######## axi4lite_slave_regfile ########
axi4lite_slave_regfile, signal wires on met1:
Bar = 20 µm.
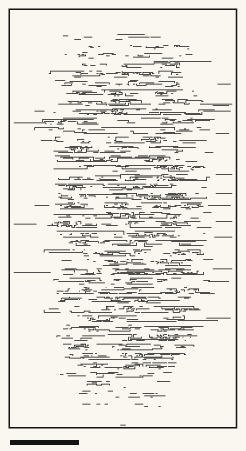

File: config.mk
export PLATFORM = sky130hd
export DESIGN_NAME = axi4lite_slave_regfile
export DESIGN_NICKNAME = d
export VERILOG_FILES = /design/src/rtl/axi4lite_pkg.sv /design/src/rtl/axi4lite_reg_array.sv /design/src/rtl/axi4lite_slave_regfile.sv
export SDC_FILE = /design/constraint.sdc
export NUM_CORES = 1
export LEC_CHECK = 0
export ABC_AREA = 1
export CAP_MARGIN = 20
export CORE_ASPECT_RATIO = 2
export CORE_MARGIN = 5
export CORE_UTILIZATION = 44
export CTS_CLUSTER_SIZE = 40
export DETAILED_ROUTE_END_ITERATION = 10
export PLACE_DENSITY = 0.82
export SLEW_MARGIN = 20
export SYNTH_ARGS = -nofsm -noshare
export SYNTH_HDL_FRONTEND = slang
export SYNTH_SLANG_ARGS = --single-unit
File: constraint.sdc
create_clock -name clk -period 1.6 [get_ports clk]
set_clock_uncertainty 0.1 [all_clocks]
set_input_delay 0.24 -clock clk [delete_from_list [all_inputs] [get_ports clk]]
set_output_delay 0.24 -clock clk [all_outputs]
set_load 0.02 [all_outputs]
File: src/rtl/axi4lite_pkg.sv
// Shared AXI4-Lite types and response codes.
// Used by both the master and the register-file slave.
package axi4lite_pkg;

  typedef logic [1:0] resp_t;

  localparam resp_t RESP_OKAY   = 2'b00;
  localparam resp_t RESP_SLVERR = 2'b10;

  function automatic int byte_lanes(input int dw);
    return dw / 8;
  endfunction

endpackage

File: src/rtl/axi4lite_reg_array.sv
// Register storage: byte-strobed write port, combinational
// read port and a flattened view of every register.
module axi4lite_reg_array
  import axi4lite_pkg::*;
#(
  parameter int ADDR_WIDTH = 2,
  parameter int DATA_WIDTH = 8,
  parameter int NUM_REGS   = 4
) (
  input  logic                           clk,
  input  logic                           rst,
  input  logic                           we,
  input  logic [ADDR_WIDTH-1:0]          waddr,
  input  logic [DATA_WIDTH-1:0]          wdata,
  input  logic [DATA_WIDTH/8-1:0]        wstrb,
  input  logic [ADDR_WIDTH-1:0]          raddr,
  output logic [DATA_WIDTH-1:0]          rdata,
  output logic [NUM_REGS*DATA_WIDTH-1:0] regs_flat
);

  localparam int NB = byte_lanes(DATA_WIDTH);

  logic [DATA_WIDTH-1:0] mem [NUM_REGS];

  always_ff @(posedge clk or posedge rst) begin
    if (rst) begin
      for (int i = 0; i < NUM_REGS; i++) begin
        mem[i] <= '0;
      end
    end else if (we) begin
      for (int i = 0; i < NUM_REGS; i++) begin
        for (int b = 0; b < NB; b++) begin
          if (waddr == ADDR_WIDTH'(i) && wstrb[b]) begin
            mem[i][b*8 +: 8] <= wdata[b*8 +: 8];
          end
        end
      end
    end
  end

  // Unmapped indices read as zero.
  always_comb begin
    rdata = '0;
    for (int i = 0; i < NUM_REGS; i++) begin
      if (raddr == ADDR_WIDTH'(i)) begin
        rdata = mem[i];
      end
    end
  end

  for (genvar g = 0; g < NUM_REGS; g++) begin : g_flat
    assign regs_flat[g*DATA_WIDTH +: DATA_WIDTH] = mem[g];
  end

endmodule

File: src/rtl/axi4lite_slave_regfile.sv
// AXI4-Lite slave register bank with independent AW/W latches
// and a single-entry read response register.
module axi4lite_slave_regfile
  import axi4lite_pkg::*;
#(
  parameter int ADDR_WIDTH = 2,
  parameter int DATA_WIDTH = 8,
  parameter int NUM_REGS   = 4
) (
  input  logic                           clk,
  input  logic                           rst,
  input  logic [ADDR_WIDTH-1:0]          s_awaddr,
  input  logic                           s_awvalid,
  output logic                           s_awready,
  input  logic [DATA_WIDTH-1:0]          s_wdata,
  input  logic [DATA_WIDTH/8-1:0]        s_wstrb,
  input  logic                           s_wvalid,
  output logic                           s_wready,
  output resp_t                          s_bresp,
  output logic                           s_bvalid,
  input  logic                           s_bready,
  input  logic [ADDR_WIDTH-1:0]          s_araddr,
  input  logic                           s_arvalid,
  output logic                           s_arready,
  output logic [DATA_WIDTH-1:0]          s_rdata,
  output resp_t                          s_rresp,
  output logic                           s_rvalid,
  input  logic                           s_rready,
  output logic [NUM_REGS*DATA_WIDTH-1:0] regs_flat
);

  localparam int NB = byte_lanes(DATA_WIDTH);
  localparam logic [ADDR_WIDTH:0] LIMIT =
    (ADDR_WIDTH+1)'(NUM_REGS);

  logic                  aw_held;
  logic                  w_held;
  logic [ADDR_WIDTH-1:0] aw_addr;
  logic [DATA_WIDTH-1:0] w_data;
  logic [NB-1:0]         w_strb;

  logic                  aw_hs;
  logic                  w_hs;
  logic                  ar_hs;
  logic                  commit;
  logic                  wr_ok;
  logic                  rd_ok;
  logic                  we;
  logic [ADDR_WIDTH-1:0] wr_addr;
  logic [DATA_WIDTH-1:0] wr_data;
  logic [NB-1:0]         wr_strb;
  logic [DATA_WIDTH-1:0] rd_data;

  assign s_awready = !rst && !aw_held && !s_bvalid;
  assign s_wready  = !rst && !w_held && !s_bvalid;
  assign s_arready = !rst && !s_rvalid;

  assign aw_hs = s_awvalid && s_awready;
  assign w_hs  = s_wvalid && s_wready;
  assign ar_hs = s_arvalid && s_arready;

  // A channel arriving this cycle bypasses its latch.
  assign wr_addr = aw_hs ? s_awaddr : aw_addr;
  assign wr_data = w_hs ? s_wdata : w_data;
  assign wr_strb = w_hs ? s_wstrb : w_strb;

  assign commit = (aw_hs || aw_held) && (w_hs || w_held);
  assign wr_ok  = {1'b0, wr_addr} < LIMIT;
  assign rd_ok  = {1'b0, s_araddr} < LIMIT;
  assign we     = commit && wr_ok;

  axi4lite_reg_array #(
    .ADDR_WIDTH (ADDR_WIDTH),
    .DATA_WIDTH (DATA_WIDTH),
    .NUM_REGS   (NUM_REGS)
  ) u_regs (
    .clk       (clk),
    .rst       (rst),
    .we        (we),
    .waddr     (wr_addr),
    .wdata     (wr_data),
    .wstrb     (wr_strb),
    .raddr     (s_araddr),
    .rdata     (rd_data),
    .regs_flat (regs_flat)
  );

  always_ff @(posedge clk or posedge rst) begin
    if (rst) begin
      aw_held  <= 1'b0;
      w_held   <= 1'b0;
      aw_addr  <= '0;
      w_data   <= '0;
      w_strb   <= '0;
      s_bvalid <= 1'b0;
      s_bresp  <= RESP_OKAY;
    end else if (commit) begin
      aw_held  <= 1'b0;
      w_held   <= 1'b0;
      s_bvalid <= 1'b1;
      s_bresp  <= wr_ok ? RESP_OKAY : RESP_SLVERR;
    end else begin
      if (aw_hs) begin
        aw_held <= 1'b1;
        aw_addr <= s_awaddr;
      end
      if (w_hs) begin
        w_held <= 1'b1;
        w_data <= s_wdata;
        w_strb <= s_wstrb;
      end
      if (s_bvalid && s_bready) begin
        s_bvalid <= 1'b0;
      end
    end
  end

  // Read samples the array before any same-edge write lands.
  always_ff @(posedge clk or posedge rst) begin
    if (rst) begin
      s_rvalid <= 1'b0;
      s_rdata  <= '0;
      s_rresp  <= RESP_OKAY;
    end else if (ar_hs) begin
      s_rvalid <= 1'b1;
      s_rdata  <= rd_ok ? rd_data : '0;
      s_rresp  <= rd_ok ? RESP_OKAY : RESP_SLVERR;
    end else if (s_rvalid && s_rready) begin
      s_rvalid <= 1'b0;
    end
  end

endmodule

######## rf_writeback_ctrl ########
--- config.mk ---
export PLATFORM = sky130hd
export DESIGN_NAME = rf_writeback_ctrl
export DESIGN_NICKNAME = d
export VERILOG_FILES = /design/src/rtl/rf_wb_pkg.sv /design/src/rtl/rf_wb_fifo.sv /design/src/rtl/rf_writeback_ctrl.sv
export SDC_FILE = /design/constraint.sdc
export NUM_CORES = 1
export LEC_CHECK = 0
export CORE_AREA = 2 2 216 218
export DETAILED_ROUTE_END_ITERATION = 8
export DIE_AREA = 0 0 218 220
export GPL_ROUTABILITY_DRIVEN = 0
export SLEW_MARGIN = 10
export SYNTH_ARGS = -nofsm -noshare
export SYNTH_HDL_FRONTEND = slang
export SYNTH_SLANG_ARGS = --single-unit
--- constraint.sdc ---
create_clock -name clk -period 8.1 [get_ports clk]
set_input_delay 0.81 -clock clk [delete_from_list [all_inputs] [get_ports clk]]
set_output_delay 0.81 -clock clk [all_outputs]
set_load 0.05 [all_outputs]
--- src/rtl/rf_wb_pkg.sv ---
// rtl/rf_wb_pkg.sv - shared widths and queue entry type for the register-file writeback controller
package rf_wb_pkg;
   localparam int XLEN      = 64;
   localparam int REG_IDX_W = 5;
   localparam int NUM_REGS  = 32;

   typedef struct packed {
      logic [REG_IDX_W-1:0] rd;
      logic [XLEN-1:0]      data;
   } wb_entry_t;
endpackage

--- src/rtl/rf_wb_fifo.sv ---
// rtl/rf_wb_fifo.sv - DEPTH-entry writeback queue; ready is derived from the registered count only
module rf_wb_fifo
   import rf_wb_pkg::*;
#(
   parameter int DEPTH = 2,
   localparam int CW = $clog2(DEPTH + 1),
   localparam int PW = (DEPTH > 1) ? $clog2(DEPTH) : 1
) (
   input  logic          clk,
   input  logic          reset,
   input  logic          push_valid,
   input  wb_entry_t     push_entry,
   input  logic          pop,
   output logic          not_empty,
   output wb_entry_t     head,
   output logic [CW-1:0] count
);

   wb_entry_t      mem [DEPTH];
   logic [PW-1:0]  wr_ptr;
   logic [PW-1:0]  rd_ptr;
   logic           push;
   logic           do_pop;

   function automatic logic [PW-1:0] bump(input logic [PW-1:0] p);
      return (p == PW'(DEPTH - 1)) ? '0 : p + 1'b1;
   endfunction

   // A pop in the same cycle does not open room for a push; ready stays count-based.
   assign push      = push_valid && (count < CW'(DEPTH));
   assign not_empty = (count != '0);
   assign do_pop    = pop && not_empty;
   assign head      = mem[rd_ptr];

   always_ff @(posedge clk) begin
      if (reset) begin
         wr_ptr <= '0;
         rd_ptr <= '0;
         count  <= '0;
      end else begin
         if (push) begin
            mem[wr_ptr] <= push_entry;
            wr_ptr      <= bump(wr_ptr);
         end
         if (do_pop) rd_ptr <= bump(rd_ptr);
         count <= count + CW'(push) - CW'(do_pop);
      end
   end

endmodule

--- src/rtl/rf_writeback_ctrl.sv ---
// rtl/rf_writeback_ctrl.sv - arbitrates ALU and load results onto one RF write port, tracks pending regs
// Optional macro RF_WB_BYPASS_EN adds a two-read-port bypass from the registered write port.
module rf_writeback_ctrl
   import rf_wb_pkg::wb_entry_t;
   import rf_wb_pkg::REG_IDX_W;
   import rf_wb_pkg::NUM_REGS;
#(
   parameter int XLEN  = 64,
   parameter int DEPTH = 2
) (
   input  logic                 clk,
   input  logic                 reset,
   input  logic                 alu_valid,
   output logic                 alu_ready,
   input  logic [REG_IDX_W-1:0] alu_rd,
   input  logic [XLEN-1:0]      alu_data,
   input  logic                 ld_valid,
   output logic                 ld_ready,
   input  logic [REG_IDX_W-1:0] ld_rd,
   input  logic [XLEN-1:0]      ld_data,
   input  logic                 alloc_valid,
   input  logic [REG_IDX_W-1:0] alloc_rd,
   output logic                 RegWrite,
   output logic [REG_IDX_W-1:0] RD,
   output logic [XLEN-1:0]      WriteData,
   output logic [NUM_REGS-1:0]  busy
`ifdef RF_WB_BYPASS_EN
   ,
   input  logic [REG_IDX_W-1:0] rs1,
   input  logic [REG_IDX_W-1:0] rs2,
   output logic                 byp1_hit,
   output logic                 byp2_hit,
   output logic [XLEN-1:0]      byp1_data,
   output logic [XLEN-1:0]      byp2_data
`endif
);

   localparam int CW = $clog2(DEPTH + 1);
   localparam int EW = $bits(wb_entry_t) - REG_IDX_W;

   wb_entry_t          alu_in, ld_in, alu_head, ld_head, win;
   logic [CW-1:0]      alu_count, ld_count;
   logic               alu_ne, ld_ne, grant_alu, grant_ld, grant, prio_ld;
   logic [NUM_REGS-1:0] busy_next;

   assign alu_in = '{rd: alu_rd, data: EW'(alu_data)};
   assign ld_in  = '{rd: ld_rd,  data: EW'(ld_data)};

   rf_wb_fifo #(.DEPTH(DEPTH)) u_alu_q (
      .clk(clk), .reset(reset), .push_valid(alu_valid), .push_entry(alu_in),
      .pop(grant_alu), .not_empty(alu_ne), .head(alu_head), .count(alu_count)
   );

   rf_wb_fifo #(.DEPTH(DEPTH)) u_ld_q (
      .clk(clk), .reset(reset), .push_valid(ld_valid), .push_entry(ld_in),
      .pop(grant_ld), .not_empty(ld_ne), .head(ld_head), .count(ld_count)
   );

   assign alu_ready = (alu_count < CW'(DEPTH));
   assign ld_ready  = (ld_count < CW'(DEPTH));

   // prio_ld names the queue that wins the next contended cycle.
   always_comb begin
      grant_ld  = 1'b0;
      grant_alu = 1'b0;
      if (ld_ne && (!alu_ne || prio_ld)) grant_ld = 1'b1;
      else if (alu_ne)                   grant_alu = 1'b1;
      grant = grant_ld || grant_alu;
      win   = grant_ld ? ld_head : alu_head;
   end

   // A set wins over a clear of the same register.
   always_comb begin
      busy_next = busy;
      if (RegWrite) busy_next[RD] = 1'b0;
      if (alloc_valid) busy_next[alloc_rd] = 1'b1;
      busy_next[0] = 1'b0;
   end

   always_ff @(posedge clk) begin
      if (reset) begin
         RegWrite  <= 1'b0;
         RD        <= '0;
         WriteData <= '0;
         prio_ld   <= 1'b1;
         busy      <= '0;
      end else begin
         RegWrite <= grant && (win.rd != '0);
         if (grant && (win.rd != '0)) begin
            RD        <= win.rd;
            WriteData <= win.data[XLEN-1:0];
         end
         if (grant) prio_ld <= grant_alu;
         busy <= busy_next;
      end
   end

`ifdef RF_WB_BYPASS_EN
   assign byp1_hit  = RegWrite && (RD == rs1) && (rs1 != '0);
   assign byp2_hit  = RegWrite && (RD == rs2) && (rs2 != '0);
   assign byp1_data = byp1_hit ? WriteData : '0;
   assign byp2_data = byp2_hit ? WriteData : '0;
`endif

endmodule

rf_writeback_ctrl, M3 wires:
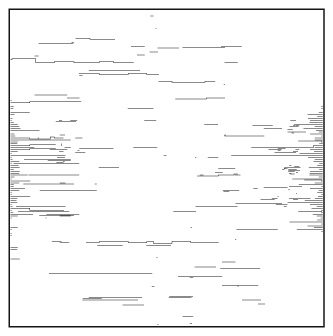
share of all routed wire = 7.4%
main direction = horizontal
nets with wire on the layer = 192
final WL: 39700 µm
Via Count: 9568
met3 Use GR: 3.98%

==> Slide: Implementation Results, rf_writeback_ctrl <==
Run Summary

Synth
  • Post-synth area hogs: edfxtp_1 (55%), dfxtp_1 (15%), mux2i_1 (13%), a21oi_1 (3.2%), nand3_1 (2.3%)
  • Cells in synth_stat.txt: 1054
  • Post-synth top area share: 55.4%
  • Top post-synthesis cells by count: edfxtp_1 (276), mux2i_1 (200), dfxtp_1 (112)
  • Count leader, synth: edfxtp_1
  • Most used flip-flop cell: edfxtp_1

Finish
  • Clock-cell share: about 7.4%
  • Register area: 10500 µm²
  • Logic share of the area: 21.2%
  • Flip-flops: 388

CTS
  • Hold Buf Count CTS: 0
  • Clk sink count: roughly 390

Power and ir drop
  • Seq group: 2.68 mW
  • Logic pwr share: 34.4%

Status
  • Status: complete, no violations

Die
  • Core Util at FP: 32.6%
  • Die X: around 220 µm
  • Die Area: approximately 48000 µm²

Route
  • Routed Antenna Nets: 0
  • DR WL/cell: roughly 20 µm

Critical path
  • Largest fanout on the critical path: 53
## rf_writeback_ctrl: critical path, stage by stage, from the launching register on
cell and delay (ps):
dfxtp_4 790, buf_4 740, mux2_4 360, or3_4 360
o32a_2 550, buf_4 430, a21oi_2 290, a32o_1 160
## rf_writeback_ctrl: layout by cell type (no fill, tap or decap), types with 3 or more instances in the layout
master / instances
clkdlybuf4s50_1: 249
buf_4: 15
inv_1: 6
o21ai_1: 40
nand2_1: 42
nand3b_1: 5
or3b_2: 3
nor2_1: 18
nor3_1: 5
clkbuf_8: 6
dfxtp_1: 110
nor3b_1: 4
clkbuf_1: 9
nand3_1: 68
o21ai_0: 59
edfxtp_1: 276
clkinv_2: 8
ha_1: 4
a21oi_1: 97
xnor2_1: 8
mux2i_1: 200
clkbuf_16: 47
nor2b_1: 4
## rf_writeback_ctrl: routing by layer
layer,up-vias,track usage [%],part of all wire (%)
met1,4700,22.1,44
met2,362,26.3,46
li1,4438,-,-
met3,62,3.98,7.4
met4,6,4.67,2.2
met5,-,0,0.091
## rf_writeback_ctrl: worst paths after layout
check | endpoint | slack [ps]
max | RD[0] | 4310
min | WriteData[38] | 480
max reg2reg | RD[0] | 4310
min reg2reg | WriteData[38] | 480
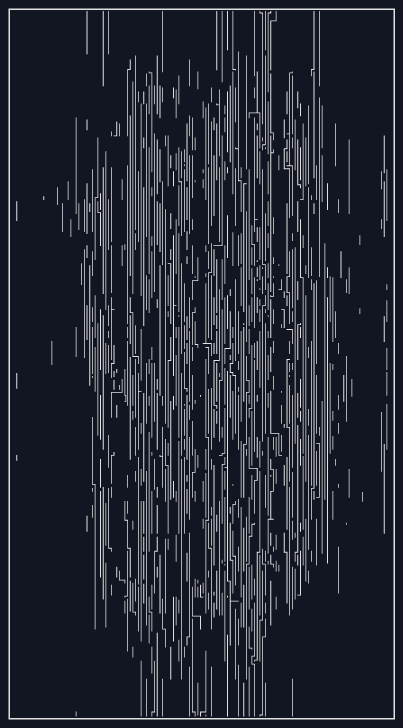
axi4lite_slave_regfile: met2 routing
share of all routed wire = 54%
main direction = vertical
wire length on this layer = 4980 µm
longest straight run = 45.2 µm
final WL: 9160 µm
routing usage on met2: 42.2%

About 'signal wires on met1' of axi4lite_slave_regfile:
wire length on this layer = 3030 µm
longest straight run = 23.5 µm
share of all routed wire = 33%
nets with wire on the layer = 394
Via Count: 2822
M1 GR Usage: 22.3%

==> Slide: Implementation Results, axi4lite_slave_regfile <==
Run Summary

Status
  • Failing checks: negative setup slack
  • Status: complete, but fails checks

Critical path
  • Crit path launch type: flop
  • Slowest CP cell: dfrtp_2
  • Worst R2R Start: s_bvalid
  • Worst Setup End Kind: output port

Power and ir drop
  • Pwr top: combinational cells
  • Power consumption: slightly above 8 mW
  • Sequential group share of total power: roughly 32%

Die
  • Std-Cell Rows: 40
  • # IOs: ~70

Final timing
  • Setup-failing EPs final: 33
  • Worst setup margin: -114 ps
  • Final Slew Violations: 0
  • Post-layout min period: 1710 ps

Placed design
  • GPL Wtd Cong: 0.972
  • IO buf count: 64

Synth
  • Area figure in the yosys stat output: approximately 2700 µm²
  • Count leader, synth: nand2_1
  • Sequential share of the synthesized area: between 50% and 60%

CTS
  • Clock latency (worst-skew pair): 300 ps

Global routing
  • Largest net degree at the start of global routing: 27
==> axi4lite_slave_regfile: cell families after synthesis <==
kind of cell | Yosys count | synth area share, %
other cells | 1 | 0.140
compound gates | 39 | 8.38
flops | 55 | 51.2
buf+inv | 37 | 6.56
simple gates | 191 | 33.7
==> axi4lite_slave_regfile: flip-flops by register name, summed over array words and instances (netlist names), 2 cells and up <==
name / flops
s_rdata: 8
u_regs.regs_flat: 32
aw_addr: 2
w_data: 8
==> axi4lite_slave_regfile: how the worst max path moves through the flow <==
| stage | start | to | slack [ps] | depth (start not counted) |
|---|---|---|---|---|
| after floorplan | s_bvalid | u_regs.regs_flat[24] | 2 | 8 |
| after global placement | rst | s_arready | -480 | 4 |
| after detailed placement | rst | u_regs.regs_flat[13] | -530 | 9 |
| after CTS | aw_held | s_awready | -100 | 2 |
| after global routing | aw_held | u_regs.regs_flat[6] | -140 | 8 |
| final | s_bvalid | s_awready | -110 | 2 |
==> axi4lite_slave_regfile: timing repair <==
item / in CTS / in global routing
gates cloned: 1 / 0
pin swaps: 33 / 6
resized: 92 / 25
setup endpoints to repair: 84 / 48
buffers inserted: 3 / 1

######## qif_spike_decoder_flat ########
qif_spike_decoder_flat, met2 routing:
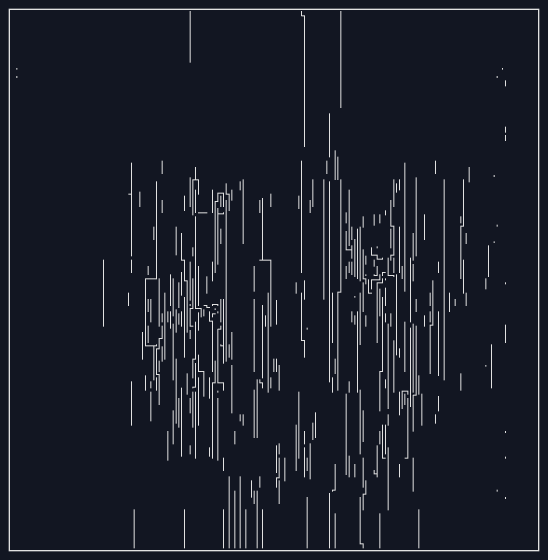

$ cat src/rtl/qif_pkg.sv
// rtl/qif_pkg.sv - shared types, widths and saturating helpers for the QIF spike decoder
package qif_pkg;

  localparam int V_W = 8;

  typedef enum logic {ARMED, FIRED} det_state_t;

  localparam logic [7:0]  RATE_MAX = 8'hFF;
  localparam logic [15:0] ISI_MAX  = 16'hFFFF;

  function automatic logic [7:0] sat_inc8(input logic [7:0] x);
    return (x == RATE_MAX) ? RATE_MAX : x + 8'd1;
  endfunction

  function automatic logic [15:0] sat_inc16(input logic [15:0] x);
    return (x == ISI_MAX) ? ISI_MAX : x + 16'd1;
  endfunction

endpackage

$ cat src/rtl/qif_spike_decoder_if.sv
// rtl/qif_spike_decoder_if.sv - valid/ready result bus carrying rate, isi and overrun
interface qif_spike_decoder_if;

  logic        out_valid;
  logic        out_ready;
  logic [7:0]  rate;
  logic [15:0] isi;
  logic        overrun;

  modport master (output out_valid, rate, isi, overrun, input out_ready);
  modport slave  (input out_valid, rate, isi, overrun, output out_ready);

endinterface

$ cat src/rtl/qif_spike_detect.sv
// rtl/qif_spike_detect.sv - hysteresis spike detector with a registered one-cycle spike pulse
module qif_spike_detect
  import qif_pkg::*;
#(
  parameter logic [7:0] V_PEAK  = 8'd200,
  parameter logic [7:0] V_REARM = 8'd64
) (
  input  logic           clk,
  input  logic           rst,
  input  logic           ena,
  input  logic [V_W-1:0] v_in,
  output logic           spike
);

  det_state_t state;
  det_state_t state_next;
  logic       spike_next;

  // State and pulse registers; the pulse is 1 only in the cycle after a firing edge
  always_ff @(posedge clk) begin
    if (rst) begin
      state <= ARMED;
      spike <= 1'b0;
    end else begin
      state <= state_next;
      spike <= spike_next;
    end
  end

  // Fire on reaching the peak while armed; re-arm only below the lower threshold
  always_comb begin
    state_next = state;
    spike_next = 1'b0;
    if (ena) begin
      case (state)
        ARMED: begin
          if (v_in >= V_PEAK) begin
            state_next = FIRED;
            spike_next = 1'b1;
          end
        end
        FIRED: begin
          if (v_in < V_REARM) begin
            state_next = ARMED;
          end
        end
        default: state_next = ARMED;
      endcase
    end
  end

endmodule

$ cat src/rtl/qif_spike_decoder.sv
// rtl/qif_spike_decoder.sv - spike rate / ISI decoder top; QIF_DEC_ISI_EN enables the ISI path
module qif_spike_decoder
  import qif_pkg::*;
#(
  parameter logic [15:0] WINDOW  = 16'd1000,
  parameter logic [7:0]  V_PEAK  = 8'd200,
  parameter logic [7:0]  V_REARM = 8'd64
) (
  input  logic                       clk,
  input  logic                       rst,
  input  logic                       ena,
  input  logic [V_W-1:0]             v_in,
  output logic                       spike,
  qif_spike_decoder_if.master        res
);

  logic [15:0] win_cnt;
  logic [7:0]  acc;
  logic        win_close;
  logic [7:0]  rate_close;
  logic [15:0] isi_last_next;

  logic        valid_q;
  logic        overrun_q;
  logic [7:0]  rate_q;
  logic [15:0] isi_q;

  qif_spike_detect #(
    .V_PEAK  (V_PEAK),
    .V_REARM (V_REARM)
  ) u_detect (
    .clk   (clk),
    .rst   (rst),
    .ena   (ena),
    .v_in  (v_in),
    .spike (spike)
  );

  // The closing cycle's own spike belongs to the window that is closing
  assign win_close  = ena && (win_cnt == WINDOW - 16'd1);
  assign rate_close = spike ? sat_inc8(acc) : acc;

  // Window counter advances on enabled cycles; the spike count is cleared at close.
  // A pulse can land in the first cycle after ena drops, so it is counted regardless of ena.
  always_ff @(posedge clk) begin
    if (rst) begin
      win_cnt <= 16'd0;
      acc     <= 8'd0;
    end else begin
      if (ena) begin
        win_cnt <= win_close ? 16'd0 : win_cnt + 16'd1;
      end
      acc <= win_close ? 8'd0 : rate_close;
    end
  end

`ifdef QIF_DEC_ISI_EN
  logic [15:0] isi_cnt;
  logic [15:0] isi_last;

  assign isi_last_next = spike ? sat_inc16(isi_cnt) : isi_last;

  // Cycles since the previous spike (or reset); the pulse cycle itself closes the interval
  always_ff @(posedge clk) begin
    if (rst) begin
      isi_cnt  <= 16'd0;
      isi_last <= 16'd0;
    end else begin
      isi_last <= isi_last_next;
      if (spike) begin
        isi_cnt <= 16'd0;
      end else if (ena) begin
        isi_cnt <= sat_inc16(isi_cnt);
      end
    end
  end
`else
  assign isi_last_next = 16'd0;
`endif

  // Result register: load on close, drop valid on acceptance, flag a dropped result as overrun
  always_ff @(posedge clk) begin
    if (rst) begin
      valid_q   <= 1'b0;
      overrun_q <= 1'b0;
      rate_q    <= 8'd0;
      isi_q     <= 16'd0;
    end else if (win_close) begin
      rate_q  <= rate_close;
      isi_q   <= isi_last_next;
      valid_q <= 1'b1;
      if (valid_q && !res.out_ready) begin
        overrun_q <= 1'b1;
      end
    end else if (valid_q && res.out_ready) begin
      valid_q <= 1'b0;
    end
  end

  assign res.out_valid = valid_q;
  assign res.overrun   = overrun_q;
  assign res.rate      = rate_q;
  assign res.isi       = isi_q;

endmodule

$ cat src/flat_wrapper.sv
// flat-port wrapper written by rule: the top's interface ports become plain ports
module qif_spike_decoder_flat import qif_pkg::*;
#(
  parameter logic [15:0] WINDOW  = 16'd1000,
  parameter logic [7:0]  V_PEAK  = 8'd200,
  parameter logic [7:0]  V_REARM = 8'd64
)
  (clk, rst, ena, v_in, spike, res_out_valid, res_rate, res_isi, res_overrun, res_out_ready);
  qif_spike_decoder_if res_i ();
  input  logic clk;
  input  logic rst;
  input  logic ena;
  input  logic [V_W-1:0] v_in;
  output logic spike;
  output wire logic [$bits(res_i.out_valid)-1:0] res_out_valid;
  output wire logic [$bits(res_i.rate)-1:0] res_rate;
  output wire logic [$bits(res_i.isi)-1:0] res_isi;
  output wire logic [$bits(res_i.overrun)-1:0] res_overrun;
  input wire logic [$bits(res_i.out_ready)-1:0] res_out_ready;
  assign res_out_valid = res_i.out_valid;
  assign res_rate = res_i.rate;
  assign res_isi = res_i.isi;
  assign res_overrun = res_i.overrun;
  assign res_i.out_ready = res_out_ready;
  qif_spike_decoder #(.WINDOW(WINDOW), .V_PEAK(V_PEAK), .V_REARM(V_REARM)) u_core (.clk(clk), .rst(rst), .ena(ena), .v_in(v_in), .spike(spike), .res(res_i));
endmodule
$ cat config.mk
export PLATFORM = sky130hd
export DESIGN_NAME = qif_spike_decoder_flat
export DESIGN_NICKNAME = d
export VERILOG_FILES = /design/src/rtl/qif_pkg.sv /design/src/rtl/qif_spike_decoder_if.sv /design/src/rtl/qif_spike_detect.sv /design/src/rtl/qif_spike_decoder.sv /design/src/flat_wrapper.sv
export SDC_FILE = /design/constraint.sdc
export NUM_CORES = 1
export LEC_CHECK = 0
export CORE_AREA = 5 5 82 84
export DETAILED_ROUTE_END_ITERATION = 16
export DIE_AREA = 0 0 87 89
export PLACE_DENSITY = 0.55
export SLEW_MARGIN = 20
export SYNTH_ARGS = -nofsm -noshare
export SYNTH_HDL_FRONTEND = slang
export SYNTH_SLANG_ARGS = --single-unit
$ cat constraint.sdc
create_clock -name clk -period 2.4 [get_ports clk]
set_input_delay 0.48 -clock clk [delete_from_list [all_inputs] [get_ports clk]]
set_output_delay 0.48 -clock clk [all_outputs]
set_load 0.02 [all_outputs]
######## input_debounce ########
### config.mk
export PLATFORM = sky130hd
export DESIGN_NAME = input_debounce
export DESIGN_NICKNAME = d
export VERILOG_FILES = /design/src/rtl/input_debounce.sv
export SDC_FILE = /design/constraint.sdc
export NUM_CORES = 1
export LEC_CHECK = 0
export CELL_PAD_IN_SITES_DETAIL_PLACEMENT = 1
export CELL_PAD_IN_SITES_GLOBAL_PLACEMENT = 1
export CORE_UTILIZATION = 40
export DETAILED_ROUTE_END_ITERATION = 8
export PLACE_DENSITY = 0.78
export REMOVE_ABC_BUFFERS = 1
export SYNTH_ARGS = -nofsm -noshare
export SYNTH_HDL_FRONTEND = slang
export SYNTH_SLANG_ARGS = --single-unit
export TNS_END_PERCENT = 1
### constraint.sdc
create_clock -name clk -period 2.2 [get_ports clk]
set_input_delay 0.66 -clock clk [delete_from_list [all_inputs] [get_ports clk]]
set_output_delay 0.66 -clock clk [all_outputs]
set_load 0.02 [all_outputs]
### src/rtl/input_debounce.sv
// ---------------------------------------------------------------------------
// input_debounce
//
// Two-channel switch/contact debouncer. Each raw input is brought into the
// clk domain through a two-flop synchronizer and then filtered by a small
// FSM. The FSM only accepts a new level after DEBOUNCE_CYCLES consecutive
// synchronized samples agree. Shorter pulses are discarded without touching
// the output. The two channels are fully independent.
//
// Parameters
//   DEBOUNCE_CYCLES : consecutive stable samples needed to accept a change
//                     (1..255, at most 2^CNT_W - 1)
//   CNT_W           : stability counter width
//
// Ports
//   clk     in   clock, all state changes on the rising edge
//   reset   in   synchronous, active-high reset
//   a_raw   in   asynchronous, possibly bouncing channel A
//   b_raw   in   asynchronous, possibly bouncing channel B
//   a       out  registered debounced level of channel A
//   b       out  registered debounced level of channel B
//   a_edge  out  one-cycle pulse on every accepted change of a
//   b_edge  out  one-cycle pulse on every accepted change of b
// ---------------------------------------------------------------------------

module InputDebounceChannel #(
  parameter int DEBOUNCE_CYCLES = 4,
  parameter int CNT_W           = 8
) (
  input  logic clk,
  input  logic reset,
  input  logic i_raw,
  output logic o_level,
  output logic o_edge
);

  typedef enum logic [1:0] {
    STABLE_LO = 2'd0,
    CHK_HI    = 2'd1,
    STABLE_HI = 2'd2,
    CHK_LO    = 2'd3
  } state_t;

  // The edge on which the FSM first notices a new level in a STABLE state
  // already counts as the first agreeing sample. Inside a CHK state cnt
  // therefore holds the number of further agreeing samples seen so far.
  // The change is accepted once cnt reaches DEBOUNCE_CYCLES-2, which
  // makes DEBOUNCE_CYCLES agreeing samples in total. With a single
  // required sample the STABLE state accepts the change directly.
  localparam logic [CNT_W-1:0] LAST_CNT =
    (DEBOUNCE_CYCLES >= 2) ? CNT_W'(DEBOUNCE_CYCLES - 2) : '0;
  localparam bit IMMEDIATE = (DEBOUNCE_CYCLES == 1);

  logic             r_s1;
  logic             r_s2;
  state_t           r_state;
  logic [CNT_W-1:0] r_cnt;
  logic             r_level;
  logic             r_edge;

  state_t           w_nextState;
  logic [CNT_W-1:0] w_nextCnt;
  logic             w_nextLevel;
  logic             w_nextEdge;

  // Plain two-flop synchronizer. No logic sits between r_s1 and r_s2, so
  // r_s1 has a full cycle to resolve metastability.
  always_ff @(posedge clk) begin
    if (reset) begin
      r_s1 <= 1'b0;
      r_s2 <= 1'b0;
    end else begin
      r_s1 <= i_raw;
      r_s2 <= r_s1;
    end
  end

  // State register. The level and the edge pulse are registered alongside
  // the state so that both outputs change on the same edge as the state.
  always_ff @(posedge clk) begin
    if (reset) begin
      r_state <= STABLE_LO;
      r_cnt   <= '0;
      r_level <= 1'b0;
      r_edge  <= 1'b0;
    end else begin
      r_state <= w_nextState;
      r_cnt   <= w_nextCnt;
      r_level <= w_nextLevel;
      r_edge  <= w_nextEdge;
    end
  end

  // Next-state logic. The counter is cleared on every exit from a CHK
  // state and never goes past LAST_CNT, so it cannot wrap.
  always_comb begin
    w_nextState = r_state;
    w_nextCnt   = r_cnt;
    w_nextLevel = r_level;
    w_nextEdge  = 1'b0;

    case (r_state)
      STABLE_LO: begin
        if (r_s2) begin
          w_nextCnt = '0;
          if (IMMEDIATE) begin
            w_nextState = STABLE_HI;
            w_nextLevel = 1'b1;
            w_nextEdge  = 1'b1;
          end else begin
            w_nextState = CHK_HI;
          end
        end
      end

      CHK_HI: begin
        if (!r_s2) begin
          w_nextState = STABLE_LO;
          w_nextCnt   = '0;
        end else if (r_cnt == LAST_CNT) begin
          w_nextState = STABLE_HI;
          w_nextCnt   = '0;
          w_nextLevel = 1'b1;
          w_nextEdge  = 1'b1;
        end else begin
          w_nextCnt = r_cnt + 1'b1;
        end
      end

      STABLE_HI: begin
        if (!r_s2) begin
          w_nextCnt = '0;
          if (IMMEDIATE) begin
            w_nextState = STABLE_LO;
            w_nextLevel = 1'b0;
            w_nextEdge  = 1'b1;
          end else begin
            w_nextState = CHK_LO;
          end
        end
      end

      CHK_LO: begin
        if (r_s2) begin
          w_nextState = STABLE_HI;
          w_nextCnt   = '0;
        end else if (r_cnt == LAST_CNT) begin
          w_nextState = STABLE_LO;
          w_nextCnt   = '0;
          w_nextLevel = 1'b0;
          w_nextEdge  = 1'b1;
        end else begin
          w_nextCnt = r_cnt + 1'b1;
        end
      end

      default: begin
        w_nextState = STABLE_LO;
        w_nextCnt   = '0;
        w_nextLevel = 1'b0;
      end
    endcase
  end

  assign o_level = r_level;
  assign o_edge  = r_edge;

endmodule

module input_debounce #(
  parameter int DEBOUNCE_CYCLES = 4,
  parameter int CNT_W           = 8
) (
  input  logic clk,
  input  logic reset,
  input  logic a_raw,
  input  logic b_raw,
  output logic a,
  output logic b,
  output logic a_edge,
  output logic b_edge
);

  InputDebounceChannel #(
    .DEBOUNCE_CYCLES(DEBOUNCE_CYCLES),
    .CNT_W          (CNT_W)
  ) u_chanA (
    .clk    (clk),
    .reset  (reset),
    .i_raw  (a_raw),
    .o_level(a),
    .o_edge (a_edge)
  );

  InputDebounceChannel #(
    .DEBOUNCE_CYCLES(DEBOUNCE_CYCLES),
    .CNT_W          (CNT_W)
  ) u_chanB (
    .clk    (clk),
    .reset  (reset),
    .i_raw  (b_raw),
    .o_level(b),
    .o_edge (b_edge)
  );

endmodule

######## scoreboard_display_flat ########
File: config.mk
export PLATFORM = sky130hd
export DESIGN_NAME = scoreboard_display_flat
export DESIGN_NICKNAME = d
export VERILOG_FILES = /design/src/rtl/scoreboard_display_if.sv /design/src/rtl/scoreboard_display.sv /design/src/flat_wrapper.sv
export SDC_FILE = /design/constraint.sdc
export NUM_CORES = 1
export LEC_CHECK = 0
export CAP_MARGIN = 20
export CORE_MARGIN = 3
export CORE_UTILIZATION = 40
export DETAILED_ROUTE_END_ITERATION = 10
export REMOVE_ABC_BUFFERS = 1
export SLEW_MARGIN = 20
export SYNTH_ARGS = -nofsm -noshare
export SYNTH_HDL_FRONTEND = slang
export SYNTH_SLANG_ARGS = --single-unit
File: constraint.sdc
create_clock -name clk -period 1.8 [get_ports clk]
set_input_delay 0.18 -clock clk [delete_from_list [all_inputs] [get_ports clk]]
set_output_delay 0.18 -clock clk [all_outputs]
set_load 0.03 [all_outputs]
File: src/rtl/scoreboard_display_if.sv
// ---------------------------------------------------------------------------
// scoreboard_display_if
// Time-multiplexed status bus from the game top. The game top presents one
// player's slot at a time.
//   bus_player   [1:0] : player index (output_player of the game top)
//   bus_position [2:0] : position of that player
//   bus_status   [3:0] : status_code of that player
// Modports:
//   master : game top side, drives the bus
//   slave  : scoreboard side, samples the bus
// ---------------------------------------------------------------------------
interface scoreboard_display_if;
  logic [1:0] bus_player;
  logic [2:0] bus_position;
  logic [3:0] bus_status;

  modport master (
    output bus_player,
    output bus_position,
    output bus_status
  );

  modport slave (
    input bus_player,
    input bus_position,
    input bus_status
  );
endinterface

File: src/rtl/scoreboard_display.sv
// ---------------------------------------------------------------------------
// scoreboard_display
// Receives the time-multiplexed player status bus and debounces each sample.
// It keeps one slot (position, status) per player and flags newly detected
// wins. It drives a scanned 4-digit common-anode seven-segment display,
// showing one digit per player, plus per-player win LEDs.
//
// Parameters:
//   SCAN_DIV    : clock cycles each digit stays enabled (>= 2)
//   STABLE      : identical consecutive samples needed to commit (1..15)
//   BLINK_SCANS : full scan rounds per blink half-period (>= 1)
//
// Ports:
//   clk        : system clock
//   rst        : synchronous reset, active low
//   bus        : status bus (slave modport)
//   seg  [6:0] : segments {g,f,e,d,c,b,a}, active low
//   dp         : decimal point, active low, marks the last reported player
//   an   [3:0] : digit enables, active low, an[i] selects player i
//   led  [3:0] : led[i] high while player i is in win state
//   win_pulse  : one-cycle strobe on a newly detected win
//   win_player : player index of the most recent win_pulse
// ---------------------------------------------------------------------------
module scoreboard_display #(
  parameter int SCAN_DIV    = 2500,
  parameter int STABLE      = 2,
  parameter int BLINK_SCANS = 64
) (
  input  logic                 clk,
  input  logic                 rst,
  scoreboard_display_if.slave  bus,
  output logic [6:0]           seg,
  output logic                 dp,
  output logic [3:0]           an,
  output logic [3:0]           led,
  output logic                 win_pulse,
  output logic [1:0]           win_player
);

  localparam int SCAN_W = $clog2(SCAN_DIV);
  // The filter count must be able to hold STABLE itself.
  localparam int CNT_W  = $clog2(STABLE + 1);
  localparam int BLK_W  = (BLINK_SCANS > 1) ? $clog2(BLINK_SCANS) : 1;

  localparam logic [SCAN_W-1:0] SCAN_LAST = SCAN_W'(SCAN_DIV - 1);
  localparam logic [CNT_W-1:0]  CNT_SAT   = CNT_W'(STABLE);
  localparam logic [CNT_W-1:0]  CNT_ONE   = CNT_W'(1);
  localparam logic [BLK_W-1:0]  BLK_LAST  = BLK_W'(BLINK_SCANS - 1);

  localparam logic [6:0] SEG_BLANK = 7'b1111111;
  localparam logic [6:0] SEG_F     = 7'b0001110;

  // Slot classification and glyph lookup.
  function automatic logic is_fault(input logic [3:0] st);
    return (st == 4'b1000);
  endfunction

  function automatic logic is_win(input logic [3:0] st);
    return st[2] && (st != 4'b1000);
  endfunction

  function automatic logic [6:0] glyph(input logic [2:0] pos);
    logic [6:0] g;
    case (pos)
      3'd0:    g = 7'b1000000;
      3'd1:    g = 7'b1111001;
      3'd2:    g = 7'b0100100;
      3'd3:    g = 7'b0110000;
      3'd4:    g = 7'b0011001;
      3'd5:    g = 7'b0010010;
      3'd6:    g = 7'b0000010;
      3'd7:    g = 7'b1111000;
      default: g = 7'b1111111;
    endcase
    return g;
  endfunction

  // ------------------------------------------------------------------ state
  logic [8:0]            sample_r;
  logic [CNT_W-1:0]      cnt_r;
  logic [3:0][2:0]       pos_r;
  logic [3:0][3:0]       st_r;
  logic [1:0]            last_player_r;

  logic [SCAN_W-1:0]     scan_cnt_r;
  logic [1:0]            digit_r;
  logic [BLK_W-1:0]      blink_cnt_r;
  logic                  blink_on_r;

  // ------------------------------------------------------------ comb nets
  logic [8:0]            sample_s;
  logic                  same_s;
  logic [CNT_W-1:0]      cnt_next_s;
  logic                  commit_s;
  logic                  now_win_s;
  logic                  was_win_s;
  logic                  new_win_s;
  logic                  scan_wrap_s;
  logic                  round_done_s;
  logic [2:0]            pos_cur_s;
  logic [3:0]            st_cur_s;
  logic [6:0]            seg_next_s;
  logic                  dp_next_s;
  logic [3:0]            an_next_s;

  assign sample_s = {bus.bus_player, bus.bus_position, bus.bus_status};
  assign same_s   = (sample_s == sample_r);

  // Filter counter: saturating run-length of identical samples and commit strobe.
  always_comb begin
    cnt_next_s = CNT_ONE;
    if (same_s) begin
      if (cnt_r == CNT_SAT) begin
        cnt_next_s = cnt_r;
      end else begin
        cnt_next_s = cnt_r + CNT_ONE;
      end
    end else begin
      cnt_next_s = CNT_ONE;
    end
    // Commit only on the cycle the run reaches STABLE, not while it stays
    // saturated. A new run always commits when STABLE is 1.
    commit_s = (cnt_next_s == CNT_SAT) && (!same_s || (cnt_r != CNT_SAT));
  end

  // A win is new only if the target slot was not already in win state.
  assign now_win_s = is_win(bus.bus_status);
  assign was_win_s = is_win(st_r[bus.bus_player]);
  assign new_win_s = commit_s && now_win_s && !was_win_s;

  // Input filter, slot storage, win detection and LEDs.
  always_ff @(posedge clk) begin
    if (!rst) begin
      sample_r      <= 9'd0;
      cnt_r         <= '0;
      pos_r         <= '0;
      st_r          <= '0;
      last_player_r <= 2'd0;
      led           <= 4'd0;
      win_pulse     <= 1'b0;
      win_player    <= 2'd0;
    end else begin
      sample_r  <= sample_s;
      cnt_r     <= cnt_next_s;
      win_pulse <= new_win_s;
      if (commit_s) begin
        pos_r[bus.bus_player] <= bus.bus_position;
        st_r[bus.bus_player]  <= bus.bus_status;
        led[bus.bus_player]   <= now_win_s;
        last_player_r         <= bus.bus_player;
      end
      if (new_win_s) begin
        win_player <= bus.bus_player;
      end
    end
  end

  assign scan_wrap_s  = (scan_cnt_r == SCAN_LAST);
  assign round_done_s = scan_wrap_s && (digit_r == 2'd3);

  // Digit scan and blink phase; blink rounds are counted on digit 3->0 wraps.
  always_ff @(posedge clk) begin
    if (!rst) begin
      scan_cnt_r  <= '0;
      digit_r     <= 2'd0;
      blink_cnt_r <= '0;
      blink_on_r  <= 1'b1;
    end else begin
      if (scan_wrap_s) begin
        scan_cnt_r <= '0;
        digit_r    <= digit_r + 2'd1;
      end else begin
        scan_cnt_r <= scan_cnt_r + SCAN_W'(1);
      end
      if (round_done_s) begin
        if (blink_cnt_r == BLK_LAST) begin
          blink_cnt_r <= '0;
          blink_on_r  <= ~blink_on_r;
        end else begin
          blink_cnt_r <= blink_cnt_r + BLK_W'(1);
        end
      end
    end
  end

  // Content of the digit currently selected by the scan.
  always_comb begin
    pos_cur_s  = pos_r[digit_r];
    st_cur_s   = st_r[digit_r];
    seg_next_s = glyph(pos_cur_s);
    if (is_fault(st_cur_s)) begin
      seg_next_s = SEG_F;
    end else if (is_win(st_cur_s) && !blink_on_r) begin
      seg_next_s = SEG_BLANK;
    end else begin
      seg_next_s = glyph(pos_cur_s);
    end
    an_next_s = ~(4'b0001 << digit_r);
    dp_next_s = (digit_r == last_player_r) ? 1'b0 : 1'b1;
  end

  // seg/dp/an share one register stage so they switch on the same edge and
  // the segments never show a neighbour's content while the anode moves.
  always_ff @(posedge clk) begin
    if (!rst) begin
      seg <= SEG_BLANK;
      dp  <= 1'b1;
      an  <= 4'b1111;
    end else begin
      seg <= seg_next_s;
      dp  <= dp_next_s;
      an  <= an_next_s;
    end
  end

endmodule
File: src/flat_wrapper.sv
// flat-port wrapper written by rule: the top's interface ports become plain ports
module scoreboard_display_flat 
#(
  parameter int SCAN_DIV    = 2500,
  parameter int STABLE      = 2,
  parameter int BLINK_SCANS = 64
)
  (clk, rst, seg, dp, an, led, win_pulse, win_player, bus_bus_player, bus_bus_position, bus_bus_status);
  scoreboard_display_if bus_i ();
  input  logic clk;
  input  logic rst;
  output logic [6:0] seg;
  output logic dp;
  output logic [3:0] an;
  output logic [3:0] led;
  output logic win_pulse;
  output logic [1:0] win_player;
  input wire logic [$bits(bus_i.bus_player)-1:0] bus_bus_player;
  input wire logic [$bits(bus_i.bus_position)-1:0] bus_bus_position;
  input wire logic [$bits(bus_i.bus_status)-1:0] bus_bus_status;
  assign bus_i.bus_player = bus_bus_player;
  assign bus_i.bus_position = bus_bus_position;
  assign bus_i.bus_status = bus_bus_status;
  scoreboard_display #(.SCAN_DIV(SCAN_DIV), .STABLE(STABLE), .BLINK_SCANS(BLINK_SCANS)) u_core (.clk(clk), .rst(rst), .bus(bus_i), .seg(seg), .dp(dp), .an(an), .led(led), .win_pulse(win_pulse), .win_player(win_player));
endmodule
######## gray_fifo_ctrl_flat ########
<file path="src/rtl/gray_fifo_ctrl_if.sv">
// gray_fifo_ctrl_if: request/flag bundle between the FIFO pointer controller
// and its producer/consumer logic.
//   wr_req/rd_req        : requests from producer/consumer
//   wr_ack/rd_ack        : request accepted this cycle
//   wr_addr/rd_addr      : RAM addresses (AW bits)
//   wptr_gray/rptr_gray  : registered Gray pointers (AW+1 bits)
//   full/empty/count     : registered occupancy flags
//   ovf/udf              : one-cycle error pulses
interface gray_fifo_ctrl_if #(
    parameter int AW = 4
);
    logic          wr_req;
    logic          rd_req;
    logic          wr_ack;
    logic          rd_ack;
    logic [AW-1:0] wr_addr;
    logic [AW-1:0] rd_addr;
    logic [AW:0]   wptr_gray;
    logic [AW:0]   rptr_gray;
    logic          full;
    logic          empty;
    logic [AW:0]   count;
    logic          ovf;
    logic          udf;

    // producer/consumer side
    modport master (
        output wr_req, rd_req,
        input  wr_ack, rd_ack, wr_addr, rd_addr, wptr_gray, rptr_gray,
               full, empty, count, ovf, udf
    );

    // controller side
    modport slave (
        input  wr_req, rd_req,
        output wr_ack, rd_ack, wr_addr, rd_addr, wptr_gray, rptr_gray,
               full, empty, count, ovf, udf
    );
endinterface

</file>
<file path="src/rtl/gray_fifo_ctrl.sv">
// gray_fifo_ctrl: single-clock FIFO pointer controller. Keeps AW+1 bit binary
// write/read pointers (MSB = wrap bit) plus registered Gray copies, accepts or
// rejects requests, and produces registered full/empty/count and ovf/udf pulses.
// Ports:
//   clk  : clock, rising edge
//   rst  : synchronous reset, active-high
//   bus  : gray_fifo_ctrl_if.slave (requests in, acks/addresses/flags out)
module gray_fifo_ctrl #(
    parameter int AW = 4
) (
    input  logic             clk,
    input  logic             rst,
    gray_fifo_ctrl_if.slave  bus
);
    logic [AW:0] wptr_bin, rptr_bin;
    logic [AW:0] wptr_bin_n, rptr_bin_n;
    logic [AW:0] wgray_n, rgray_n;
    logic [AW:0] wgray_q, rgray_q;
    logic [AW:0] count_q, count_n;
    logic        full_q, empty_q, full_n, empty_n;
    logic        ovf_q, udf_q;
    logic        wr_ack, rd_ack;

    // Acks look only at registered flags, so there is no combinational path
    // from the pointers back into the accept decision. A cycle with rst high
    // accepts nothing: reset overrides any request.
    assign wr_ack = bus.wr_req & ~full_q  & ~rst;
    assign rd_ack = bus.rd_req & ~empty_q & ~rst;

    assign wptr_bin_n = wptr_bin + {{AW{1'b0}}, wr_ack};
    assign rptr_bin_n = rptr_bin + {{AW{1'b0}}, rd_ack};

    assign wgray_n = wptr_bin_n ^ (wptr_bin_n >> 1);
    assign rgray_n = rptr_bin_n ^ (rptr_bin_n >> 1);

    // In Gray code, "write pointer exactly one lap ahead" means the top two
    // bits are inverted and the rest equal.
    assign empty_n = (wgray_n == rgray_n);
    assign full_n  = (wgray_n == {~rgray_n[AW:AW-1], rgray_n[AW-2:0]});
    assign count_n = wptr_bin_n - rptr_bin_n;

    always_ff @(posedge clk) begin
        if (rst) begin
            wptr_bin <= '0;
            rptr_bin <= '0;
            wgray_q  <= '0;
            rgray_q  <= '0;
            full_q   <= 1'b0;
            empty_q  <= 1'b1;
            count_q  <= '0;
            ovf_q    <= 1'b0;
            udf_q    <= 1'b0;
        end else begin
            wptr_bin <= wptr_bin_n;
            rptr_bin <= rptr_bin_n;
            wgray_q  <= wgray_n;
            rgray_q  <= rgray_n;
            full_q   <= full_n;
            empty_q  <= empty_n;
            count_q  <= count_n;
            ovf_q    <= bus.wr_req & full_q;
            udf_q    <= bus.rd_req & empty_q;
        end
    end

    assign bus.wr_ack    = wr_ack;
    assign bus.rd_ack    = rd_ack;
    assign bus.wr_addr   = wptr_bin[AW-1:0];
    assign bus.rd_addr   = rptr_bin[AW-1:0];
    assign bus.wptr_gray = wgray_q;
    assign bus.rptr_gray = rgray_q;
    assign bus.full      = full_q;
    assign bus.empty     = empty_q;
    assign bus.count     = count_q;
    assign bus.ovf       = ovf_q;
    assign bus.udf       = udf_q;
endmodule

</file>
<file path="src/flat_wrapper.sv">
// flat-port wrapper written by rule: the top's interface ports become plain ports
module gray_fifo_ctrl_flat 
#(
    parameter int AW = 4
)
  (clk, rst, bus_wr_req, bus_rd_req, bus_wr_ack, bus_rd_ack, bus_wr_addr, bus_rd_addr, bus_wptr_gray, bus_rptr_gray, bus_full, bus_empty, bus_count, bus_ovf, bus_udf);
  gray_fifo_ctrl_if #(.AW(AW)) bus_i ();
  input  logic clk;
  input  logic rst;
  input wire logic [$bits(bus_i.wr_req)-1:0] bus_wr_req;
  input wire logic [$bits(bus_i.rd_req)-1:0] bus_rd_req;
  output wire logic [$bits(bus_i.wr_ack)-1:0] bus_wr_ack;
  output wire logic [$bits(bus_i.rd_ack)-1:0] bus_rd_ack;
  output wire logic [$bits(bus_i.wr_addr)-1:0] bus_wr_addr;
  output wire logic [$bits(bus_i.rd_addr)-1:0] bus_rd_addr;
  output wire logic [$bits(bus_i.wptr_gray)-1:0] bus_wptr_gray;
  output wire logic [$bits(bus_i.rptr_gray)-1:0] bus_rptr_gray;
  output wire logic [$bits(bus_i.full)-1:0] bus_full;
  output wire logic [$bits(bus_i.empty)-1:0] bus_empty;
  output wire logic [$bits(bus_i.count)-1:0] bus_count;
  output wire logic [$bits(bus_i.ovf)-1:0] bus_ovf;
  output wire logic [$bits(bus_i.udf)-1:0] bus_udf;
  assign bus_i.wr_req = bus_wr_req;
  assign bus_i.rd_req = bus_rd_req;
  assign bus_wr_ack = bus_i.wr_ack;
  assign bus_rd_ack = bus_i.rd_ack;
  assign bus_wr_addr = bus_i.wr_addr;
  assign bus_rd_addr = bus_i.rd_addr;
  assign bus_wptr_gray = bus_i.wptr_gray;
  assign bus_rptr_gray = bus_i.rptr_gray;
  assign bus_full = bus_i.full;
  assign bus_empty = bus_i.empty;
  assign bus_count = bus_i.count;
  assign bus_ovf = bus_i.ovf;
  assign bus_udf = bus_i.udf;
  gray_fifo_ctrl #(.AW(AW)) u_core (.clk(clk), .rst(rst), .bus(bus_i));
endmodule
</file>
<file path="config.mk">
export PLATFORM = sky130hd
export DESIGN_NAME = gray_fifo_ctrl_flat
export DESIGN_NICKNAME = d
export VERILOG_FILES = /design/src/rtl/gray_fifo_ctrl_if.sv /design/src/rtl/gray_fifo_ctrl.sv /design/src/flat_wrapper.sv
export SDC_FILE = /design/constraint.sdc
export NUM_CORES = 1
export LEC_CHECK = 0
export CORE_MARGIN = 10
export CORE_UTILIZATION = 37
export CTS_CLUSTER_DIAMETER = 80
export CTS_CLUSTER_SIZE = 8
export DETAILED_ROUTE_END_ITERATION = 7
export GPL_ROUTABILITY_DRIVEN = 0
export HOLD_SLACK_MARGIN = 0.12
export PLACE_DENSITY = 0.66
export SYNTH_ARGS = -nofsm -noshare
export SYNTH_HDL_FRONTEND = slang
export SYNTH_SLANG_ARGS = --single-unit
</file>
<file path="constraint.sdc">
create_clock -name clk -period 4.2 [get_ports clk]
set_input_delay 0.42 -clock clk [delete_from_list [all_inputs] [get_ports clk]]
set_output_delay 0.42 -clock clk [all_outputs]
set_load 0.03 [all_outputs]
</file>
gray_fifo_ctrl_flat, M3 wires:
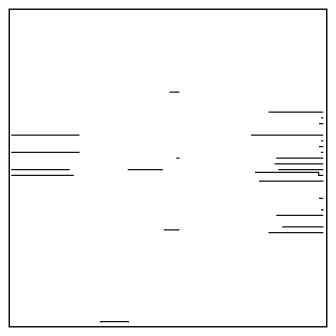
longest straight run = 16.8 µm
wire length on this layer = 210 µm
nets with wire on the layer = 23
main direction = horizontal
met3 Use GR: 2.50%
Via Count: 787
final WL: 2340 µm

==> Slide: Implementation Results, gray_fifo_ctrl_flat <==
Run Summary

Die
  • Die Area: 5600 µm²
  • Die X: 74.9 µm

Route
  • DRT iter0 DRCs: 34
  • Routed wl met3: 209 µm
  • Routed Antenna Nets: 0

Power and ir drop
  • Pwr top: sequential cells

Global routing
  • GRT Residual Overflow: 0
  • Largest net degree at the start of global routing: 17
  • GR peak layer: met2

Worst hold path
  • Hold wc startpoint: u_core.bus.full

Status
  • Status: complete, no violations

Finish
  • Logic share of the area: 36.3%

Final timing
  • Setup-failing EPs final: 0
  • Max Clock Skew: 7.15 ps

CTS
  • CTS tree: yes
[gray_fifo_ctrl_flat: synth_stat cells, types with 2 or more instances]
cell type	n	area (µm²)
and3b_1	2	17.5
inv_1	5	18.8
nor3_2	2	20.0
ha_1	7	87.6
xor2_1	8	70.1
clkbuf_1	2	7.51
dfxtp_1	27	541
nor2b_1	2	12.5
nand3_1	4	20.0
xnor2_1	11	96.3
a21oi_1	2	10.0
nor3b_1	2	15.0
xor2_2	3	48.8
nor2_1	21	78.8
[gray_fifo_ctrl_flat: registers in the layout, indices dropped and copies added (netlist names)]
signal / flops
u_core.bus.count: 5
u_core.bus.empty: 1
u_core.bus.full: 1
u_core.bus.ovf: 1
u_core.bus.rptr_gray: 5
u_core.bus.udf: 1
u_core.bus.wptr_gray: 5
u_core.rptr_bin: 4
u_core.wptr_bin: 4
[gray_fifo_ctrl_flat: worst max-delay path by stage]
stage                          endpoint  slack (ps)  cells after the start
floorplan           u_core.bus.count[4]         940                     11
global placement    u_core.bus.count[4]         860                     10
detailed placement  u_core.bus.count[4]         850                     11
CTS                 u_core.bus.count[4]        1200                     11
global route        u_core.bus.count[4]        1010                     10
finish              u_core.bus.count[4]        1210                     11
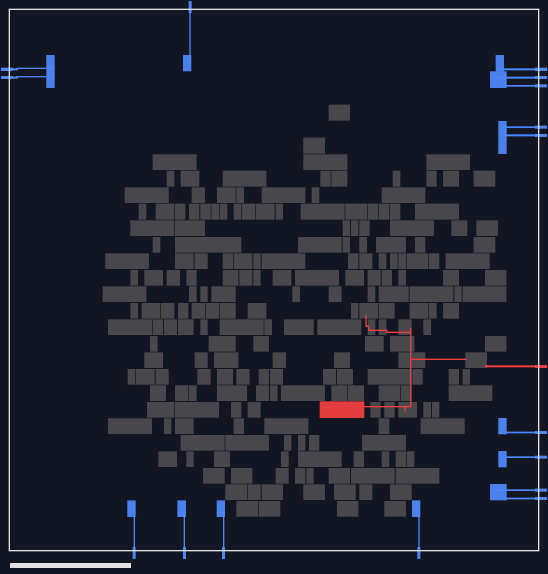
qif_spike_decoder_flat: port wiring
Bar = 20 µm.
red -> spike  # bits 1, direction output, end cells 1, buffers 1, wire 49.0 µm
blue -> res_isi  # bits 16, direction output, end cells 16, buffers 0, wire 98.5 µm
# IOs: 39
IO buf count: 19

About 'met2 routing' of qif_spike_decoder_flat:
main direction = vertical
wire length on this layer = 1630 µm
longest straight run = 33.0 µm
share of all routed wire = 46%
Via Count: 1403
routing usage on met2: 16.0%
final WL: 3510 µm

==> Slide: Implementation Results, qif_spike_decoder_flat <==
Run Summary

Finish
  • Post-route insts no fill: 303
  • Top Layout Cells: dfxtp_1 (36), nor2_1 (30), clkdlybuf4s50_1 (19), conb_1 (16), nand2_1 (15)
  • Tally of filler cells in the layout: 608

Critical path
  • Required time worst endpoint: 2570 ps

Global routing
  • Largest net degree at the start of global routing: 17
  • Vias in the first global route: 1332
  • GR peak layer: met2

Die
  • Std-Cell Rows: 28

CTS
  • CTS buffer count: 5

Final timing
  • Final Slew Violations: 0

Synth
  • Mux share: approximately 1.8%
  • Sequential share of the synthesized area: 42.4%

Status
  • Status: complete, no violations

Route
  • Met2 WL: 1630 µm

Placed design
  • Setup slack at placement: 286 ps
## qif_spike_decoder_flat: registers in the layout, summed over array words and instances (netlist names)
register,count
u_core.res.overrun,1
u_core.acc,8
u_core.u_detect.state,1
u_core.u_detect.spike,1
u_core.res.out_valid,1
u_core.res.rate,8
u_core.win_cnt,16
## qif_spike_decoder_flat: cell type report
cell class / count / area, µm² / area share (%)
clock buffer: 5 / 68.8 / 3.33
clock inverter: 3 / 42.5 / 2.06
inverter: 4 / 15.0 / 0.727
multi-input combinational: 151 / 860 / 41.6
sequential: 36 / 721 / 34.9
tap: 75 / 93.8 / 4.54
timing repair buffer: 29 / 265 / 12.8
## qif_spike_decoder_flat: critical path, stage by stage (launching register included)
cell	delay, ps
dfxtp_1	350
or4_1	580
or4_4	530
nand2b_1	110
buf_4	220
nor2_1	70
## qif_spike_decoder_flat: worst paths after layout
path / endpoint / depth (start not counted) / start
hold reg to reg: u_core.u_detect.spike / 1 / u_core.u_detect.state
setup / recovery: u_core.acc[7] / 5 / u_core.win_cnt[10]
hold / removal: u_core.u_detect.spike / 1 / u_core.u_detect.state
setup reg to reg: u_core.acc[7] / 5 / u_core.win_cnt[10]
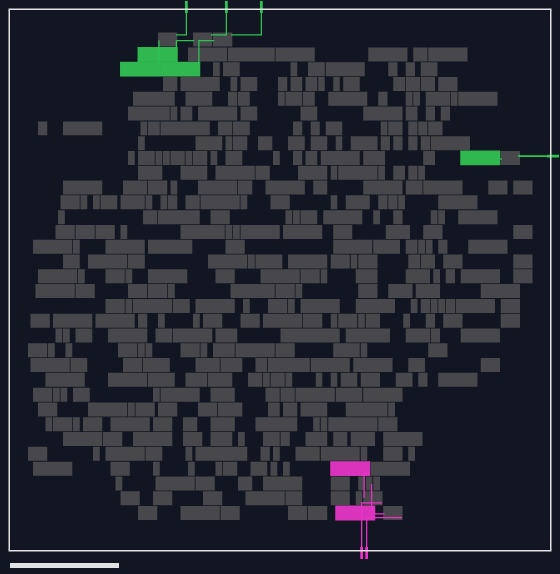
scoreboard_display_flat: port wiring
Bar = 20 µm.
magenta -> win_player  # bits 2, direction output, end cells 2, buffers 2, wire 37.1 µm
green -> an  # bits 4, direction output, end cells 4, buffers 4, wire 46.0 µm
IO buf count: 29
# IOs: 30

==> Slide: Implementation Results, scoreboard_display_flat <==
Run Summary

Status
  • Status: complete, no violations

Finish
  • Logic share of the area: 40.9%
  • Share of layout cells above drive strength 1: between 10% and 20%
  • Inverters excl. clock: 22
  • Final-layout clock buffer total: 12

Critical path
  • Critical path launch point: u_core.cnt_r[1]
  • Largest fanout on the critical path: 5
  • WS Path Type: flop to flop

Final timing
  • Total Neg Setup Slack: 0 ps
  • Worst slew pin tran: 448 ps
  • Max Clock Skew: about 11 ps

Route
  • Vias per cell: 4.97
  • Met2 WL: 3210 µm
  • # DRC: 0

Worst hold path
  • Hold Crit Depth: 3
  • Hold crit path type: input port to flop

Synth
  • Most used flip-flop cell: dfxtp_1
  • Mux share: 16.3%

Placed design
  • Placed cells: approximately 500
scoreboard_display_flat: worst max-delay path, cell delays in order (launching register included):
cell     delay (ps)
dfxtp_2         340
inv_2            50
ha_4            260
or3b_4          420
nor3b_2         190
nand4_2         150
buf_6           160
mux2i_1         110
scoreboard_display_flat: state kept, by name, summed over array words and instances, names as in the netlist:
| signal | count |
|---|---|
| u_core.scan_cnt_r | 12 |
| u_core.digit_r | 2 |
| u_core.pos_r | 12 |
| u_core.led | 4 |
| u_core.an | 4 |
| u_core.blink_on_r | 1 |
| u_core.dp | 1 |
| u_core.last_player_r | 2 |
| u_core.win_player | 2 |
| u_core.win_pulse | 1 |
| u_core.st_r | 16 |
| u_core.blink_cnt_r | 6 |
| u_core.cnt_r | 2 |
| u_core.sample_r | 9 |
| u_core.seg | 7 |
scoreboard_display_flat: power breakdown:
part	switching (mW)	total [mW]	leakage, nW	internal [mW]
combinational	0.142	0.241	1.17	0.0998
sequential	0.0123	1.83	0.661	1.82
clock	0.612	1.32	0.102	0.706
scoreboard_display_flat: metal layers:
layer / vias up / GRT usage [%]
li1: 1314 / -
met1: 1214 / 20.5
met3: 7 / 3.79
met4: 0 / 4.41
met5: - / 0
met2: 31 / 23.7
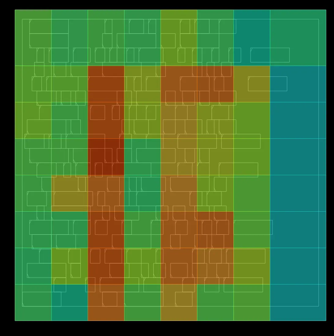
input_debounce: routing congestion map
met3 Use GR: 2.64%
DR WL/cell: 14.5 µm

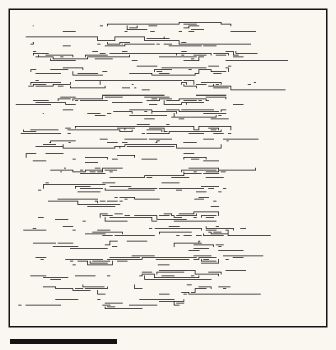
input_debounce: signal wires on met1
Bar = 20 µm.
longest straight run = 22.1 µm
wire length on this layer = 1370 µm
share of all routed wire = 49%
main direction = horizontal
nets with wire on the layer = 146
final WL: 2830 µm
Via Count: 1059
M1 GR Usage: 22.6%

==> Slide: Implementation Results, input_debounce <==
Run Summary

Status
  • Status: complete, no violations

Global routing
  • Antenna violations before repair: 0
  • Largest net degree at the start of global routing: 22
  • GR peak layer: met2
  • GRT Util Overall: 17.3%

Placed design
  • Setup slack at placement: 272 ps
  • IO buf count: 7

Final timing
  • Final Hold Viols: 0
  • Final Slew Violations: 0
  • Worst setup margin: 155 ps
  • Hold slack: 463 ps

Synth
  • Syn_area_per_cell: 9.06 µm²

Finish
  • Comb gates: 104
  • Share of layout cells above drive strength 1: 7.28%
  • Flip-flops: 28

Die
  • Die Area: 3470 µm²
  • Tapcells inserted: 44

Power and ir drop
  • Cell area power density: around 570 nW/µm²

Route
  • # DRC: 0
-- input_debounce: cell families (layout without fill, tap and decap cells) --
logic type	count (synthesis)	count (layout)	synth area share, %
multiplexers	2	2	1.55
flip-flops	28	28	43.3
buffers and inverters	11	19	3.57
AND/OR/NAND/NOR	58	58	25.0
AND-OR/OR-AND	35	35	18.7
XOR/XNOR	5	5	3.96
adder cells (fa/ha/maj)	4	4	3.86
-- input_debounce: worst max-delay path, cell delays in order (launching register included) --
cell	delay, ps
dfxtp_1	390
inv_1	80
ha_1	210
nor4b_1	180
a21boi_1	740
a31oi_1	200
a31oi_1	190
-- input_debounce: worst max path at each step --
stage / cells past startpoint / slack, ps / end
after floorplan: 6 / 590 / u_chanA.r_cnt[5]
after global placement: 3 / 360 / u_chanB.r_cnt[7]
after detailed placement: 6 / 270 / u_chanB.r_cnt[3]
after CTS: 6 / 180 / u_chanB.r_cnt[3]
after global routing: 6 / 20 / u_chanB.r_cnt[3]
final: 6 / 150 / u_chanB.r_cnt[3]
-- input_debounce: where the power goes --
group          internal, mW  leakage, nW  switching, mW
registers             0.516        0.227        0.00687
logic                0.0232        0.275         0.0305
clock network         0.101       0.0210          0.154
total                 0.640        0.523          0.191

######## mpt_walk_arbiter ########
mpt_walk_arbiter, signal wires on met1:
Bar = 20 µm.
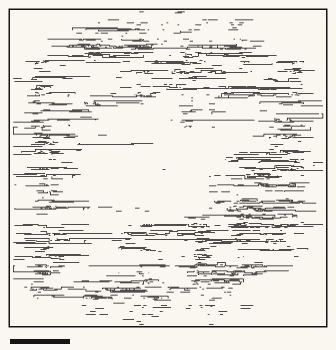

<file path="src/rtl/mpt_walk_arbiter.sv">
// Round-robin arbiter sharing one MPT walker among NUM_REQ requesters.
// One transaction in flight; bypass modes answer without using the walker.
package mpt_walk_pkg;
  typedef enum logic {MPT_WALKING_DO = 1'b0, MPT_WALKING_SKIP = 1'b1} mpt_walking_e;
  typedef enum logic [3:0] {MPT_BARE = 4'd0, MPT_34 = 4'd1, MPT_43 = 4'd2, MPT_52 = 4'd3} mpt_mode_e;
  typedef enum logic [2:0] {
    NO_ERROR = 3'd0, ILLEGAL_ENTRY = 3'd1, NOT_VALID_ENTRY = 3'd2, ACCESS_FAULT = 3'd3
  } page_format_fault_e;
  typedef struct packed {
    mpt_walking_e walking;
    mpt_mode_e    mode;
    logic [5:0]   sdid;
    logic [1:0]   access;
    logic [33:0]  spa;
  } mptw_transaction_t;
endpackage

module mpt_walk_arbiter
  import mpt_walk_pkg::*;
#(
  parameter int NUM_REQ = 2
) (
  input  logic                             clk_i,
  input  logic                             rst_i,
  input  logic                             flush_i,
  input  logic              [NUM_REQ-1:0]  req_valid_i,
  output logic              [NUM_REQ-1:0]  req_ready_o,
  input  mptw_transaction_t [NUM_REQ-1:0]  req_trans_i,
  output logic              [NUM_REQ-1:0]  rsp_valid_o,
  output logic                             rsp_allow_o,
  output logic                             rsp_fault_o,
  output logic              [2:0]          rsp_cause_o,
  output logic                             walk_valid_o,
  input  logic                             walk_ready_i,
  output mptw_transaction_t                walk_trans_o,
  input  logic                             walk_done_i,
  input  logic                             walk_allow_i,
  input  logic                             walk_fault_i,
  input  logic              [2:0]          walk_cause_i
);
  localparam int IW = $clog2(NUM_REQ);

  typedef enum logic [1:0] {S_IDLE, S_ISSUE, S_WAIT_RSP, S_RESPOND} state_e;

  state_e            r_state, w_state_nxt;
  logic [IW-1:0]     r_ptr, r_idx, w_win, w_ptr_nxt;
  logic              r_drop, r_allow, r_fault;
  logic [2:0]        r_cause;
  mptw_transaction_t r_trans;
  logic              w_found, w_grant, w_bypass, w_walk_valid, w_rsp_valid, w_rsp_on;
  logic [NUM_REQ-1:0] w_ready;
  logic [IW:0]       w_k;

  // Round-robin search from r_ptr upward, wrapping at NUM_REQ.
  always_comb begin
    w_found = 1'b0;
    w_win   = '0;
    w_k     = '0;
    for (int i = 0; i < NUM_REQ; i++) begin
      w_k = {1'b0, r_ptr} + (IW+1)'(i);
      if (w_k >= (IW+1)'(NUM_REQ)) w_k = w_k - (IW+1)'(NUM_REQ);
      if (!w_found && req_valid_i[w_k[IW-1:0]]) begin
        w_found = 1'b1;
        w_win   = w_k[IW-1:0];
      end
    end
  end

  assign w_ptr_nxt = (w_win == IW'(NUM_REQ-1)) ? '0 : w_win + IW'(1);
  assign w_bypass  = (req_trans_i[w_win].walking == MPT_WALKING_SKIP) ||
                     (req_trans_i[w_win].mode == MPT_BARE);

  always_comb begin
    w_state_nxt  = r_state;
    w_grant      = 1'b0;
    w_ready      = '0;
    w_walk_valid = 1'b0;
    w_rsp_valid  = 1'b0;
    case (r_state)
      S_IDLE: begin
        if (w_found && !flush_i) begin
          w_grant        = 1'b1;
          w_ready[w_win] = 1'b1;
          w_state_nxt    = w_bypass ? S_RESPOND : S_ISSUE;
        end
      end
      S_ISSUE: begin
        // Once the walker accepts, it owns the transaction even under flush.
        w_walk_valid = 1'b1;
        if (walk_ready_i) w_state_nxt = S_WAIT_RSP;
        else if (flush_i) w_state_nxt = S_IDLE;
      end
      S_WAIT_RSP: begin
        if (walk_done_i) w_state_nxt = (r_drop || flush_i) ? S_IDLE : S_RESPOND;
      end
      S_RESPOND: begin
        w_rsp_valid = !flush_i;
        w_state_nxt = S_IDLE;
      end
      default: w_state_nxt = S_IDLE;
    endcase
  end

  always_ff @(posedge clk_i) begin
    if (rst_i) begin
      r_state <= S_IDLE;
      r_ptr   <= '0;
      r_idx   <= '0;
      r_drop  <= 1'b0;
      r_allow <= 1'b0;
      r_fault <= 1'b0;
      r_cause <= '0;
      r_trans <= '0;
    end else begin
      r_state <= w_state_nxt;
      if (w_grant) begin
        r_idx   <= w_win;
        r_ptr   <= w_ptr_nxt;
        r_trans <= req_trans_i[w_win];
        // Bypass result; overwritten by the walker result otherwise.
        r_allow <= 1'b1;
        r_fault <= 1'b0;
        r_cause <= NO_ERROR;
      end
      if (r_state == S_WAIT_RSP && walk_done_i) begin
        r_allow <= walk_allow_i;
        r_fault <= walk_fault_i;
        r_cause <= walk_cause_i;
      end
      if (w_state_nxt == S_IDLE)
        r_drop <= 1'b0;
      else if (flush_i && ((r_state == S_ISSUE && walk_ready_i) || r_state == S_WAIT_RSP))
        r_drop <= 1'b1;
    end
  end

  assign w_rsp_on     = w_rsp_valid && !rst_i;
  assign req_ready_o  = rst_i ? '0 : w_ready;
  assign rsp_valid_o  = w_rsp_on ? (NUM_REQ'(1) << r_idx) : '0;
  assign rsp_allow_o  = w_rsp_on && r_allow;
  assign rsp_fault_o  = w_rsp_on && r_fault;
  assign rsp_cause_o  = w_rsp_on ? r_cause : '0;
  assign walk_valid_o = w_walk_valid && !rst_i;
  assign walk_trans_o = rst_i ? '0 : r_trans;
endmodule

</file>
<file path="config.mk">
export PLATFORM = sky130hd
export DESIGN_NAME = mpt_walk_arbiter
export DESIGN_NICKNAME = d
export VERILOG_FILES = /design/src/rtl/mpt_walk_arbiter.sv
export SDC_FILE = /design/constraint.sdc
export NUM_CORES = 1
export LEC_CHECK = 0
export CAP_MARGIN = 20
export CORE_UTILIZATION = 25
export DETAILED_ROUTE_END_ITERATION = 16
export PLACE_DENSITY = 0.63
export RECOVER_POWER = 25
export SYNTH_ARGS = -nofsm -noshare
export SYNTH_HDL_FRONTEND = slang
export SYNTH_SLANG_ARGS = --single-unit
export TNS_END_PERCENT = 10
</file>
<file path="constraint.sdc">
create_clock -name clk_i -period 6.3 [get_ports clk_i]
set_input_delay 1.89 -clock clk_i [delete_from_list [all_inputs] [get_ports clk_i]]
set_output_delay 1.89 -clock clk_i [all_outputs]
set_load 0.05 [all_outputs]
</file>
######## quad_step_decoder ########
[config.mk]
export PLATFORM = sky130hd
export DESIGN_NAME = quad_step_decoder
export DESIGN_NICKNAME = d
export VERILOG_FILES = /design/src/rtl/quad_step_decoder.sv
export SDC_FILE = /design/constraint.sdc
export NUM_CORES = 1
export LEC_CHECK = 0
export ABC_AREA = 1
export CORE_MARGIN = 8
export CORE_UTILIZATION = 61
export CTS_BUF_LIST = sky130_fd_sc_hd__clkbuf_16
export CTS_CLUSTER_SIZE = 14
export DETAILED_ROUTE_END_ITERATION = 10
export PLACE_DENSITY = 0.83
export SYNTH_ARGS = -nofsm -noshare
export SYNTH_HDL_FRONTEND = slang
export SYNTH_SLANG_ARGS = --single-unit
[constraint.sdc]
create_clock -name clk -period 6.4 [get_ports clk]
set_clock_uncertainty 0.2 [all_clocks]
set_input_delay 1.28 -clock clk [delete_from_list [all_inputs] [get_ports clk]]
set_output_delay 1.28 -clock clk [all_outputs]
set_load 0.02 [all_outputs]
[src/rtl/quad_step_decoder.sv]
// quad_step_decoder
//   Turns an asynchronous two-channel quadrature pair (A/B) into a step +
//   direction interface with an integrated wrap-around position count.
//   Each channel is synchronised, then glitch-filtered; every filtered change
//   of the {A,B} state is decoded as an up step, a down step or an illegal
//   double-bit jump.
//
// Ports
//   clk       in   clock
//   reset     in   asynchronous, active-high reset
//   a_in      in   quadrature channel A (asynchronous to clk)
//   b_in      in   quadrature channel B (asynchronous to clk)
//   clr       in   synchronous position clear (wins over a coincident step)
//   err_clr   in   synchronous clear of err (loses to a coincident illegal jump)
//   step      out  one-cycle pulse per legal transition
//   up        out  direction of the last legal step (1 = up)
//   position  out  step count, wraps modulo 2^POS_WIDTH
//   err       out  sticky flag: illegal double-bit transition seen
//
// Handshake note: there is no valid/ready interface here; step is a plain
// one-cycle qualifier for up/position on the same cycle.
module quad_step_decoder #(
    parameter int SYNC_STAGES = 2,
    parameter int FILT_CYCLES = 4,
    parameter int POS_WIDTH   = 16
) (
    input  logic                 clk,
    input  logic                 reset,
    input  logic                 a_in,
    input  logic                 b_in,
    input  logic                 clr,
    input  logic                 err_clr,
    output logic                 step,
    output logic                 up,
    output logic [POS_WIDTH-1:0] position,
    output logic                 err
);

    localparam int FCW       = $clog2(FILT_CYCLES + 1);
    localparam int ARM_EDGES = SYNC_STAGES + FILT_CYCLES + 1;
    localparam int ACW       = $clog2(ARM_EDGES + 1);

    typedef enum logic [1:0] {
        MOVE_NONE,
        MOVE_UP,
        MOVE_DOWN,
        MOVE_ILLEGAL
    } move_t;

    // ------------------------------------------------------------------
    // Input synchronisers
    // ------------------------------------------------------------------
    logic [SYNC_STAGES-1:0] a_sync;
    logic [SYNC_STAGES-1:0] b_sync;

    always_ff @(posedge clk or posedge reset) begin
        if (reset) begin
            a_sync <= '0;
            b_sync <= '0;
        end else begin
            a_sync <= {a_sync[SYNC_STAGES-2:0], a_in};
            b_sync <= {b_sync[SYNC_STAGES-2:0], b_in};
        end
    end

    // Bit 1 is channel A, bit 0 is channel B, so the vector reads as {A,B}.
    logic [1:0] synced;
    logic [1:0] filt;

    assign synced = {a_sync[SYNC_STAGES-1], b_sync[SYNC_STAGES-1]};

    // ------------------------------------------------------------------
    // Per-channel glitch filter: the synced level must differ from the
    // accepted level for FILT_CYCLES consecutive edges before it is taken.
    // ------------------------------------------------------------------
    for (genvar ch = 0; ch < 2; ch++) begin : g_filt
        logic           filt_q;
        logic [FCW-1:0] cnt;

        always_ff @(posedge clk or posedge reset) begin
            if (reset) begin
                filt_q <= 1'b0;
                cnt    <= '0;
            end else if (synced[ch] == filt_q) begin
                cnt <= '0;
            end else if (cnt == FCW'(FILT_CYCLES - 1)) begin
                filt_q <= ~filt_q;
                cnt    <= '0;
            end else begin
                cnt <= cnt + 1'b1;
            end
        end

        assign filt[ch] = filt_q;
    end

    // ------------------------------------------------------------------
    // Decode
    // ------------------------------------------------------------------
    logic [1:0]     filt_prev;
    logic [ACW-1:0] arm_cnt;
    logic           armed;
    move_t          move;

    // Decode stays off until the filters have had time to settle on the
    // levels present at reset release, so a non-00 start is not an error.
    assign armed = (arm_cnt == ACW'(ARM_EDGES));

    always_comb begin
        move = MOVE_NONE;
        if (armed) begin
            case ({filt_prev, filt})
                4'b00_10, 4'b10_11, 4'b11_01, 4'b01_00: move = MOVE_UP;
                4'b00_01, 4'b01_11, 4'b11_10, 4'b10_00: move = MOVE_DOWN;
                4'b00_11, 4'b11_00, 4'b10_01, 4'b01_10: move = MOVE_ILLEGAL;
                default:                                move = MOVE_NONE;
            endcase
        end
    end

    always_ff @(posedge clk or posedge reset) begin
        if (reset) begin
            filt_prev <= 2'b00;
            arm_cnt   <= '0;
            step      <= 1'b0;
            up        <= 1'b1;
            position  <= '0;
            err       <= 1'b0;
        end else begin
            filt_prev <= filt;
            if (!armed) begin
                arm_cnt <= arm_cnt + 1'b1;
            end

            step <= (move == MOVE_UP) || (move == MOVE_DOWN);

            if (move == MOVE_UP) begin
                up <= 1'b1;
            end else if (move == MOVE_DOWN) begin
                up <= 1'b0;
            end

            if (clr) begin
                position <= '0;
            end else if (move == MOVE_UP) begin
                position <= position + 1'b1;
            end else if (move == MOVE_DOWN) begin
                position <= position - 1'b1;
            end

            if (move == MOVE_ILLEGAL) begin
                err <= 1'b1;
            end else if (err_clr) begin
                err <= 1'b0;
            end
        end
    end

endmodule

######## keyboard_decoder_flat ########
File: config.mk
export PLATFORM = sky130hd
export DESIGN_NAME = keyboard_decoder_flat
export DESIGN_NICKNAME = d
export VERILOG_FILES = /design/src/rtl/keyboard_decoder_if.sv /design/src/rtl/keyboard_decoder.sv /design/src/flat_wrapper.sv
export SDC_FILE = /design/constraint.sdc
export NUM_CORES = 1
export LEC_CHECK = 0
export ABC_AREA = 0
export CORE_MARGIN = 5
export CORE_UTILIZATION = 39
export CTS_CLUSTER_DIAMETER = 50
export DETAILED_ROUTE_END_ITERATION = 7
export GPL_ROUTABILITY_DRIVEN = 0
export PLACE_DENSITY = 0.66
export SYNTH_ARGS = -nofsm -noshare
export SYNTH_HDL_FRONTEND = slang
export SYNTH_SLANG_ARGS = --single-unit
File: constraint.sdc
create_clock -name clock -period 1.75 [get_ports clock]
set_clock_uncertainty 0.15 [all_clocks]
set_input_delay 0.2625 -clock clock [delete_from_list [all_inputs] [get_ports clock]]
set_output_delay 0.2625 -clock clock [all_outputs]
set_load 0.1 [all_outputs]
File: src/rtl/keyboard_decoder_if.sv
// Producer/consumer handshake carrying decoded keyboard operations to game logic.
interface keyboard_decoder_if;
  logic       keyboard_ready;
  logic [2:0] keyboard_data;
  logic       keyboard_read_fin;

  modport master (
    output keyboard_ready,
    output keyboard_data,
    input  keyboard_read_fin
  );

  modport slave (
    input  keyboard_ready,
    input  keyboard_data,
    output keyboard_read_fin
  );
endinterface

File: src/rtl/keyboard_decoder.sv
// PS/2 Set-2 frame receiver and game-operation decoder with a one-deep pending slot.
// Optional feature macro: KEYBOARD_ARROW_EN (extended arrow make codes map to W/A/S/D).
module keyboard_decoder #(
  parameter int unsigned TIMEOUT_CYCLES = 5000
) (
  input  logic                clock,
  input  logic                reset,
  input  logic                ps2_clock,
  input  logic                ps2_data,
  keyboard_decoder_if.master  kb,
  output logic                frame_error
);

  localparam int unsigned OP_W  = 3;
  localparam int unsigned CNT_W = $clog2(TIMEOUT_CYCLES + 1);

  localparam logic [OP_W-1:0] OP_KEY_W = OP_W'(0);
  localparam logic [OP_W-1:0] OP_KEY_A = OP_W'(1);
  localparam logic [OP_W-1:0] OP_KEY_S = OP_W'(2);
  localparam logic [OP_W-1:0] OP_KEY_D = OP_W'(3);
  localparam logic [OP_W-1:0] OP_SPACE = OP_W'(4);
  localparam logic [OP_W-1:0] OP_KEY_Z = OP_W'(5);
  localparam logic [OP_W-1:0] OP_NONE  = OP_W'(6);

  typedef enum logic [1:0] {
    ST_IDLE,
    ST_DATA,
    ST_PARITY,
    ST_STOP
  } state_t;

  // Pin synchronizers and falling-edge detect on the synchronized PS/2 clock
  logic [1:0] clk_sync;
  logic [1:0] dat_sync;
  logic       clk_prev;
  logic       fall_c;
  logic       bit_c;

  always_ff @(posedge clock or posedge reset) begin
    if (reset) begin
      clk_sync <= 2'b11;
      dat_sync <= 2'b11;
      clk_prev <= 1'b1;
    end else begin
      clk_sync <= {clk_sync[0], ps2_clock};
      dat_sync <= {dat_sync[0], ps2_data};
      clk_prev <= clk_sync[1];
    end
  end

  assign fall_c = clk_prev & ~clk_sync[1];
  assign bit_c  = dat_sync[1];

  // Cycles since the last PS/2 falling edge, saturating at the timeout
  logic [CNT_W-1:0] idle_cnt;
  state_t           state;
  state_t           state_d;
  logic             timeout_c;

  always_ff @(posedge clock or posedge reset) begin
    if (reset) begin
      idle_cnt <= '0;
    end else if (fall_c) begin
      idle_cnt <= '0;
    end else if (idle_cnt != CNT_W'(TIMEOUT_CYCLES)) begin
      idle_cnt <= idle_cnt + CNT_W'(1);
    end
  end

  assign timeout_c = (idle_cnt == CNT_W'(TIMEOUT_CYCLES)) && (state != ST_IDLE);

  function automatic logic [OP_W:0] map_code(input logic [7:0] code, input logic is_ext);
    map_code = {1'b0, OP_NONE};
    if (!is_ext) begin
      case (code)
        8'h1D:   map_code = {1'b1, OP_KEY_W};
        8'h1C:   map_code = {1'b1, OP_KEY_A};
        8'h1B:   map_code = {1'b1, OP_KEY_S};
        8'h23:   map_code = {1'b1, OP_KEY_D};
        8'h29:   map_code = {1'b1, OP_SPACE};
        8'h1A:   map_code = {1'b1, OP_KEY_Z};
        default: map_code = {1'b0, OP_NONE};
      endcase
    end
`ifdef KEYBOARD_ARROW_EN
    else begin
      case (code)
        8'h75:   map_code = {1'b1, OP_KEY_W};
        8'h6B:   map_code = {1'b1, OP_KEY_A};
        8'h72:   map_code = {1'b1, OP_KEY_S};
        8'h74:   map_code = {1'b1, OP_KEY_D};
        default: map_code = {1'b0, OP_NONE};
      endcase
    end
`endif
  endfunction

  logic [2:0]      bit_cnt,   bit_cnt_d;
  logic [7:0]      shift,     shift_d;
  logic            parity,    parity_d;
  logic            ext,       ext_d;
  logic            brk,       brk_d;
  logic            err_d;
  logic            dec_valid, dec_valid_d;
  logic [OP_W-1:0] dec_op,    dec_op_d;

  always_ff @(posedge clock or posedge reset) begin
    if (reset) begin
      state       <= ST_IDLE;
      bit_cnt     <= '0;
      shift       <= '0;
      parity      <= 1'b0;
      ext         <= 1'b0;
      brk         <= 1'b0;
      frame_error <= 1'b0;
      dec_valid   <= 1'b0;
      dec_op      <= OP_NONE;
    end else begin
      state       <= state_d;
      bit_cnt     <= bit_cnt_d;
      shift       <= shift_d;
      parity      <= parity_d;
      ext         <= ext_d;
      brk         <= brk_d;
      frame_error <= err_d;
      dec_valid   <= dec_valid_d;
      dec_op      <= dec_op_d;
    end
  end

  // Frame FSM; a good stop edge also runs the prefix tracking and make-code decode
  always_comb begin
    state_d     = state;
    bit_cnt_d   = bit_cnt;
    shift_d     = shift;
    parity_d    = parity;
    ext_d       = ext;
    brk_d       = brk;
    err_d       = 1'b0;
    dec_valid_d = 1'b0;
    dec_op_d    = OP_NONE;
    if (fall_c) begin
      case (state)
        ST_IDLE: begin
          if (!bit_c) begin
            state_d   = ST_DATA;
            bit_cnt_d = '0;
          end
        end
        ST_DATA: begin
          shift_d   = {bit_c, shift[7:1]};
          bit_cnt_d = bit_cnt + 3'd1;
          if (bit_cnt == 3'd7) state_d = ST_PARITY;
        end
        ST_PARITY: begin
          parity_d = bit_c;
          state_d  = ST_STOP;
        end
        ST_STOP: begin
          state_d = ST_IDLE;
          if (bit_c && (^{shift, parity})) begin
            if (shift == 8'hE0) begin
              ext_d = 1'b1;
            end else if (shift == 8'hF0) begin
              brk_d = 1'b1;
            end else begin
              ext_d = 1'b0;
              brk_d = 1'b0;
              if (!brk) {dec_valid_d, dec_op_d} = map_code(shift, ext);
            end
          end else begin
            err_d = 1'b1;
            ext_d = 1'b0;
            brk_d = 1'b0;
          end
        end
        default: state_d = ST_IDLE;
      endcase
    end else if (timeout_c) begin
      state_d = ST_IDLE;
      err_d   = 1'b1;
      ext_d   = 1'b0;
      brk_d   = 1'b0;
    end
  end

  // Output register, pending slot and re-arm guard (armed = read_fin seen low since retire)
  logic            ready_q,    ready_d;
  logic [OP_W-1:0] data_q,     data_d;
  logic            pend_valid, pend_valid_d;
  logic [OP_W-1:0] pend_op,    pend_op_d;
  logic            armed,      armed_d;

  always_ff @(posedge clock or posedge reset) begin
    if (reset) begin
      ready_q    <= 1'b0;
      data_q     <= OP_NONE;
      pend_valid <= 1'b0;
      pend_op    <= OP_NONE;
      armed      <= 1'b1;
    end else begin
      ready_q    <= ready_d;
      data_q     <= data_d;
      pend_valid <= pend_valid_d;
      pend_op    <= pend_op_d;
      armed      <= armed_d;
    end
  end

  always_comb begin
    ready_d      = ready_q;
    data_d       = data_q;
    pend_valid_d = pend_valid;
    pend_op_d    = pend_op;
    armed_d      = armed;
    if (ready_q && kb.keyboard_read_fin) begin
      ready_d = 1'b0;
      data_d  = OP_NONE;
      armed_d = 1'b0;
      if (dec_valid && !pend_valid) begin
        pend_valid_d = 1'b1;
        pend_op_d    = dec_op;
      end
    end else if (!ready_q && (armed || !kb.keyboard_read_fin)) begin
      armed_d = 1'b1;
      if (pend_valid) begin
        ready_d      = 1'b1;
        data_d       = pend_op;
        pend_valid_d = dec_valid;
        if (dec_valid) pend_op_d = dec_op;
      end else if (dec_valid) begin
        ready_d = 1'b1;
        data_d  = dec_op;
      end
    end else if (dec_valid && !pend_valid) begin
      pend_valid_d = 1'b1;
      pend_op_d    = dec_op;
    end
  end

  assign kb.keyboard_ready = ready_q;
  assign kb.keyboard_data  = data_q;

endmodule
File: src/flat_wrapper.sv
// flat-port wrapper written by rule: the top's interface ports become plain ports
module keyboard_decoder_flat 
#(
  parameter int unsigned TIMEOUT_CYCLES = 5000
)
  (clock, reset, ps2_clock, ps2_data, frame_error, kb_keyboard_ready, kb_keyboard_data, kb_keyboard_read_fin);
  keyboard_decoder_if kb_i ();
  input  logic clock;
  input  logic reset;
  input  logic ps2_clock;
  input  logic ps2_data;
  output logic frame_error;
  output wire logic [$bits(kb_i.keyboard_ready)-1:0] kb_keyboard_ready;
  output wire logic [$bits(kb_i.keyboard_data)-1:0] kb_keyboard_data;
  input wire logic [$bits(kb_i.keyboard_read_fin)-1:0] kb_keyboard_read_fin;
  assign kb_keyboard_ready = kb_i.keyboard_ready;
  assign kb_keyboard_data = kb_i.keyboard_data;
  assign kb_i.keyboard_read_fin = kb_keyboard_read_fin;
  keyboard_decoder #(.TIMEOUT_CYCLES(TIMEOUT_CYCLES)) u_core (.clock(clock), .reset(reset), .ps2_clock(ps2_clock), .ps2_data(ps2_data), .kb(kb_i), .frame_error(frame_error));
endmodule
keyboard_decoder_flat, M3 wires:
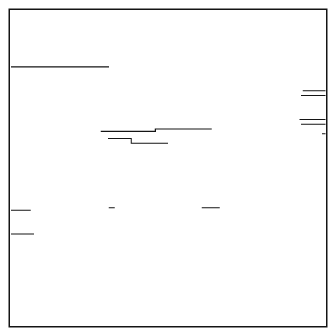
longest straight run = 27.6 µm
main direction = horizontal
wire length on this layer = 123 µm
share of all routed wire = 2.6%
Via Count: 1741
final WL: 4650 µm
met3 Use GR: 3.84%

==> Slide: Implementation Results, keyboard_decoder_flat <==
Run Summary

Finish
  • Max reg flops: 13
  • Tally of filler cells in the layout: 569
  • Ant diodes: 0
  • Finished Cell Area: 3130 µm²
  • Top Layout Cells: dfrtp_1 (35), buf_4 (29), nand2_1 (19), nor2_1 (16), o21ai_0 (13)

Status
  • Failing checks: negative setup slack
  • Status: complete, but fails checks

Route
  • DR WL/cell: 13.3 µm

Critical path
  • Worst Setup End Kind: flop
  • Buffers & Inverters on Critical Path: 2

Synth
  • Synth flops: between 40 and 50
  • Aoi share: slightly above 10%
  • Post-synth top area share: 36.1%

Final timing
  • Worst setup margin: -161 ps
  • Setup-failing EPs final: 10

Global routing
  • GRT Residual Overflow: 0

Placed design
  • Setup slack at placement: -150 ps

CTS
  • Htree depth: 2
  • CTS tree: yes
==> keyboard_decoder_flat: worst paths after layout <==
kind / startpoint / end / slack (ps) / cells after the start
max: u_core.parity / u_core.ext / -160 / 6
min: reset / u_core.kb.keyboard_ready / 150 / 3
max reg2reg: u_core.parity / u_core.ext / -160 / 6
min reg2reg: u_core.dat_sync[0] / u_core.dat_sync[1] / 210 / 0
max in group asynchronous: reset / u_core.clk_sync[1] / 1020 / 3
min in group clock: u_core.dat_sync[0] / u_core.dat_sync[1] / 210 / 0
==> keyboard_decoder_flat: layout make-up <==
type,instances,area (µm²),area share [%]
Multi-Input combinational cell,162,1240,39.6
Sequential cell,48,1220,39.0
Timing Repair Buffer,42,420,13.4
Tap cell,77,96.3,3.08
Clock buffer,7,76.3,2.44
Inverter,12,45.0,1.44
Clock inverter,1,30.0,0.960
==> keyboard_decoder_flat: layer usage <==
layer	vias to the layer above	global-route usage, %	share of wire, %
met2	15	19.1	48
met5	-	0	0
met3	4	3.84	2.6
li1	888	-	-
met4	0	2.61	0.90
met1	834	16.3	48
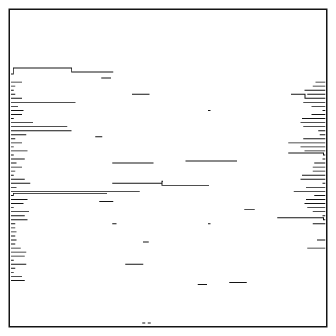
mpt_walk_arbiter: M3 wires
main direction = horizontal
wire length on this layer = 622 µm
longest straight run = 43.0 µm
final WL: 8130 µm
met3 Use GR: 3.49%
Via Count: 2693

About 'signal wires on met1' of mpt_walk_arbiter:
nets with wire on the layer = 463
main direction = horizontal
longest straight run = 38.6 µm
wire length on this layer = 3660 µm
M1 GR Usage: 17.4%

==> Slide: Implementation Results, mpt_walk_arbiter <==
Run Summary

Critical path
  • WS Path Type: input port to output port
  • Largest fanout on the critical path: 49
  • Buffers & Inverters on Critical Path: 2
  • Reg2Reg Depth: 4

Flow run
  • Number of logged tool warnings: 26
  • Max-Cap Viols: 1

Route
  • DRT Pass-1 Iters: 4
  • DR WL/cell: approximately 14 µm
  • Routed wl met3: around 620 µm

Synth
  • Count leader, synth: dfxtp_1
  • Area figure in the yosys stat output: 2710 µm²
  • Post-Syn Nets: 394
  • Instance tally after logic synthesis: 288

Die
  • Core area: 10400 µm²
  • Die height: 106 µm

Finish
  • Final core occ: 44.2%
  • P&R area growth vs syn: 69.8%
  • Ant diodes: 0

Final timing
  • Final Slew Violations: 43

Status
  • Failing checks: max-capacitance violations, max-slew violations
  • Status: complete, but fails checks

CTS
  • CTS buffer count: 9
[mpt_walk_arbiter: stage by stage]
step / hold slack [ps]
2_1_floorplan: 443
3_3_place_gp: 451
3_5_place_dp: 458
4_1_cts: 467
5_1_grt: 484
6_report: 468
[mpt_walk_arbiter: layout make-up]
class                   count  share of cell area, %
repair buffers            166                   35.7
clock inverters             4                   1.63
clock buffers              12                   3.37
inverters                   1                 0.0815
multi-input cells         207                   30.7
well taps                 136                   3.69
flip-flops and latches     57                   24.8
[mpt_walk_arbiter: cell families after synthesis]
logic type             share of synthesized area, %
AOI/OAI and AO/OA                              21.0
buffers and inverters                          5.44
DFF                                            42.1
and+or+nand+nor                                31.5
[mpt_walk_arbiter: how the worst max path moves through the flow]
stage,slack (ps),endpoint
global route,310,req_ready_o[0]
floorplan,1220,walk_trans_o[42]
detailed placement,610,rsp_cause_o[2]
CTS,610,rsp_cause_o[2]
global placement,640,rsp_valid_o[0]
finish,480,req_ready_o[0]
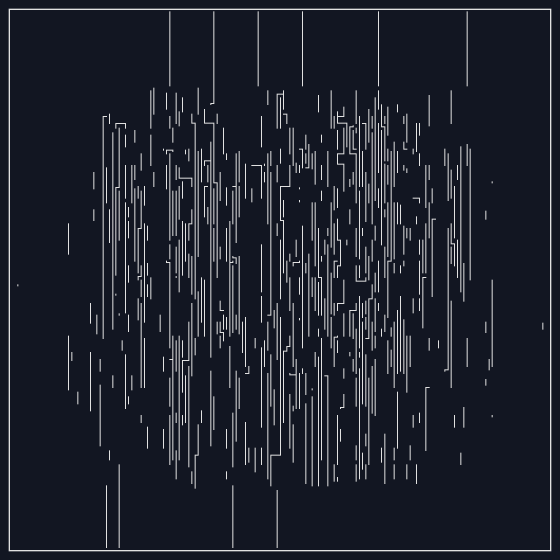
quad_step_decoder: met2 routing
share of all routed wire = 46%
wire length on this layer = 2290 µm
longest straight run = 32.3 µm
final WL: 4960 µm
Via Count: 2072
routing usage on met2: 29.7%

==> Slide: Implementation Results, quad_step_decoder <==
Run Summary

Die
  • Std-Cell Rows: 22

Critical path
  • Slowest CP cell: inv_1
  • CP Cell Sequence: ha_1 -> ha_1 -> inv_1 -> nor3_1 -> inv_1 -> ha_1 -> inv_1 -> ha_1 -> or2_4 -> nand3_2 -> nand2_2 -> nand2_1 -> nand2_1 -> nand2_1 -> nand3_1 -> nand2_1
  • Crit path launch type: flop
  • CP peak stage delay: about 530 ps

Finish
  • Most instantiated logic cell after routing: nand2_1
  • Max reg flops: 16
  • P&R area growth vs syn: 19.3%

Global routing
  • M1 GR Usage: 19.7%
  • Antenna violations before repair: 0

Final timing
  • Post-layout min period: between 3000 and 4000 ps

Synth
  • Aoi share: 5.87%
  • Simple-Gate Fraction of Synth Area: 31.8%
  • Main kind of combinational logic by area: simple AND/OR/NAND/NOR gates
  • Post-synth area hogs: dfrtp_1 (37%), nand2_1 (19%), ha_1 (12%), inv_1 (8.3%), nand3_1 (3.4%)
  • Area figure in the yosys stat output: 2390 µm²

Flow run
  • Number of logged tool warnings: 30

Route
  • Vias per cell: 5.10
  • DR WL/cell: 12.2 µm
  • Highest routed layer: met4

CTS
  • Clock latency (worst-skew pair): about 280 ps
  • Reg clk slew, reported paths: 50 ps
  • CTS root buffer: clkbuf_16
  • Clk sink count: 36

Status
  • Status: complete, no violations
## quad_step_decoder: path summary, 6_finish.rpt
check	startpoint	end	depth (start not counted)
max	arm_cnt[0]	position[11]	16
min reg2reg	a_sync[0]	a_sync[1]	0
max in group asynchronous	reset	up	3
min	a_sync[0]	a_sync[1]	0
min in group asynchronous	reset	filt_prev[1]	3
max reg2reg	arm_cnt[0]	position[11]	16
## quad_step_decoder: metrics by stage
stage / instances / hold WS (ps)
after floorplan: 327 / 131
after global placement: 398 / 133
after detailed placement: 398 / 136
after CTS: 406 / 148
after global routing: 406 / 152
final: 406 / 147
## quad_step_decoder: area by class of cell
class	instances	area (µm²)	share of cell area, %
Timing Repair Buffer	25	248	8.70
Multi-Input combinational cell	231	1250	44.0
Clock buffer	5	125	4.40
Clock inverter	3	42.5	1.49
Tap cell	48	60.1	2.11
Sequential cell	36	902	31.7
Inverter	58	218	7.65

==> screenshots <==
Routing congestion map.
(a)
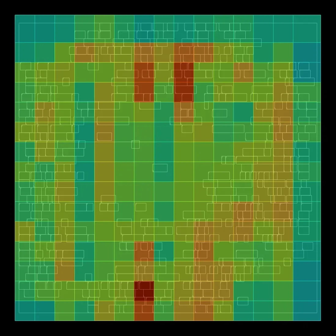
(b)
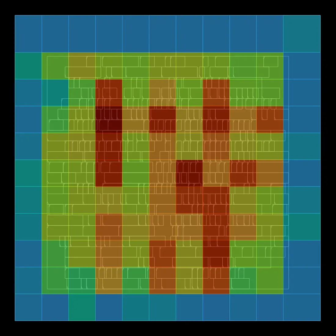
(c)
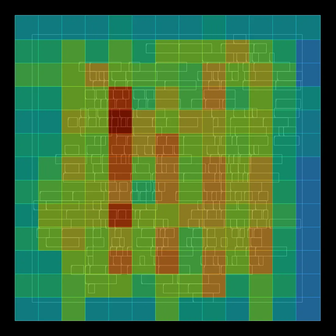
Of these, lowest track usage: (c)
For keyboard_decoder_flat, see (c).
For mpt_walk_arbiter, see (a).
For quad_step_decoder, see (b).


######## xy_route_unit ########
xy_route_unit, M3 wires:
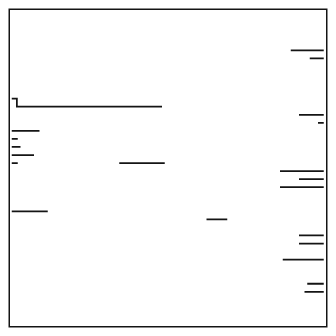

### src/rtl/noc_pkg.sv
// Shared mesh-router definitions: direction one-hot codes, route-order enum and
// the dimension-ordered route function reused by later router stages.
package noc_pkg;

  localparam int DIR_W       = 5;
  // Widest coordinate the route function accepts; callers zero-extend into it.
  localparam int COORD_MAX_W = 8;

  localparam logic [DIR_W-1:0] DIR_E     = 5'b00001;
  localparam logic [DIR_W-1:0] DIR_W_    = 5'b00010;
  localparam logic [DIR_W-1:0] DIR_N     = 5'b00100;
  localparam logic [DIR_W-1:0] DIR_S     = 5'b01000;
  localparam logic [DIR_W-1:0] DIR_LOCAL = 5'b10000;

  typedef enum logic {
    MODE_XY = 1'b0,
    MODE_YX = 1'b1
  } route_mode_e;

  // Resolve one axis at a time; the first axis with a nonzero offset wins.
  function automatic logic [DIR_W-1:0] route_dir(
    input logic [COORD_MAX_W-1:0] x,
    input logic [COORD_MAX_W-1:0] y,
    input logic [COORD_MAX_W-1:0] rx,
    input logic [COORD_MAX_W-1:0] ry,
    input route_mode_e            mode
  );
    logic [DIR_W-1:0] x_dir;
    logic [DIR_W-1:0] y_dir;
    logic [DIR_W-1:0] dir;
    x_dir = (x > rx) ? DIR_E : ((x < rx) ? DIR_W_ : '0);
    y_dir = (y > ry) ? DIR_N : ((y < ry) ? DIR_S  : '0);
    if (mode == MODE_XY) begin
      dir = (x_dir != '0) ? x_dir : y_dir;
    end else begin
      dir = (y_dir != '0) ? y_dir : x_dir;
    end
    if (dir == '0) begin
      dir = DIR_LOCAL;
    end
    return dir;
  endfunction

endpackage

### src/rtl/route_fifo2.sv
// Two-entry FIFO of routed headers {addr, dir}; readiness comes only from the
// registered occupancy so the upstream handshake never sees downstream ready.
module route_fifo2
  import noc_pkg::*;
#(
  parameter int ADDR_W = 6
) (
  input  logic              clk,
  input  logic              rst_n,
  input  logic              push_valid,
  output logic              push_ready,
  input  logic [ADDR_W-1:0] push_addr,
  input  logic [DIR_W-1:0]  push_dir,
  output logic              pop_valid,
  input  logic              pop_ready,
  output logic [ADDR_W-1:0] pop_addr,
  output logic [DIR_W-1:0]  pop_dir
);

  logic [1:0]        count;
  logic [ADDR_W-1:0] head_addr;
  logic [DIR_W-1:0]  head_dir;
  logic [ADDR_W-1:0] tail_addr;
  logic [DIR_W-1:0]  tail_dir;
  logic              push;
  logic              pop;

  assign push_ready = (count != 2'd2);
  assign pop_valid  = (count != 2'd0);
  assign push       = push_valid && push_ready;
  assign pop        = pop_valid && pop_ready;
  assign pop_addr   = head_addr;
  assign pop_dir    = head_dir;

  // Head slot drives the outputs directly; tail only moves up on a pop from full.
  always_ff @(posedge clk or negedge rst_n) begin
    if (!rst_n) begin
      count     <= 2'd0;
      head_addr <= '0;
      head_dir  <= '0;
      tail_addr <= '0;
      tail_dir  <= '0;
    end else begin
      case ({push, pop})
        2'b10: begin
          count <= count + 2'd1;
          if (count == 2'd0) begin
            head_addr <= push_addr;
            head_dir  <= push_dir;
          end else begin
            tail_addr <= push_addr;
            tail_dir  <= push_dir;
          end
        end
        2'b01: begin
          count <= count - 2'd1;
          if (count == 2'd2) begin
            head_addr <= tail_addr;
            head_dir  <= tail_dir;
          end
        end
        2'b11: begin
          // Only reachable with one entry held: the new header becomes the head.
          head_addr <= push_addr;
          head_dir  <= push_dir;
        end
        default: begin
        end
      endcase
    end
  end

endmodule

### src/rtl/xy_route_unit.sv
// Route-computation stage for one mesh router input port: computes the output
// direction per header, drops out-of-mesh destinations and buffers two results.
module xy_route_unit
  import noc_pkg::*;
#(
  parameter int COORD_W  = 3,
  parameter int MESH_X   = 8,
  parameter int MESH_Y   = 8,
  parameter int ROUTER_X = 4,
  parameter int ROUTER_Y = 4,
  parameter int CNT_W    = 8
) (
  input  logic                 clk,
  input  logic                 rst_n,
  input  logic                 in_valid,
  output logic                 in_ready,
  input  logic [2*COORD_W-1:0] in_addr,
  input  logic                 in_mode,
  output logic                 out_valid,
  input  logic                 out_ready,
  output logic [2*COORD_W-1:0] out_addr,
  output logic [DIR_W-1:0]     out_dir,
  output logic                 err_drop,
  output logic [CNT_W-1:0]     drop_cnt
);

  localparam int ADDR_W = 2 * COORD_W;
  localparam logic [CNT_W-1:0] CNT_MAX = '1;

  function automatic logic [CNT_W-1:0] sat_inc(input logic [CNT_W-1:0] v);
    return (v == CNT_MAX) ? v : v + 1'b1;
  endfunction

  logic [COORD_W-1:0] in_x;
  logic [COORD_W-1:0] in_y;
  logic               in_range;
  logic               accept;
  logic               drop;
  logic [DIR_W-1:0]   in_dir;

  assign in_x     = in_addr[COORD_W-1:0];
  assign in_y     = in_addr[ADDR_W-1:COORD_W];
  assign in_range = (int'(in_x) < MESH_X) && (int'(in_y) < MESH_Y);
  assign accept   = in_valid && in_ready;
  assign drop     = accept && !in_range;

  // Direction is fixed at accept time and travels with the entry.
  assign in_dir = route_dir(COORD_MAX_W'(in_x), COORD_MAX_W'(in_y),
                            COORD_MAX_W'(ROUTER_X), COORD_MAX_W'(ROUTER_Y),
                            route_mode_e'(in_mode));

  route_fifo2 #(
    .ADDR_W(ADDR_W)
  ) u_fifo (
    .clk       (clk),
    .rst_n     (rst_n),
    .push_valid(in_valid && in_range),
    .push_ready(in_ready),
    .push_addr (in_addr),
    .push_dir  (in_dir),
    .pop_valid (out_valid),
    .pop_ready (out_ready),
    .pop_addr  (out_addr),
    .pop_dir   (out_dir)
  );

  // Out-of-range headers still complete the handshake; they only leave a trace here.
  always_ff @(posedge clk or negedge rst_n) begin
    if (!rst_n) begin
      err_drop <= 1'b0;
      drop_cnt <= '0;
    end else begin
      err_drop <= drop;
      if (drop) begin
        drop_cnt <= sat_inc(drop_cnt);
      end
    end
  end

endmodule

### config.mk
export PLATFORM = sky130hd
export DESIGN_NAME = xy_route_unit
export DESIGN_NICKNAME = d
export VERILOG_FILES = /design/src/rtl/noc_pkg.sv /design/src/rtl/route_fifo2.sv /design/src/rtl/xy_route_unit.sv
export SDC_FILE = /design/constraint.sdc
export NUM_CORES = 1
export LEC_CHECK = 0
export ABC_CLOCK_PERIOD_IN_PS = 3000
export CAP_MARGIN = 25
export CORE_UTILIZATION = 48
export CTS_CLUSTER_SIZE = 28
export DETAILED_ROUTE_END_ITERATION = 8
export GPL_TIMING_DRIVEN = 0
export PLACE_DENSITY = 0.79
export RECOVER_POWER = 25
export SLEW_MARGIN = 20
export SYNTH_ARGS = -nofsm -noshare
export SYNTH_HDL_FRONTEND = slang
export SYNTH_SLANG_ARGS = --single-unit
### constraint.sdc
create_clock -name clk -period 3 [get_ports clk]
set_clock_uncertainty 0.2 [all_clocks]
set_input_delay 0.3 -clock clk [delete_from_list [all_inputs] [get_ports clk]]
set_output_delay 0.3 -clock clk [all_outputs]
set_load 0.03 [all_outputs]
######## fetch_seq ########
**src/rtl/fetch_seq.sv**
```systemverilog
// Instruction fetch/execute sequencer: FETCH -> EXEC0 -> (EXEC1) -> FETCH, owning PC, IR and carry.
// Optional single-step gating is compiled in with `define SEQ_STEP_EN.
module fetch_seq (
   input  logic        clk,
   input  logic        rst_n,
   output logic        imem_req,
   output logic [15:0] imem_addr,
   input  logic        imem_ack,
   input  logic [7:0]  imem_data,
   output logic [7:0]  inst,
   output logic        cycle,
   output logic        carry,
   output logic        valid,
   input  logic        MC,
   input  logic        J,
   input  logic        LJ,
   input  logic [15:0] jtarget,
   input  logic        WC,
   input  logic        alu_cout,
`ifdef SEQ_STEP_EN
   input  logic        step,
`endif
   input  logic        mem_done
);

   typedef enum logic [1:0] {StFetch, StExec0, StExec1} state_e;

   state_e      r_state;
   logic        r_req;
   logic [15:0] r_pc;
   logic [7:0]  r_inst;
   logic        r_cycle;
   logic        r_carry;
`ifdef SEQ_STEP_EN
   logic        r_hold;
`endif

   logic w_accept;
   logic w_valid;
   logic w_done;

   // An ack only counts while our own request is visible, so stale acks are dropped.
   assign w_accept = (r_state == StFetch) && r_req && imem_ack;
   assign w_valid  = (r_state == StExec0) || ((r_state == StExec1) && mem_done);
   assign w_done   = ((r_state == StExec0) && !MC) || ((r_state == StExec1) && mem_done);

   always_ff @(posedge clk or negedge rst_n) begin
      if (!rst_n) begin
         r_state <= StFetch;
         r_req   <= 1'b0;
         r_pc    <= 16'h0000;
         r_inst  <= 8'h00;
         r_cycle <= 1'b0;
         r_carry <= 1'b0;
`ifdef SEQ_STEP_EN
         r_hold  <= 1'b0;
`endif
      end else begin
         case (r_state)
            StFetch: begin
               if (w_accept) begin
                  r_inst  <= imem_data;
                  r_pc    <= r_pc + 16'd1;
                  r_req   <= 1'b0;
                  r_cycle <= 1'b0;
                  r_state <= StExec0;
               end else if (!r_req) begin
`ifdef SEQ_STEP_EN
                  if (!r_hold || step) begin
                     r_req  <= 1'b1;
                     r_hold <= 1'b0;
                  end
`else
                  r_req <= 1'b1;
`endif
               end
            end
            StExec0: begin
               if (MC) begin
                  r_cycle <= 1'b1;
                  r_state <= StExec1;
               end else begin
                  r_state <= StFetch;
               end
            end
            StExec1: begin
               if (mem_done) r_state <= StFetch;
            end
            default: r_state <= StFetch;
         endcase

         // Later assignment overrides the increment made on accept.
         if (w_valid && (J || LJ)) r_pc <= jtarget;
         if (w_valid && WC) r_carry <= alu_cout;

         // Request the next fetch on the completing edge so there is no idle bubble.
         if (w_done) begin
`ifdef SEQ_STEP_EN
            r_hold <= 1'b1;
`else
            r_req  <= 1'b1;
`endif
         end
      end
   end

   assign imem_req  = r_req;
   assign imem_addr = r_pc;
   assign inst      = r_inst;
   assign cycle     = r_cycle;
   assign carry     = r_carry;
   assign valid     = w_valid;

endmodule

```
**config.mk**
```make
export PLATFORM = sky130hd
export DESIGN_NAME = fetch_seq
export DESIGN_NICKNAME = d
export VERILOG_FILES = /design/src/rtl/fetch_seq.sv
export SDC_FILE = /design/constraint.sdc
export NUM_CORES = 1
export LEC_CHECK = 0
export CORE_ASPECT_RATIO = 1.4
export CORE_UTILIZATION = 38
export DETAILED_ROUTE_END_ITERATION = 16
export HOLD_SLACK_MARGIN = 0.03
export PLACE_DENSITY = 0.76
export SYNTH_ARGS = -nofsm -noshare
export SYNTH_HDL_FRONTEND = slang
export SYNTH_SLANG_ARGS = --single-unit
```
**constraint.sdc**
```tcl
create_clock -name clk -period 1.4 [get_ports clk]
set_input_delay 0.28 -clock clk [delete_from_list [all_inputs] [get_ports clk]]
set_output_delay 0.28 -clock clk [all_outputs]
set_load 0.02 [all_outputs]
```
######## jk_register_counter ########
File: src/rtl/jk_register_counter.sv
// jk_register_counter: JK register / up-down counter / loadable register, macro JK_COUNTER_SATURATE_EN makes counters saturate
module jk_register_counter #(
   parameter int WIDTH = 4,
   parameter logic [WIDTH-1:0] RESET_VALUE = '0
) (
   input  logic             clk,
   input  logic             rst_n,
   input  logic             en,
   input  logic [1:0]       mode,
   input  logic [WIDTH-1:0] j,
   input  logic [WIDTH-1:0] k,
   input  logic [WIDTH-1:0] load_val,
   output logic [WIDTH-1:0] q,
   output logic [WIDTH-1:0] q_inverse,
   output logic             tc,
   output logic             wrap
);
   logic [WIDTH-1:0] q_next;
   logic [WIDTH-1:0] q_inc;
   logic [WIDTH-1:0] q_dec;
   assign q_inverse = ~q;
   assign tc = (mode == 2'b01 && &q) || (mode == 2'b10 && ~|q);
`ifdef JK_COUNTER_SATURATE_EN
   assign q_inc = tc ? q : q + 1'b1;
   assign q_dec = tc ? q : q - 1'b1;
`else
   assign q_inc = q + 1'b1;
   assign q_dec = q - 1'b1;
`endif
   // next state: per-bit JK table (unknown j/k falls to hold), count, or load
   always_comb begin
      q_next = q;
      case (mode)
         2'b00:
            for (int i = 0; i < WIDTH; i++)
               case ({j[i], k[i]})
                  2'b01:   q_next[i] = 1'b0;
                  2'b10:   q_next[i] = 1'b1;
                  2'b11:   q_next[i] = ~q[i];
                  default: q_next[i] = q[i];
               endcase
         2'b01:   q_next = q_inc;
         2'b10:   q_next = q_dec;
         default: q_next = load_val;
      endcase
   end
   // state register and one-cycle wrap pulse on enabled terminal-count edges
   always_ff @(posedge clk or negedge rst_n) begin
      if (!rst_n) begin
         q    <= RESET_VALUE;
         wrap <= 1'b0;
      end else begin
         q    <= en ? q_next : q;
         wrap <= en & tc;
      end
   end
endmodule
File: config.mk
export PLATFORM = sky130hd
export DESIGN_NAME = jk_register_counter
export DESIGN_NICKNAME = d
export VERILOG_FILES = /design/src/rtl/jk_register_counter.sv
export SDC_FILE = /design/constraint.sdc
export NUM_CORES = 1
export LEC_CHECK = 0
export CAP_MARGIN = 20
export CORE_MARGIN = 4
export CORE_UTILIZATION = 43
export CTS_BUF_LIST = sky130_fd_sc_hd__clkbuf_8
export DETAILED_ROUTE_END_ITERATION = 6
export PLACE_DENSITY = 0.81
export SLEW_MARGIN = 25
export SYNTH_ARGS = -nofsm -noshare
export SYNTH_HDL_FRONTEND = slang
export SYNTH_SLANG_ARGS = --single-unit
File: constraint.sdc
create_clock -name clk -period 1.8 [get_ports clk]
set_input_delay 0.45 -clock clk [delete_from_list [all_inputs] [get_ports clk]]
set_output_delay 0.45 -clock clk [all_outputs]
set_load 0.005 [all_outputs]
jk_register_counter, port wiring:
Bar = 10 µm.
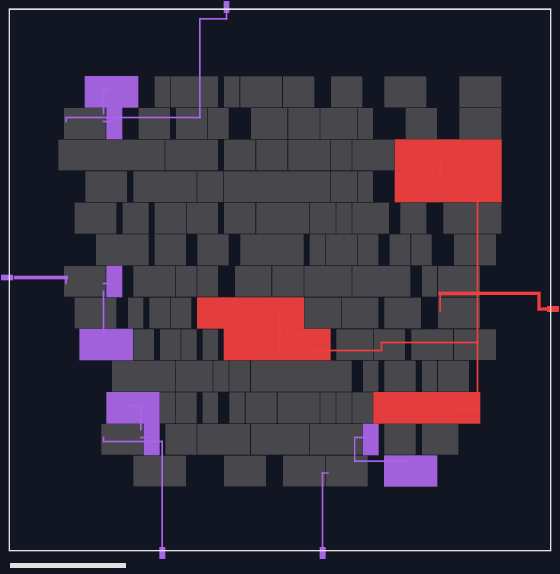
red -> rst_n  # bits 1, direction input, end cells 5, buffers 1, wire 53.2 µm
purple -> k  # bits 4, direction input, end cells 8, buffers 4, wire 68.0 µm
# IOs: 27
IO buf count: 26

==> Slide: Implementation Results, jk_register_counter <==
Run Summary

Synth
  • Area of the mapped netlist: 637 µm²
  • Sequential share of the synthesized area: roughly 20%
  • Count leader, synth: ha_1
  • Area figure in the yosys stat output: between 600 and 700 µm²

Route
  • DRT iter0 DRCs: 24
  • DRT Pass-1 Iters: 4
  • Highest routed layer: met4

CTS
  • CTS tree: yes
  • Clk sink count: 5
  • Cts repair resizes: 16

Status
  • Status: complete, no violations

Final timing
  • Crit share post-route: 98.1%
  • Setup-failing EPs final: 0

Die
  • Die height: 46.5 µm

Flow run
  • Max-Cap Viols: 0

Critical path
  • Worst Setup End Kind: output port
  • WS Path Type: flop to output port
  • Worst Path Arrival: ~1300 ps

Finish
  • Most instantiated logic cell after routing: clkdlybuf4s50_1
  • Finished Cell Area: 1100 µm²
  • P&R area growth vs syn: 72.9%

Global routing
  • Largest net degree at the start of global routing: 8
  • GR peak layer: met2
  • Global-route wire length before repair: around 2800 µm
  • Vias in the first global route: 666
  • M1 GR Usage: about a fifth

Placed design
  • Placed Area: 997 µm²
-- jk_register_counter: final cells by class --
cell class / count / area share (%)
sequential: 5 / 11.4
timing repair buffer: 40 / 32.8
tap: 15 / 1.70
multi-input combinational: 59 / 45.9
clock inverter: 1 / 0.341
clock buffer: 3 / 3.75
inverter: 12 / 4.09
-- jk_register_counter: logic make-up after synthesis --
logic type / synth area share [%]
adder cells (fa/ha/maj): 27.5
XOR/XNOR: 4.13
flip-flops: 19.6
AND/OR/NAND/NOR: 13.0
buffers and inverters: 9.63
AND-OR/OR-AND: 26.1
-- jk_register_counter: sequential cells by signal (all words and copies together) (netlist names) --
| signal | count |
|---|---|
| q | 4 |
| wrap | 1 |
-- jk_register_counter: where the power goes --
group          internal (mW)  total, mW  switching (mW)
logic                  0.219      0.375           0.156
registers              0.135      0.160          0.0253
clock network          0.147      0.208          0.0616
total                  0.500      0.743           0.243
-- jk_register_counter: final timing paths --
path | from | end
max in group asynchronous | rst_n | q[0]
hold reg to reg | q[3] | q[3]
min in group clk | q[3] | q[3]
setup / recovery | q[0] | q_inverse[0]
hold / removal | rst_n | q[2]
setup reg to reg | q[1] | q[2]
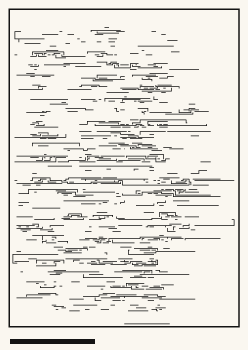
fetch_seq: signal wires on met1
Bar = 20 µm.
share of all routed wire = 36%
nets with wire on the layer = 235
main direction = horizontal
Via Count: 1572
M1 GR Usage: 27.5%
final WL: 4540 µm

==> Slide: Implementation Results, fetch_seq <==
Run Summary

Global routing
  • Largest net degree at the start of global routing: 30
  • GRT Residual Overflow: 0
  • Global-route wire length before repair: 7300 µm
  • GRT Util Overall: 25.4%

Power and ir drop
  • Sequential group share of total power: 29.8%
  • Cell area power density: between 2000 and 2500 nW/µm²
  • Clock Power Share: approximately an eighth

Die
  • Core Util at FP: slightly above 40%
  • Die height: 74.3 µm
  • Die Area: between 3000 and 4000 µm²

Synth
  • Yosys xor share: 1.85%
  • Mux share: less than 1%
  • Post-Syn Nets: 189

Final timing
  • Worst slew margin: 81.8%
  • Worst setup margin: -230 ps
  • Max Clock Skew: around 3.2 ps
  • Setup-failing EPs final: 16

Placed design
  • GPL Wtd Cong: 0.772

Worst hold path
  • Hold crit path type: input port to asynchronous set/reset pin

CTS
  • Htree depth: 2
  • Clk sink count: 29
  • CTS tree: yes
  • Reg clk slew, reported paths: approximately 60 ps

Critical path
  • Crit path max-delay family: simple AND/OR/NAND/NOR gates
  • Largest fanout on the critical path: 6
  • Worst Setup End Kind: flop

Finish
  • Tally of filler cells in the layout: 245

Status
  • Status: complete, but fails checks
  • Failing checks: negative setup slack

Route
  • # DRC: 0
[fetch_seq: power groups by stage]
| stage | Clock (mW) | Sequential (mW) | Combinational, mW |
|---|---|---|---|
| CTS | 0.665 | 1.56 | 2.96 |
| global route | 0.714 | 1.63 | 3.31 |
| detailed placement | 0 | 1.58 | 2.93 |
| finish | 0.666 | 1.58 | 3.06 |
| global placement | 0 | 1.55 | 2.85 |
| floorplan | 0 | 2.06 | 0.986 |
[fetch_seq: how the worst min path moves through the flow]
stage,slack [ps],end,cells after the start
2_1_floorplan,-20,carry,0
3_3_place_gp,460,inst[6],2
3_5_place_dp,460,inst[4],2
5_1_grt,360,inst[6],2
4_1_cts,360,inst[7],2
6_report,350,inst[5],2
[fetch_seq: per-layer routing]
metal  routed length [µm]  vias up
met5                    0        -
met4                  191        0
met3                  243       22
met2                 2460       59
met1                 1640      759
li1                     -      732
[fetch_seq: cell type report]
class	count	area, µm²	area share [%]
inverter	3	16.3	0.656
multi-input combinational	116	761	30.7
timing repair buffer	92	832	33.6
clock buffer	6	72.6	2.93
clock inverter	2	10.0	0.404
tap	40	50.0	2.02
sequential	29	737	29.7
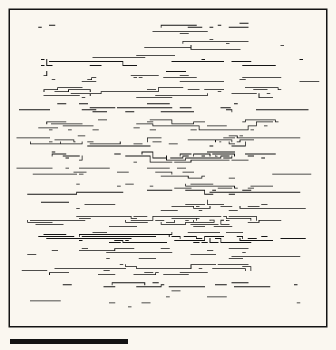
xy_route_unit: signal wires on met1
Bar = 20 µm.
longest straight run = 15.6 µm
share of all routed wire = 46%
main direction = horizontal
Via Count: 856
M1 GR Usage: 22.9%
final WL: 2250 µm

## Picture notes: 'M3 wires' of xy_route_unit
main direction = horizontal
wire length on this layer = 103 µm
nets with wire on the layer = 21
met3 Use GR: 3.45%

==> Slide: Implementation Results, xy_route_unit <==
Run Summary

Placed design
  • Placed cells: 167
  • Placed Area: 1580 µm²
  • IO buf count: 23

Global routing
  • Global-route wire length before repair: 3600 µm
  • Antenna violations before repair: 0
  • GRT Util Overall: 17.7%
  • Vias in the first global route: 768

Final timing
  • Worst slew pin tran: 876 ps
  • Total Neg Setup Slack: 0 ps
  • Crit share post-route: 90.9%
  • Setup-failing EPs final: 0

Route
  • Routed Antenna Nets: 0
  • Highest routed layer: met3
  • # DRC: 0

Finish
  • Tally of filler cells in the layout: 217
  • Top Layout Cells: dfrtp_1 (24), clkdlybuf4s50_1 (22), nand2_1 (14), mux2_2 (14), mux2_4 (10)
  • Post-route insts no fill: 171
  • Final core occ: 64.8%
  • Sequential cell area share: 37.4%
  • Share of layout cells above drive strength 1: between 20 and 30%
  • Most instantiated logic cell after routing: dfrtp_1

Status
  • Status: complete, no violations

Die
  • Tapcells inserted: 30

Synth
  • Post-synth top area cell: dfrtp_1
  • Area figure in the yosys stat output: 1270 µm²
  • Post-synth top area share: 47.3%
  • Instance tally after logic synthesis: ~110

Critical path
  • Slowest CP cell: dfrtp_1

CTS
  • CTS tree: yes
## xy_route_unit: where the power goes
group          total (mW)  leakage (nW)  internal (mW)  switching, mW
clock network       0.168        0.0210         0.0741         0.0941
registers           0.551         0.297          0.468         0.0829
logic               0.871         0.430          0.451          0.420
total                1.59         0.748          0.993          0.597
## xy_route_unit: cells in the mapped netlist (2+ instances only)
cell and n:
buf_4 9, buf_6 2, dfrtp_1 24, ha_1 3, inv_1 2, mux2_2 14
mux2_4 10, nand2_1 14, nor2_1 2, o21ai_0 4, o31ai_1 8, xor2_1 2
## xy_route_unit: final timing paths
| path | startpoint | to | slack (ps) | cells after the start |
|---|---|---|---|---|
| max | u_fifo.count[0] | u_fifo.pop_dir[1] | 270 | 10 |
| min | rst_n | u_fifo.pop_dir[0] | 140 | 1 |
| max reg2reg | u_fifo.count[0] | u_fifo.pop_dir[1] | 270 | 10 |
| min reg2reg | u_fifo.tail_dir[3] | u_fifo.tail_dir[3] | 290 | 2 |
| max in group asynchronous | rst_n | u_fifo.tail_addr[5] | 1330 | 2 |
| min in group clk | u_fifo.tail_dir[3] | u_fifo.tail_dir[3] | 290 | 2 |

==> notes/layouts.md <==
Pictures saved along the way, in no particular order.

Routing congestion map.
shot_01.png
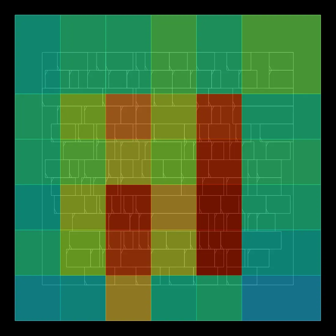
shot_02.png
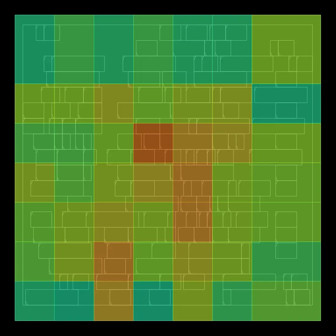
shot_03.png
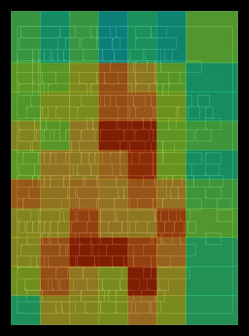
- highest track usage: shot_03.png
- most wire per cell: shot_03.png
- shot_02.png = xy_route_unit
- shot_03.png = fetch_seq
- shot_01.png = jk_register_counter



==> notes/layouts.md <==
Pictures saved along the way, in no particular order.

Met2 routing.
panel A
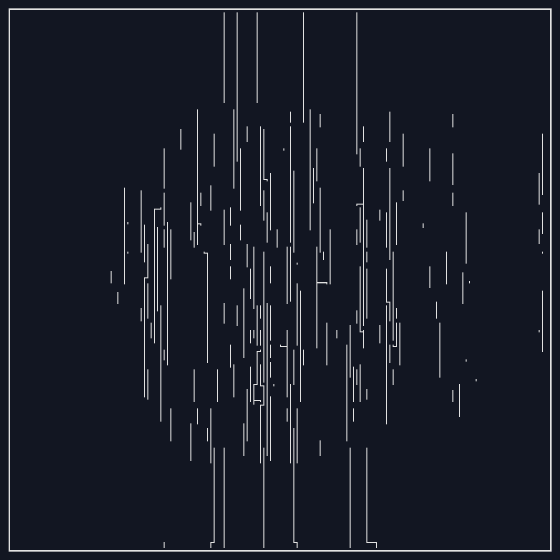
panel B
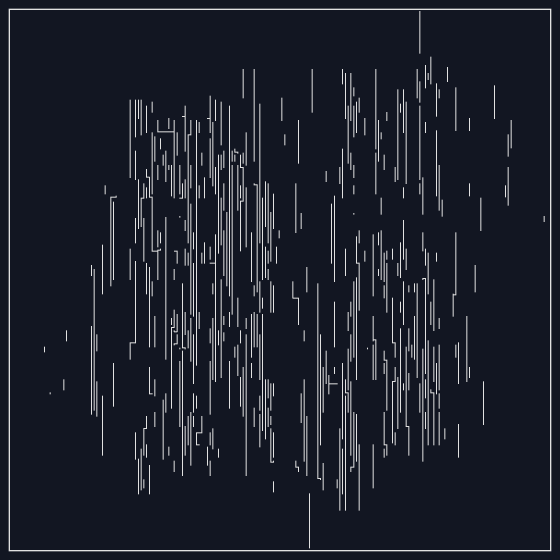
panel C
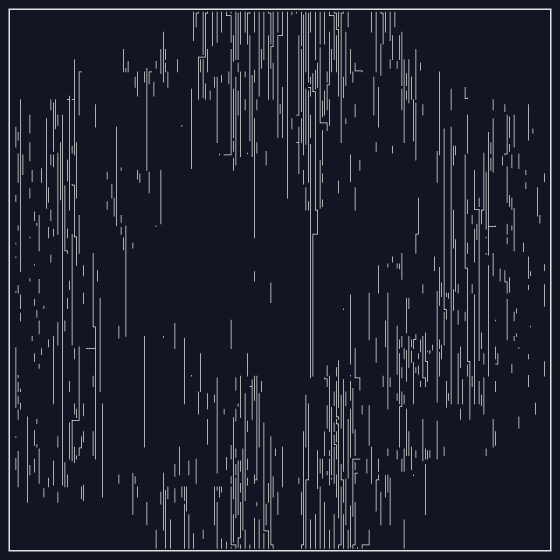
panel D
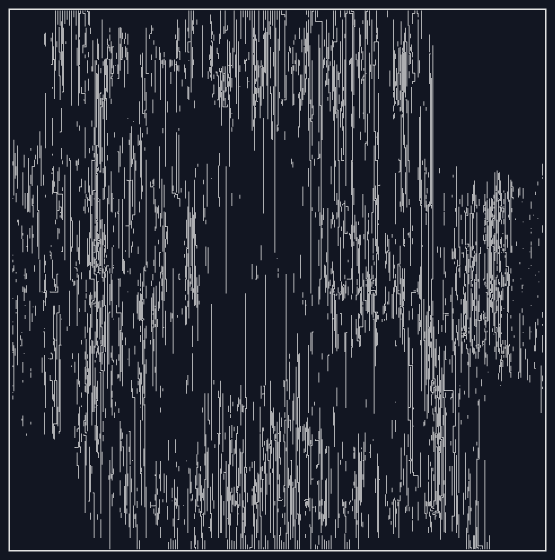
panel E
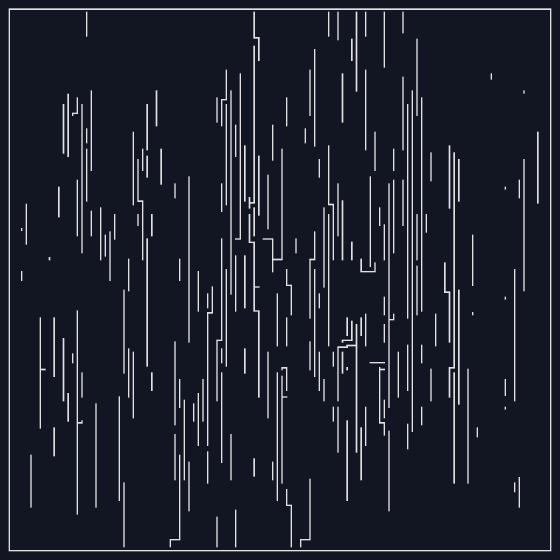
panel F
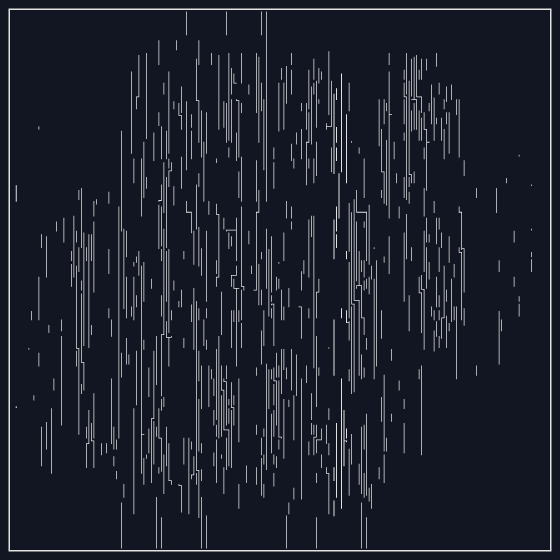
| picture | from |
|---|---|
| panel A | gray_fifo_ctrl_flat |
| panel D | rf_writeback_ctrl |
| panel B | keyboard_decoder_flat |
| panel E | xy_route_unit |
| panel F | scoreboard_display_flat |
| panel C | mpt_walk_arbiter |

Key to panel F:
longest straight run = 42.5 µm
wire length on this layer = 3210 µm
main direction = vertical


## Gallery

Port wiring.
Bar = 20 µm.
Plate I
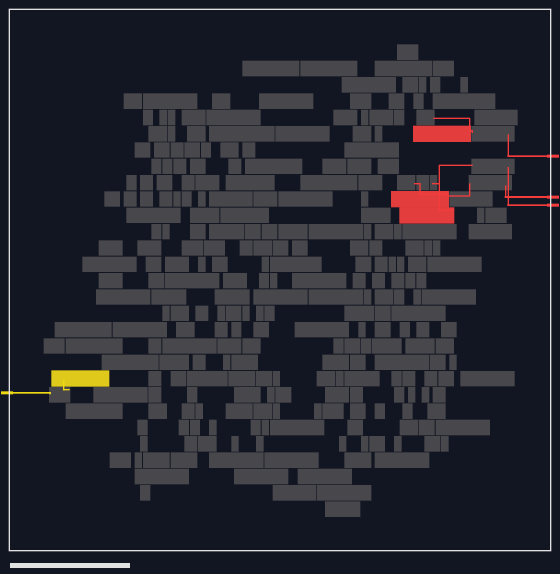
Plate II
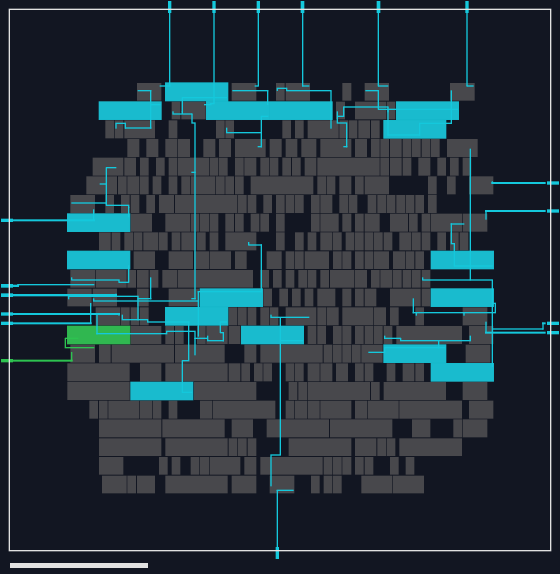
Plate III
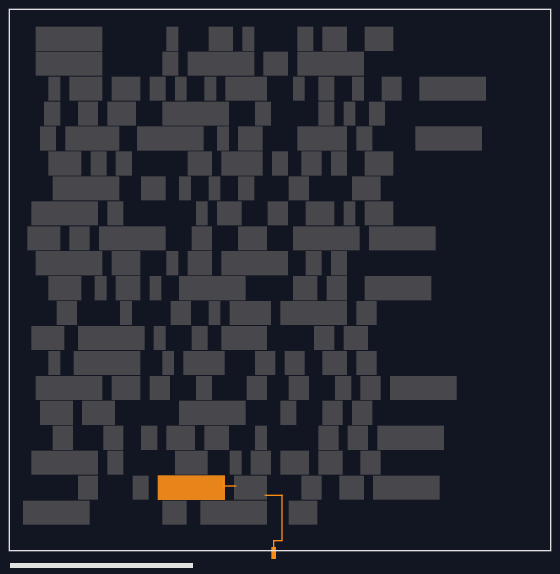
Plate IV
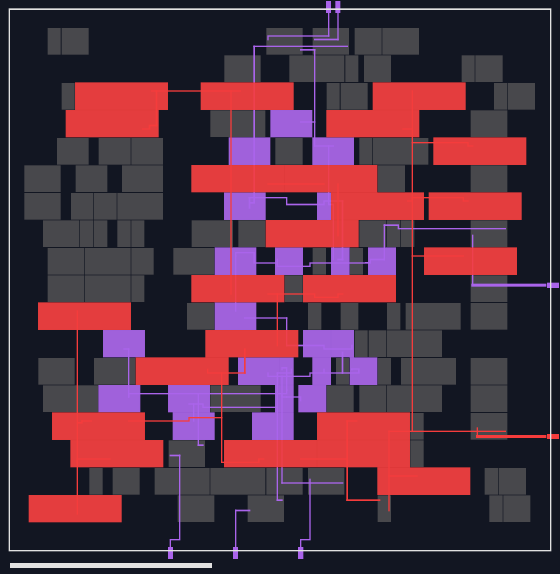
Plate V
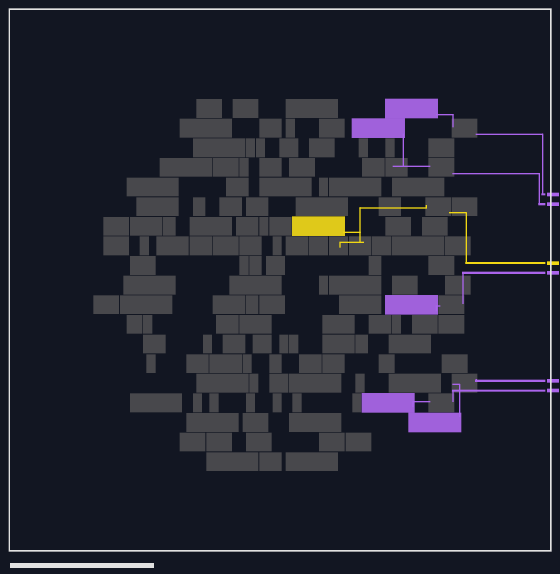
Of these, smallest die: Plate IV
Of these, largest die: Plate I
| picture | from |
|---|---|
| Plate V | gray_fifo_ctrl_flat |
| Plate III | input_debounce |
| Plate I | keyboard_decoder_flat |
| Plate II | quad_step_decoder |
| Plate IV | xy_route_unit |

Key to Plate V:
yellow -> bus_empty  # bits 1, direction output, end cells 1, buffers 1, wire 40.6 µm
purple -> bus_wptr_gray  # bits 5, direction output, end cells 5, buffers 5, wire 96.9 µm

Power is estimated from default activity; no workload was simulated.
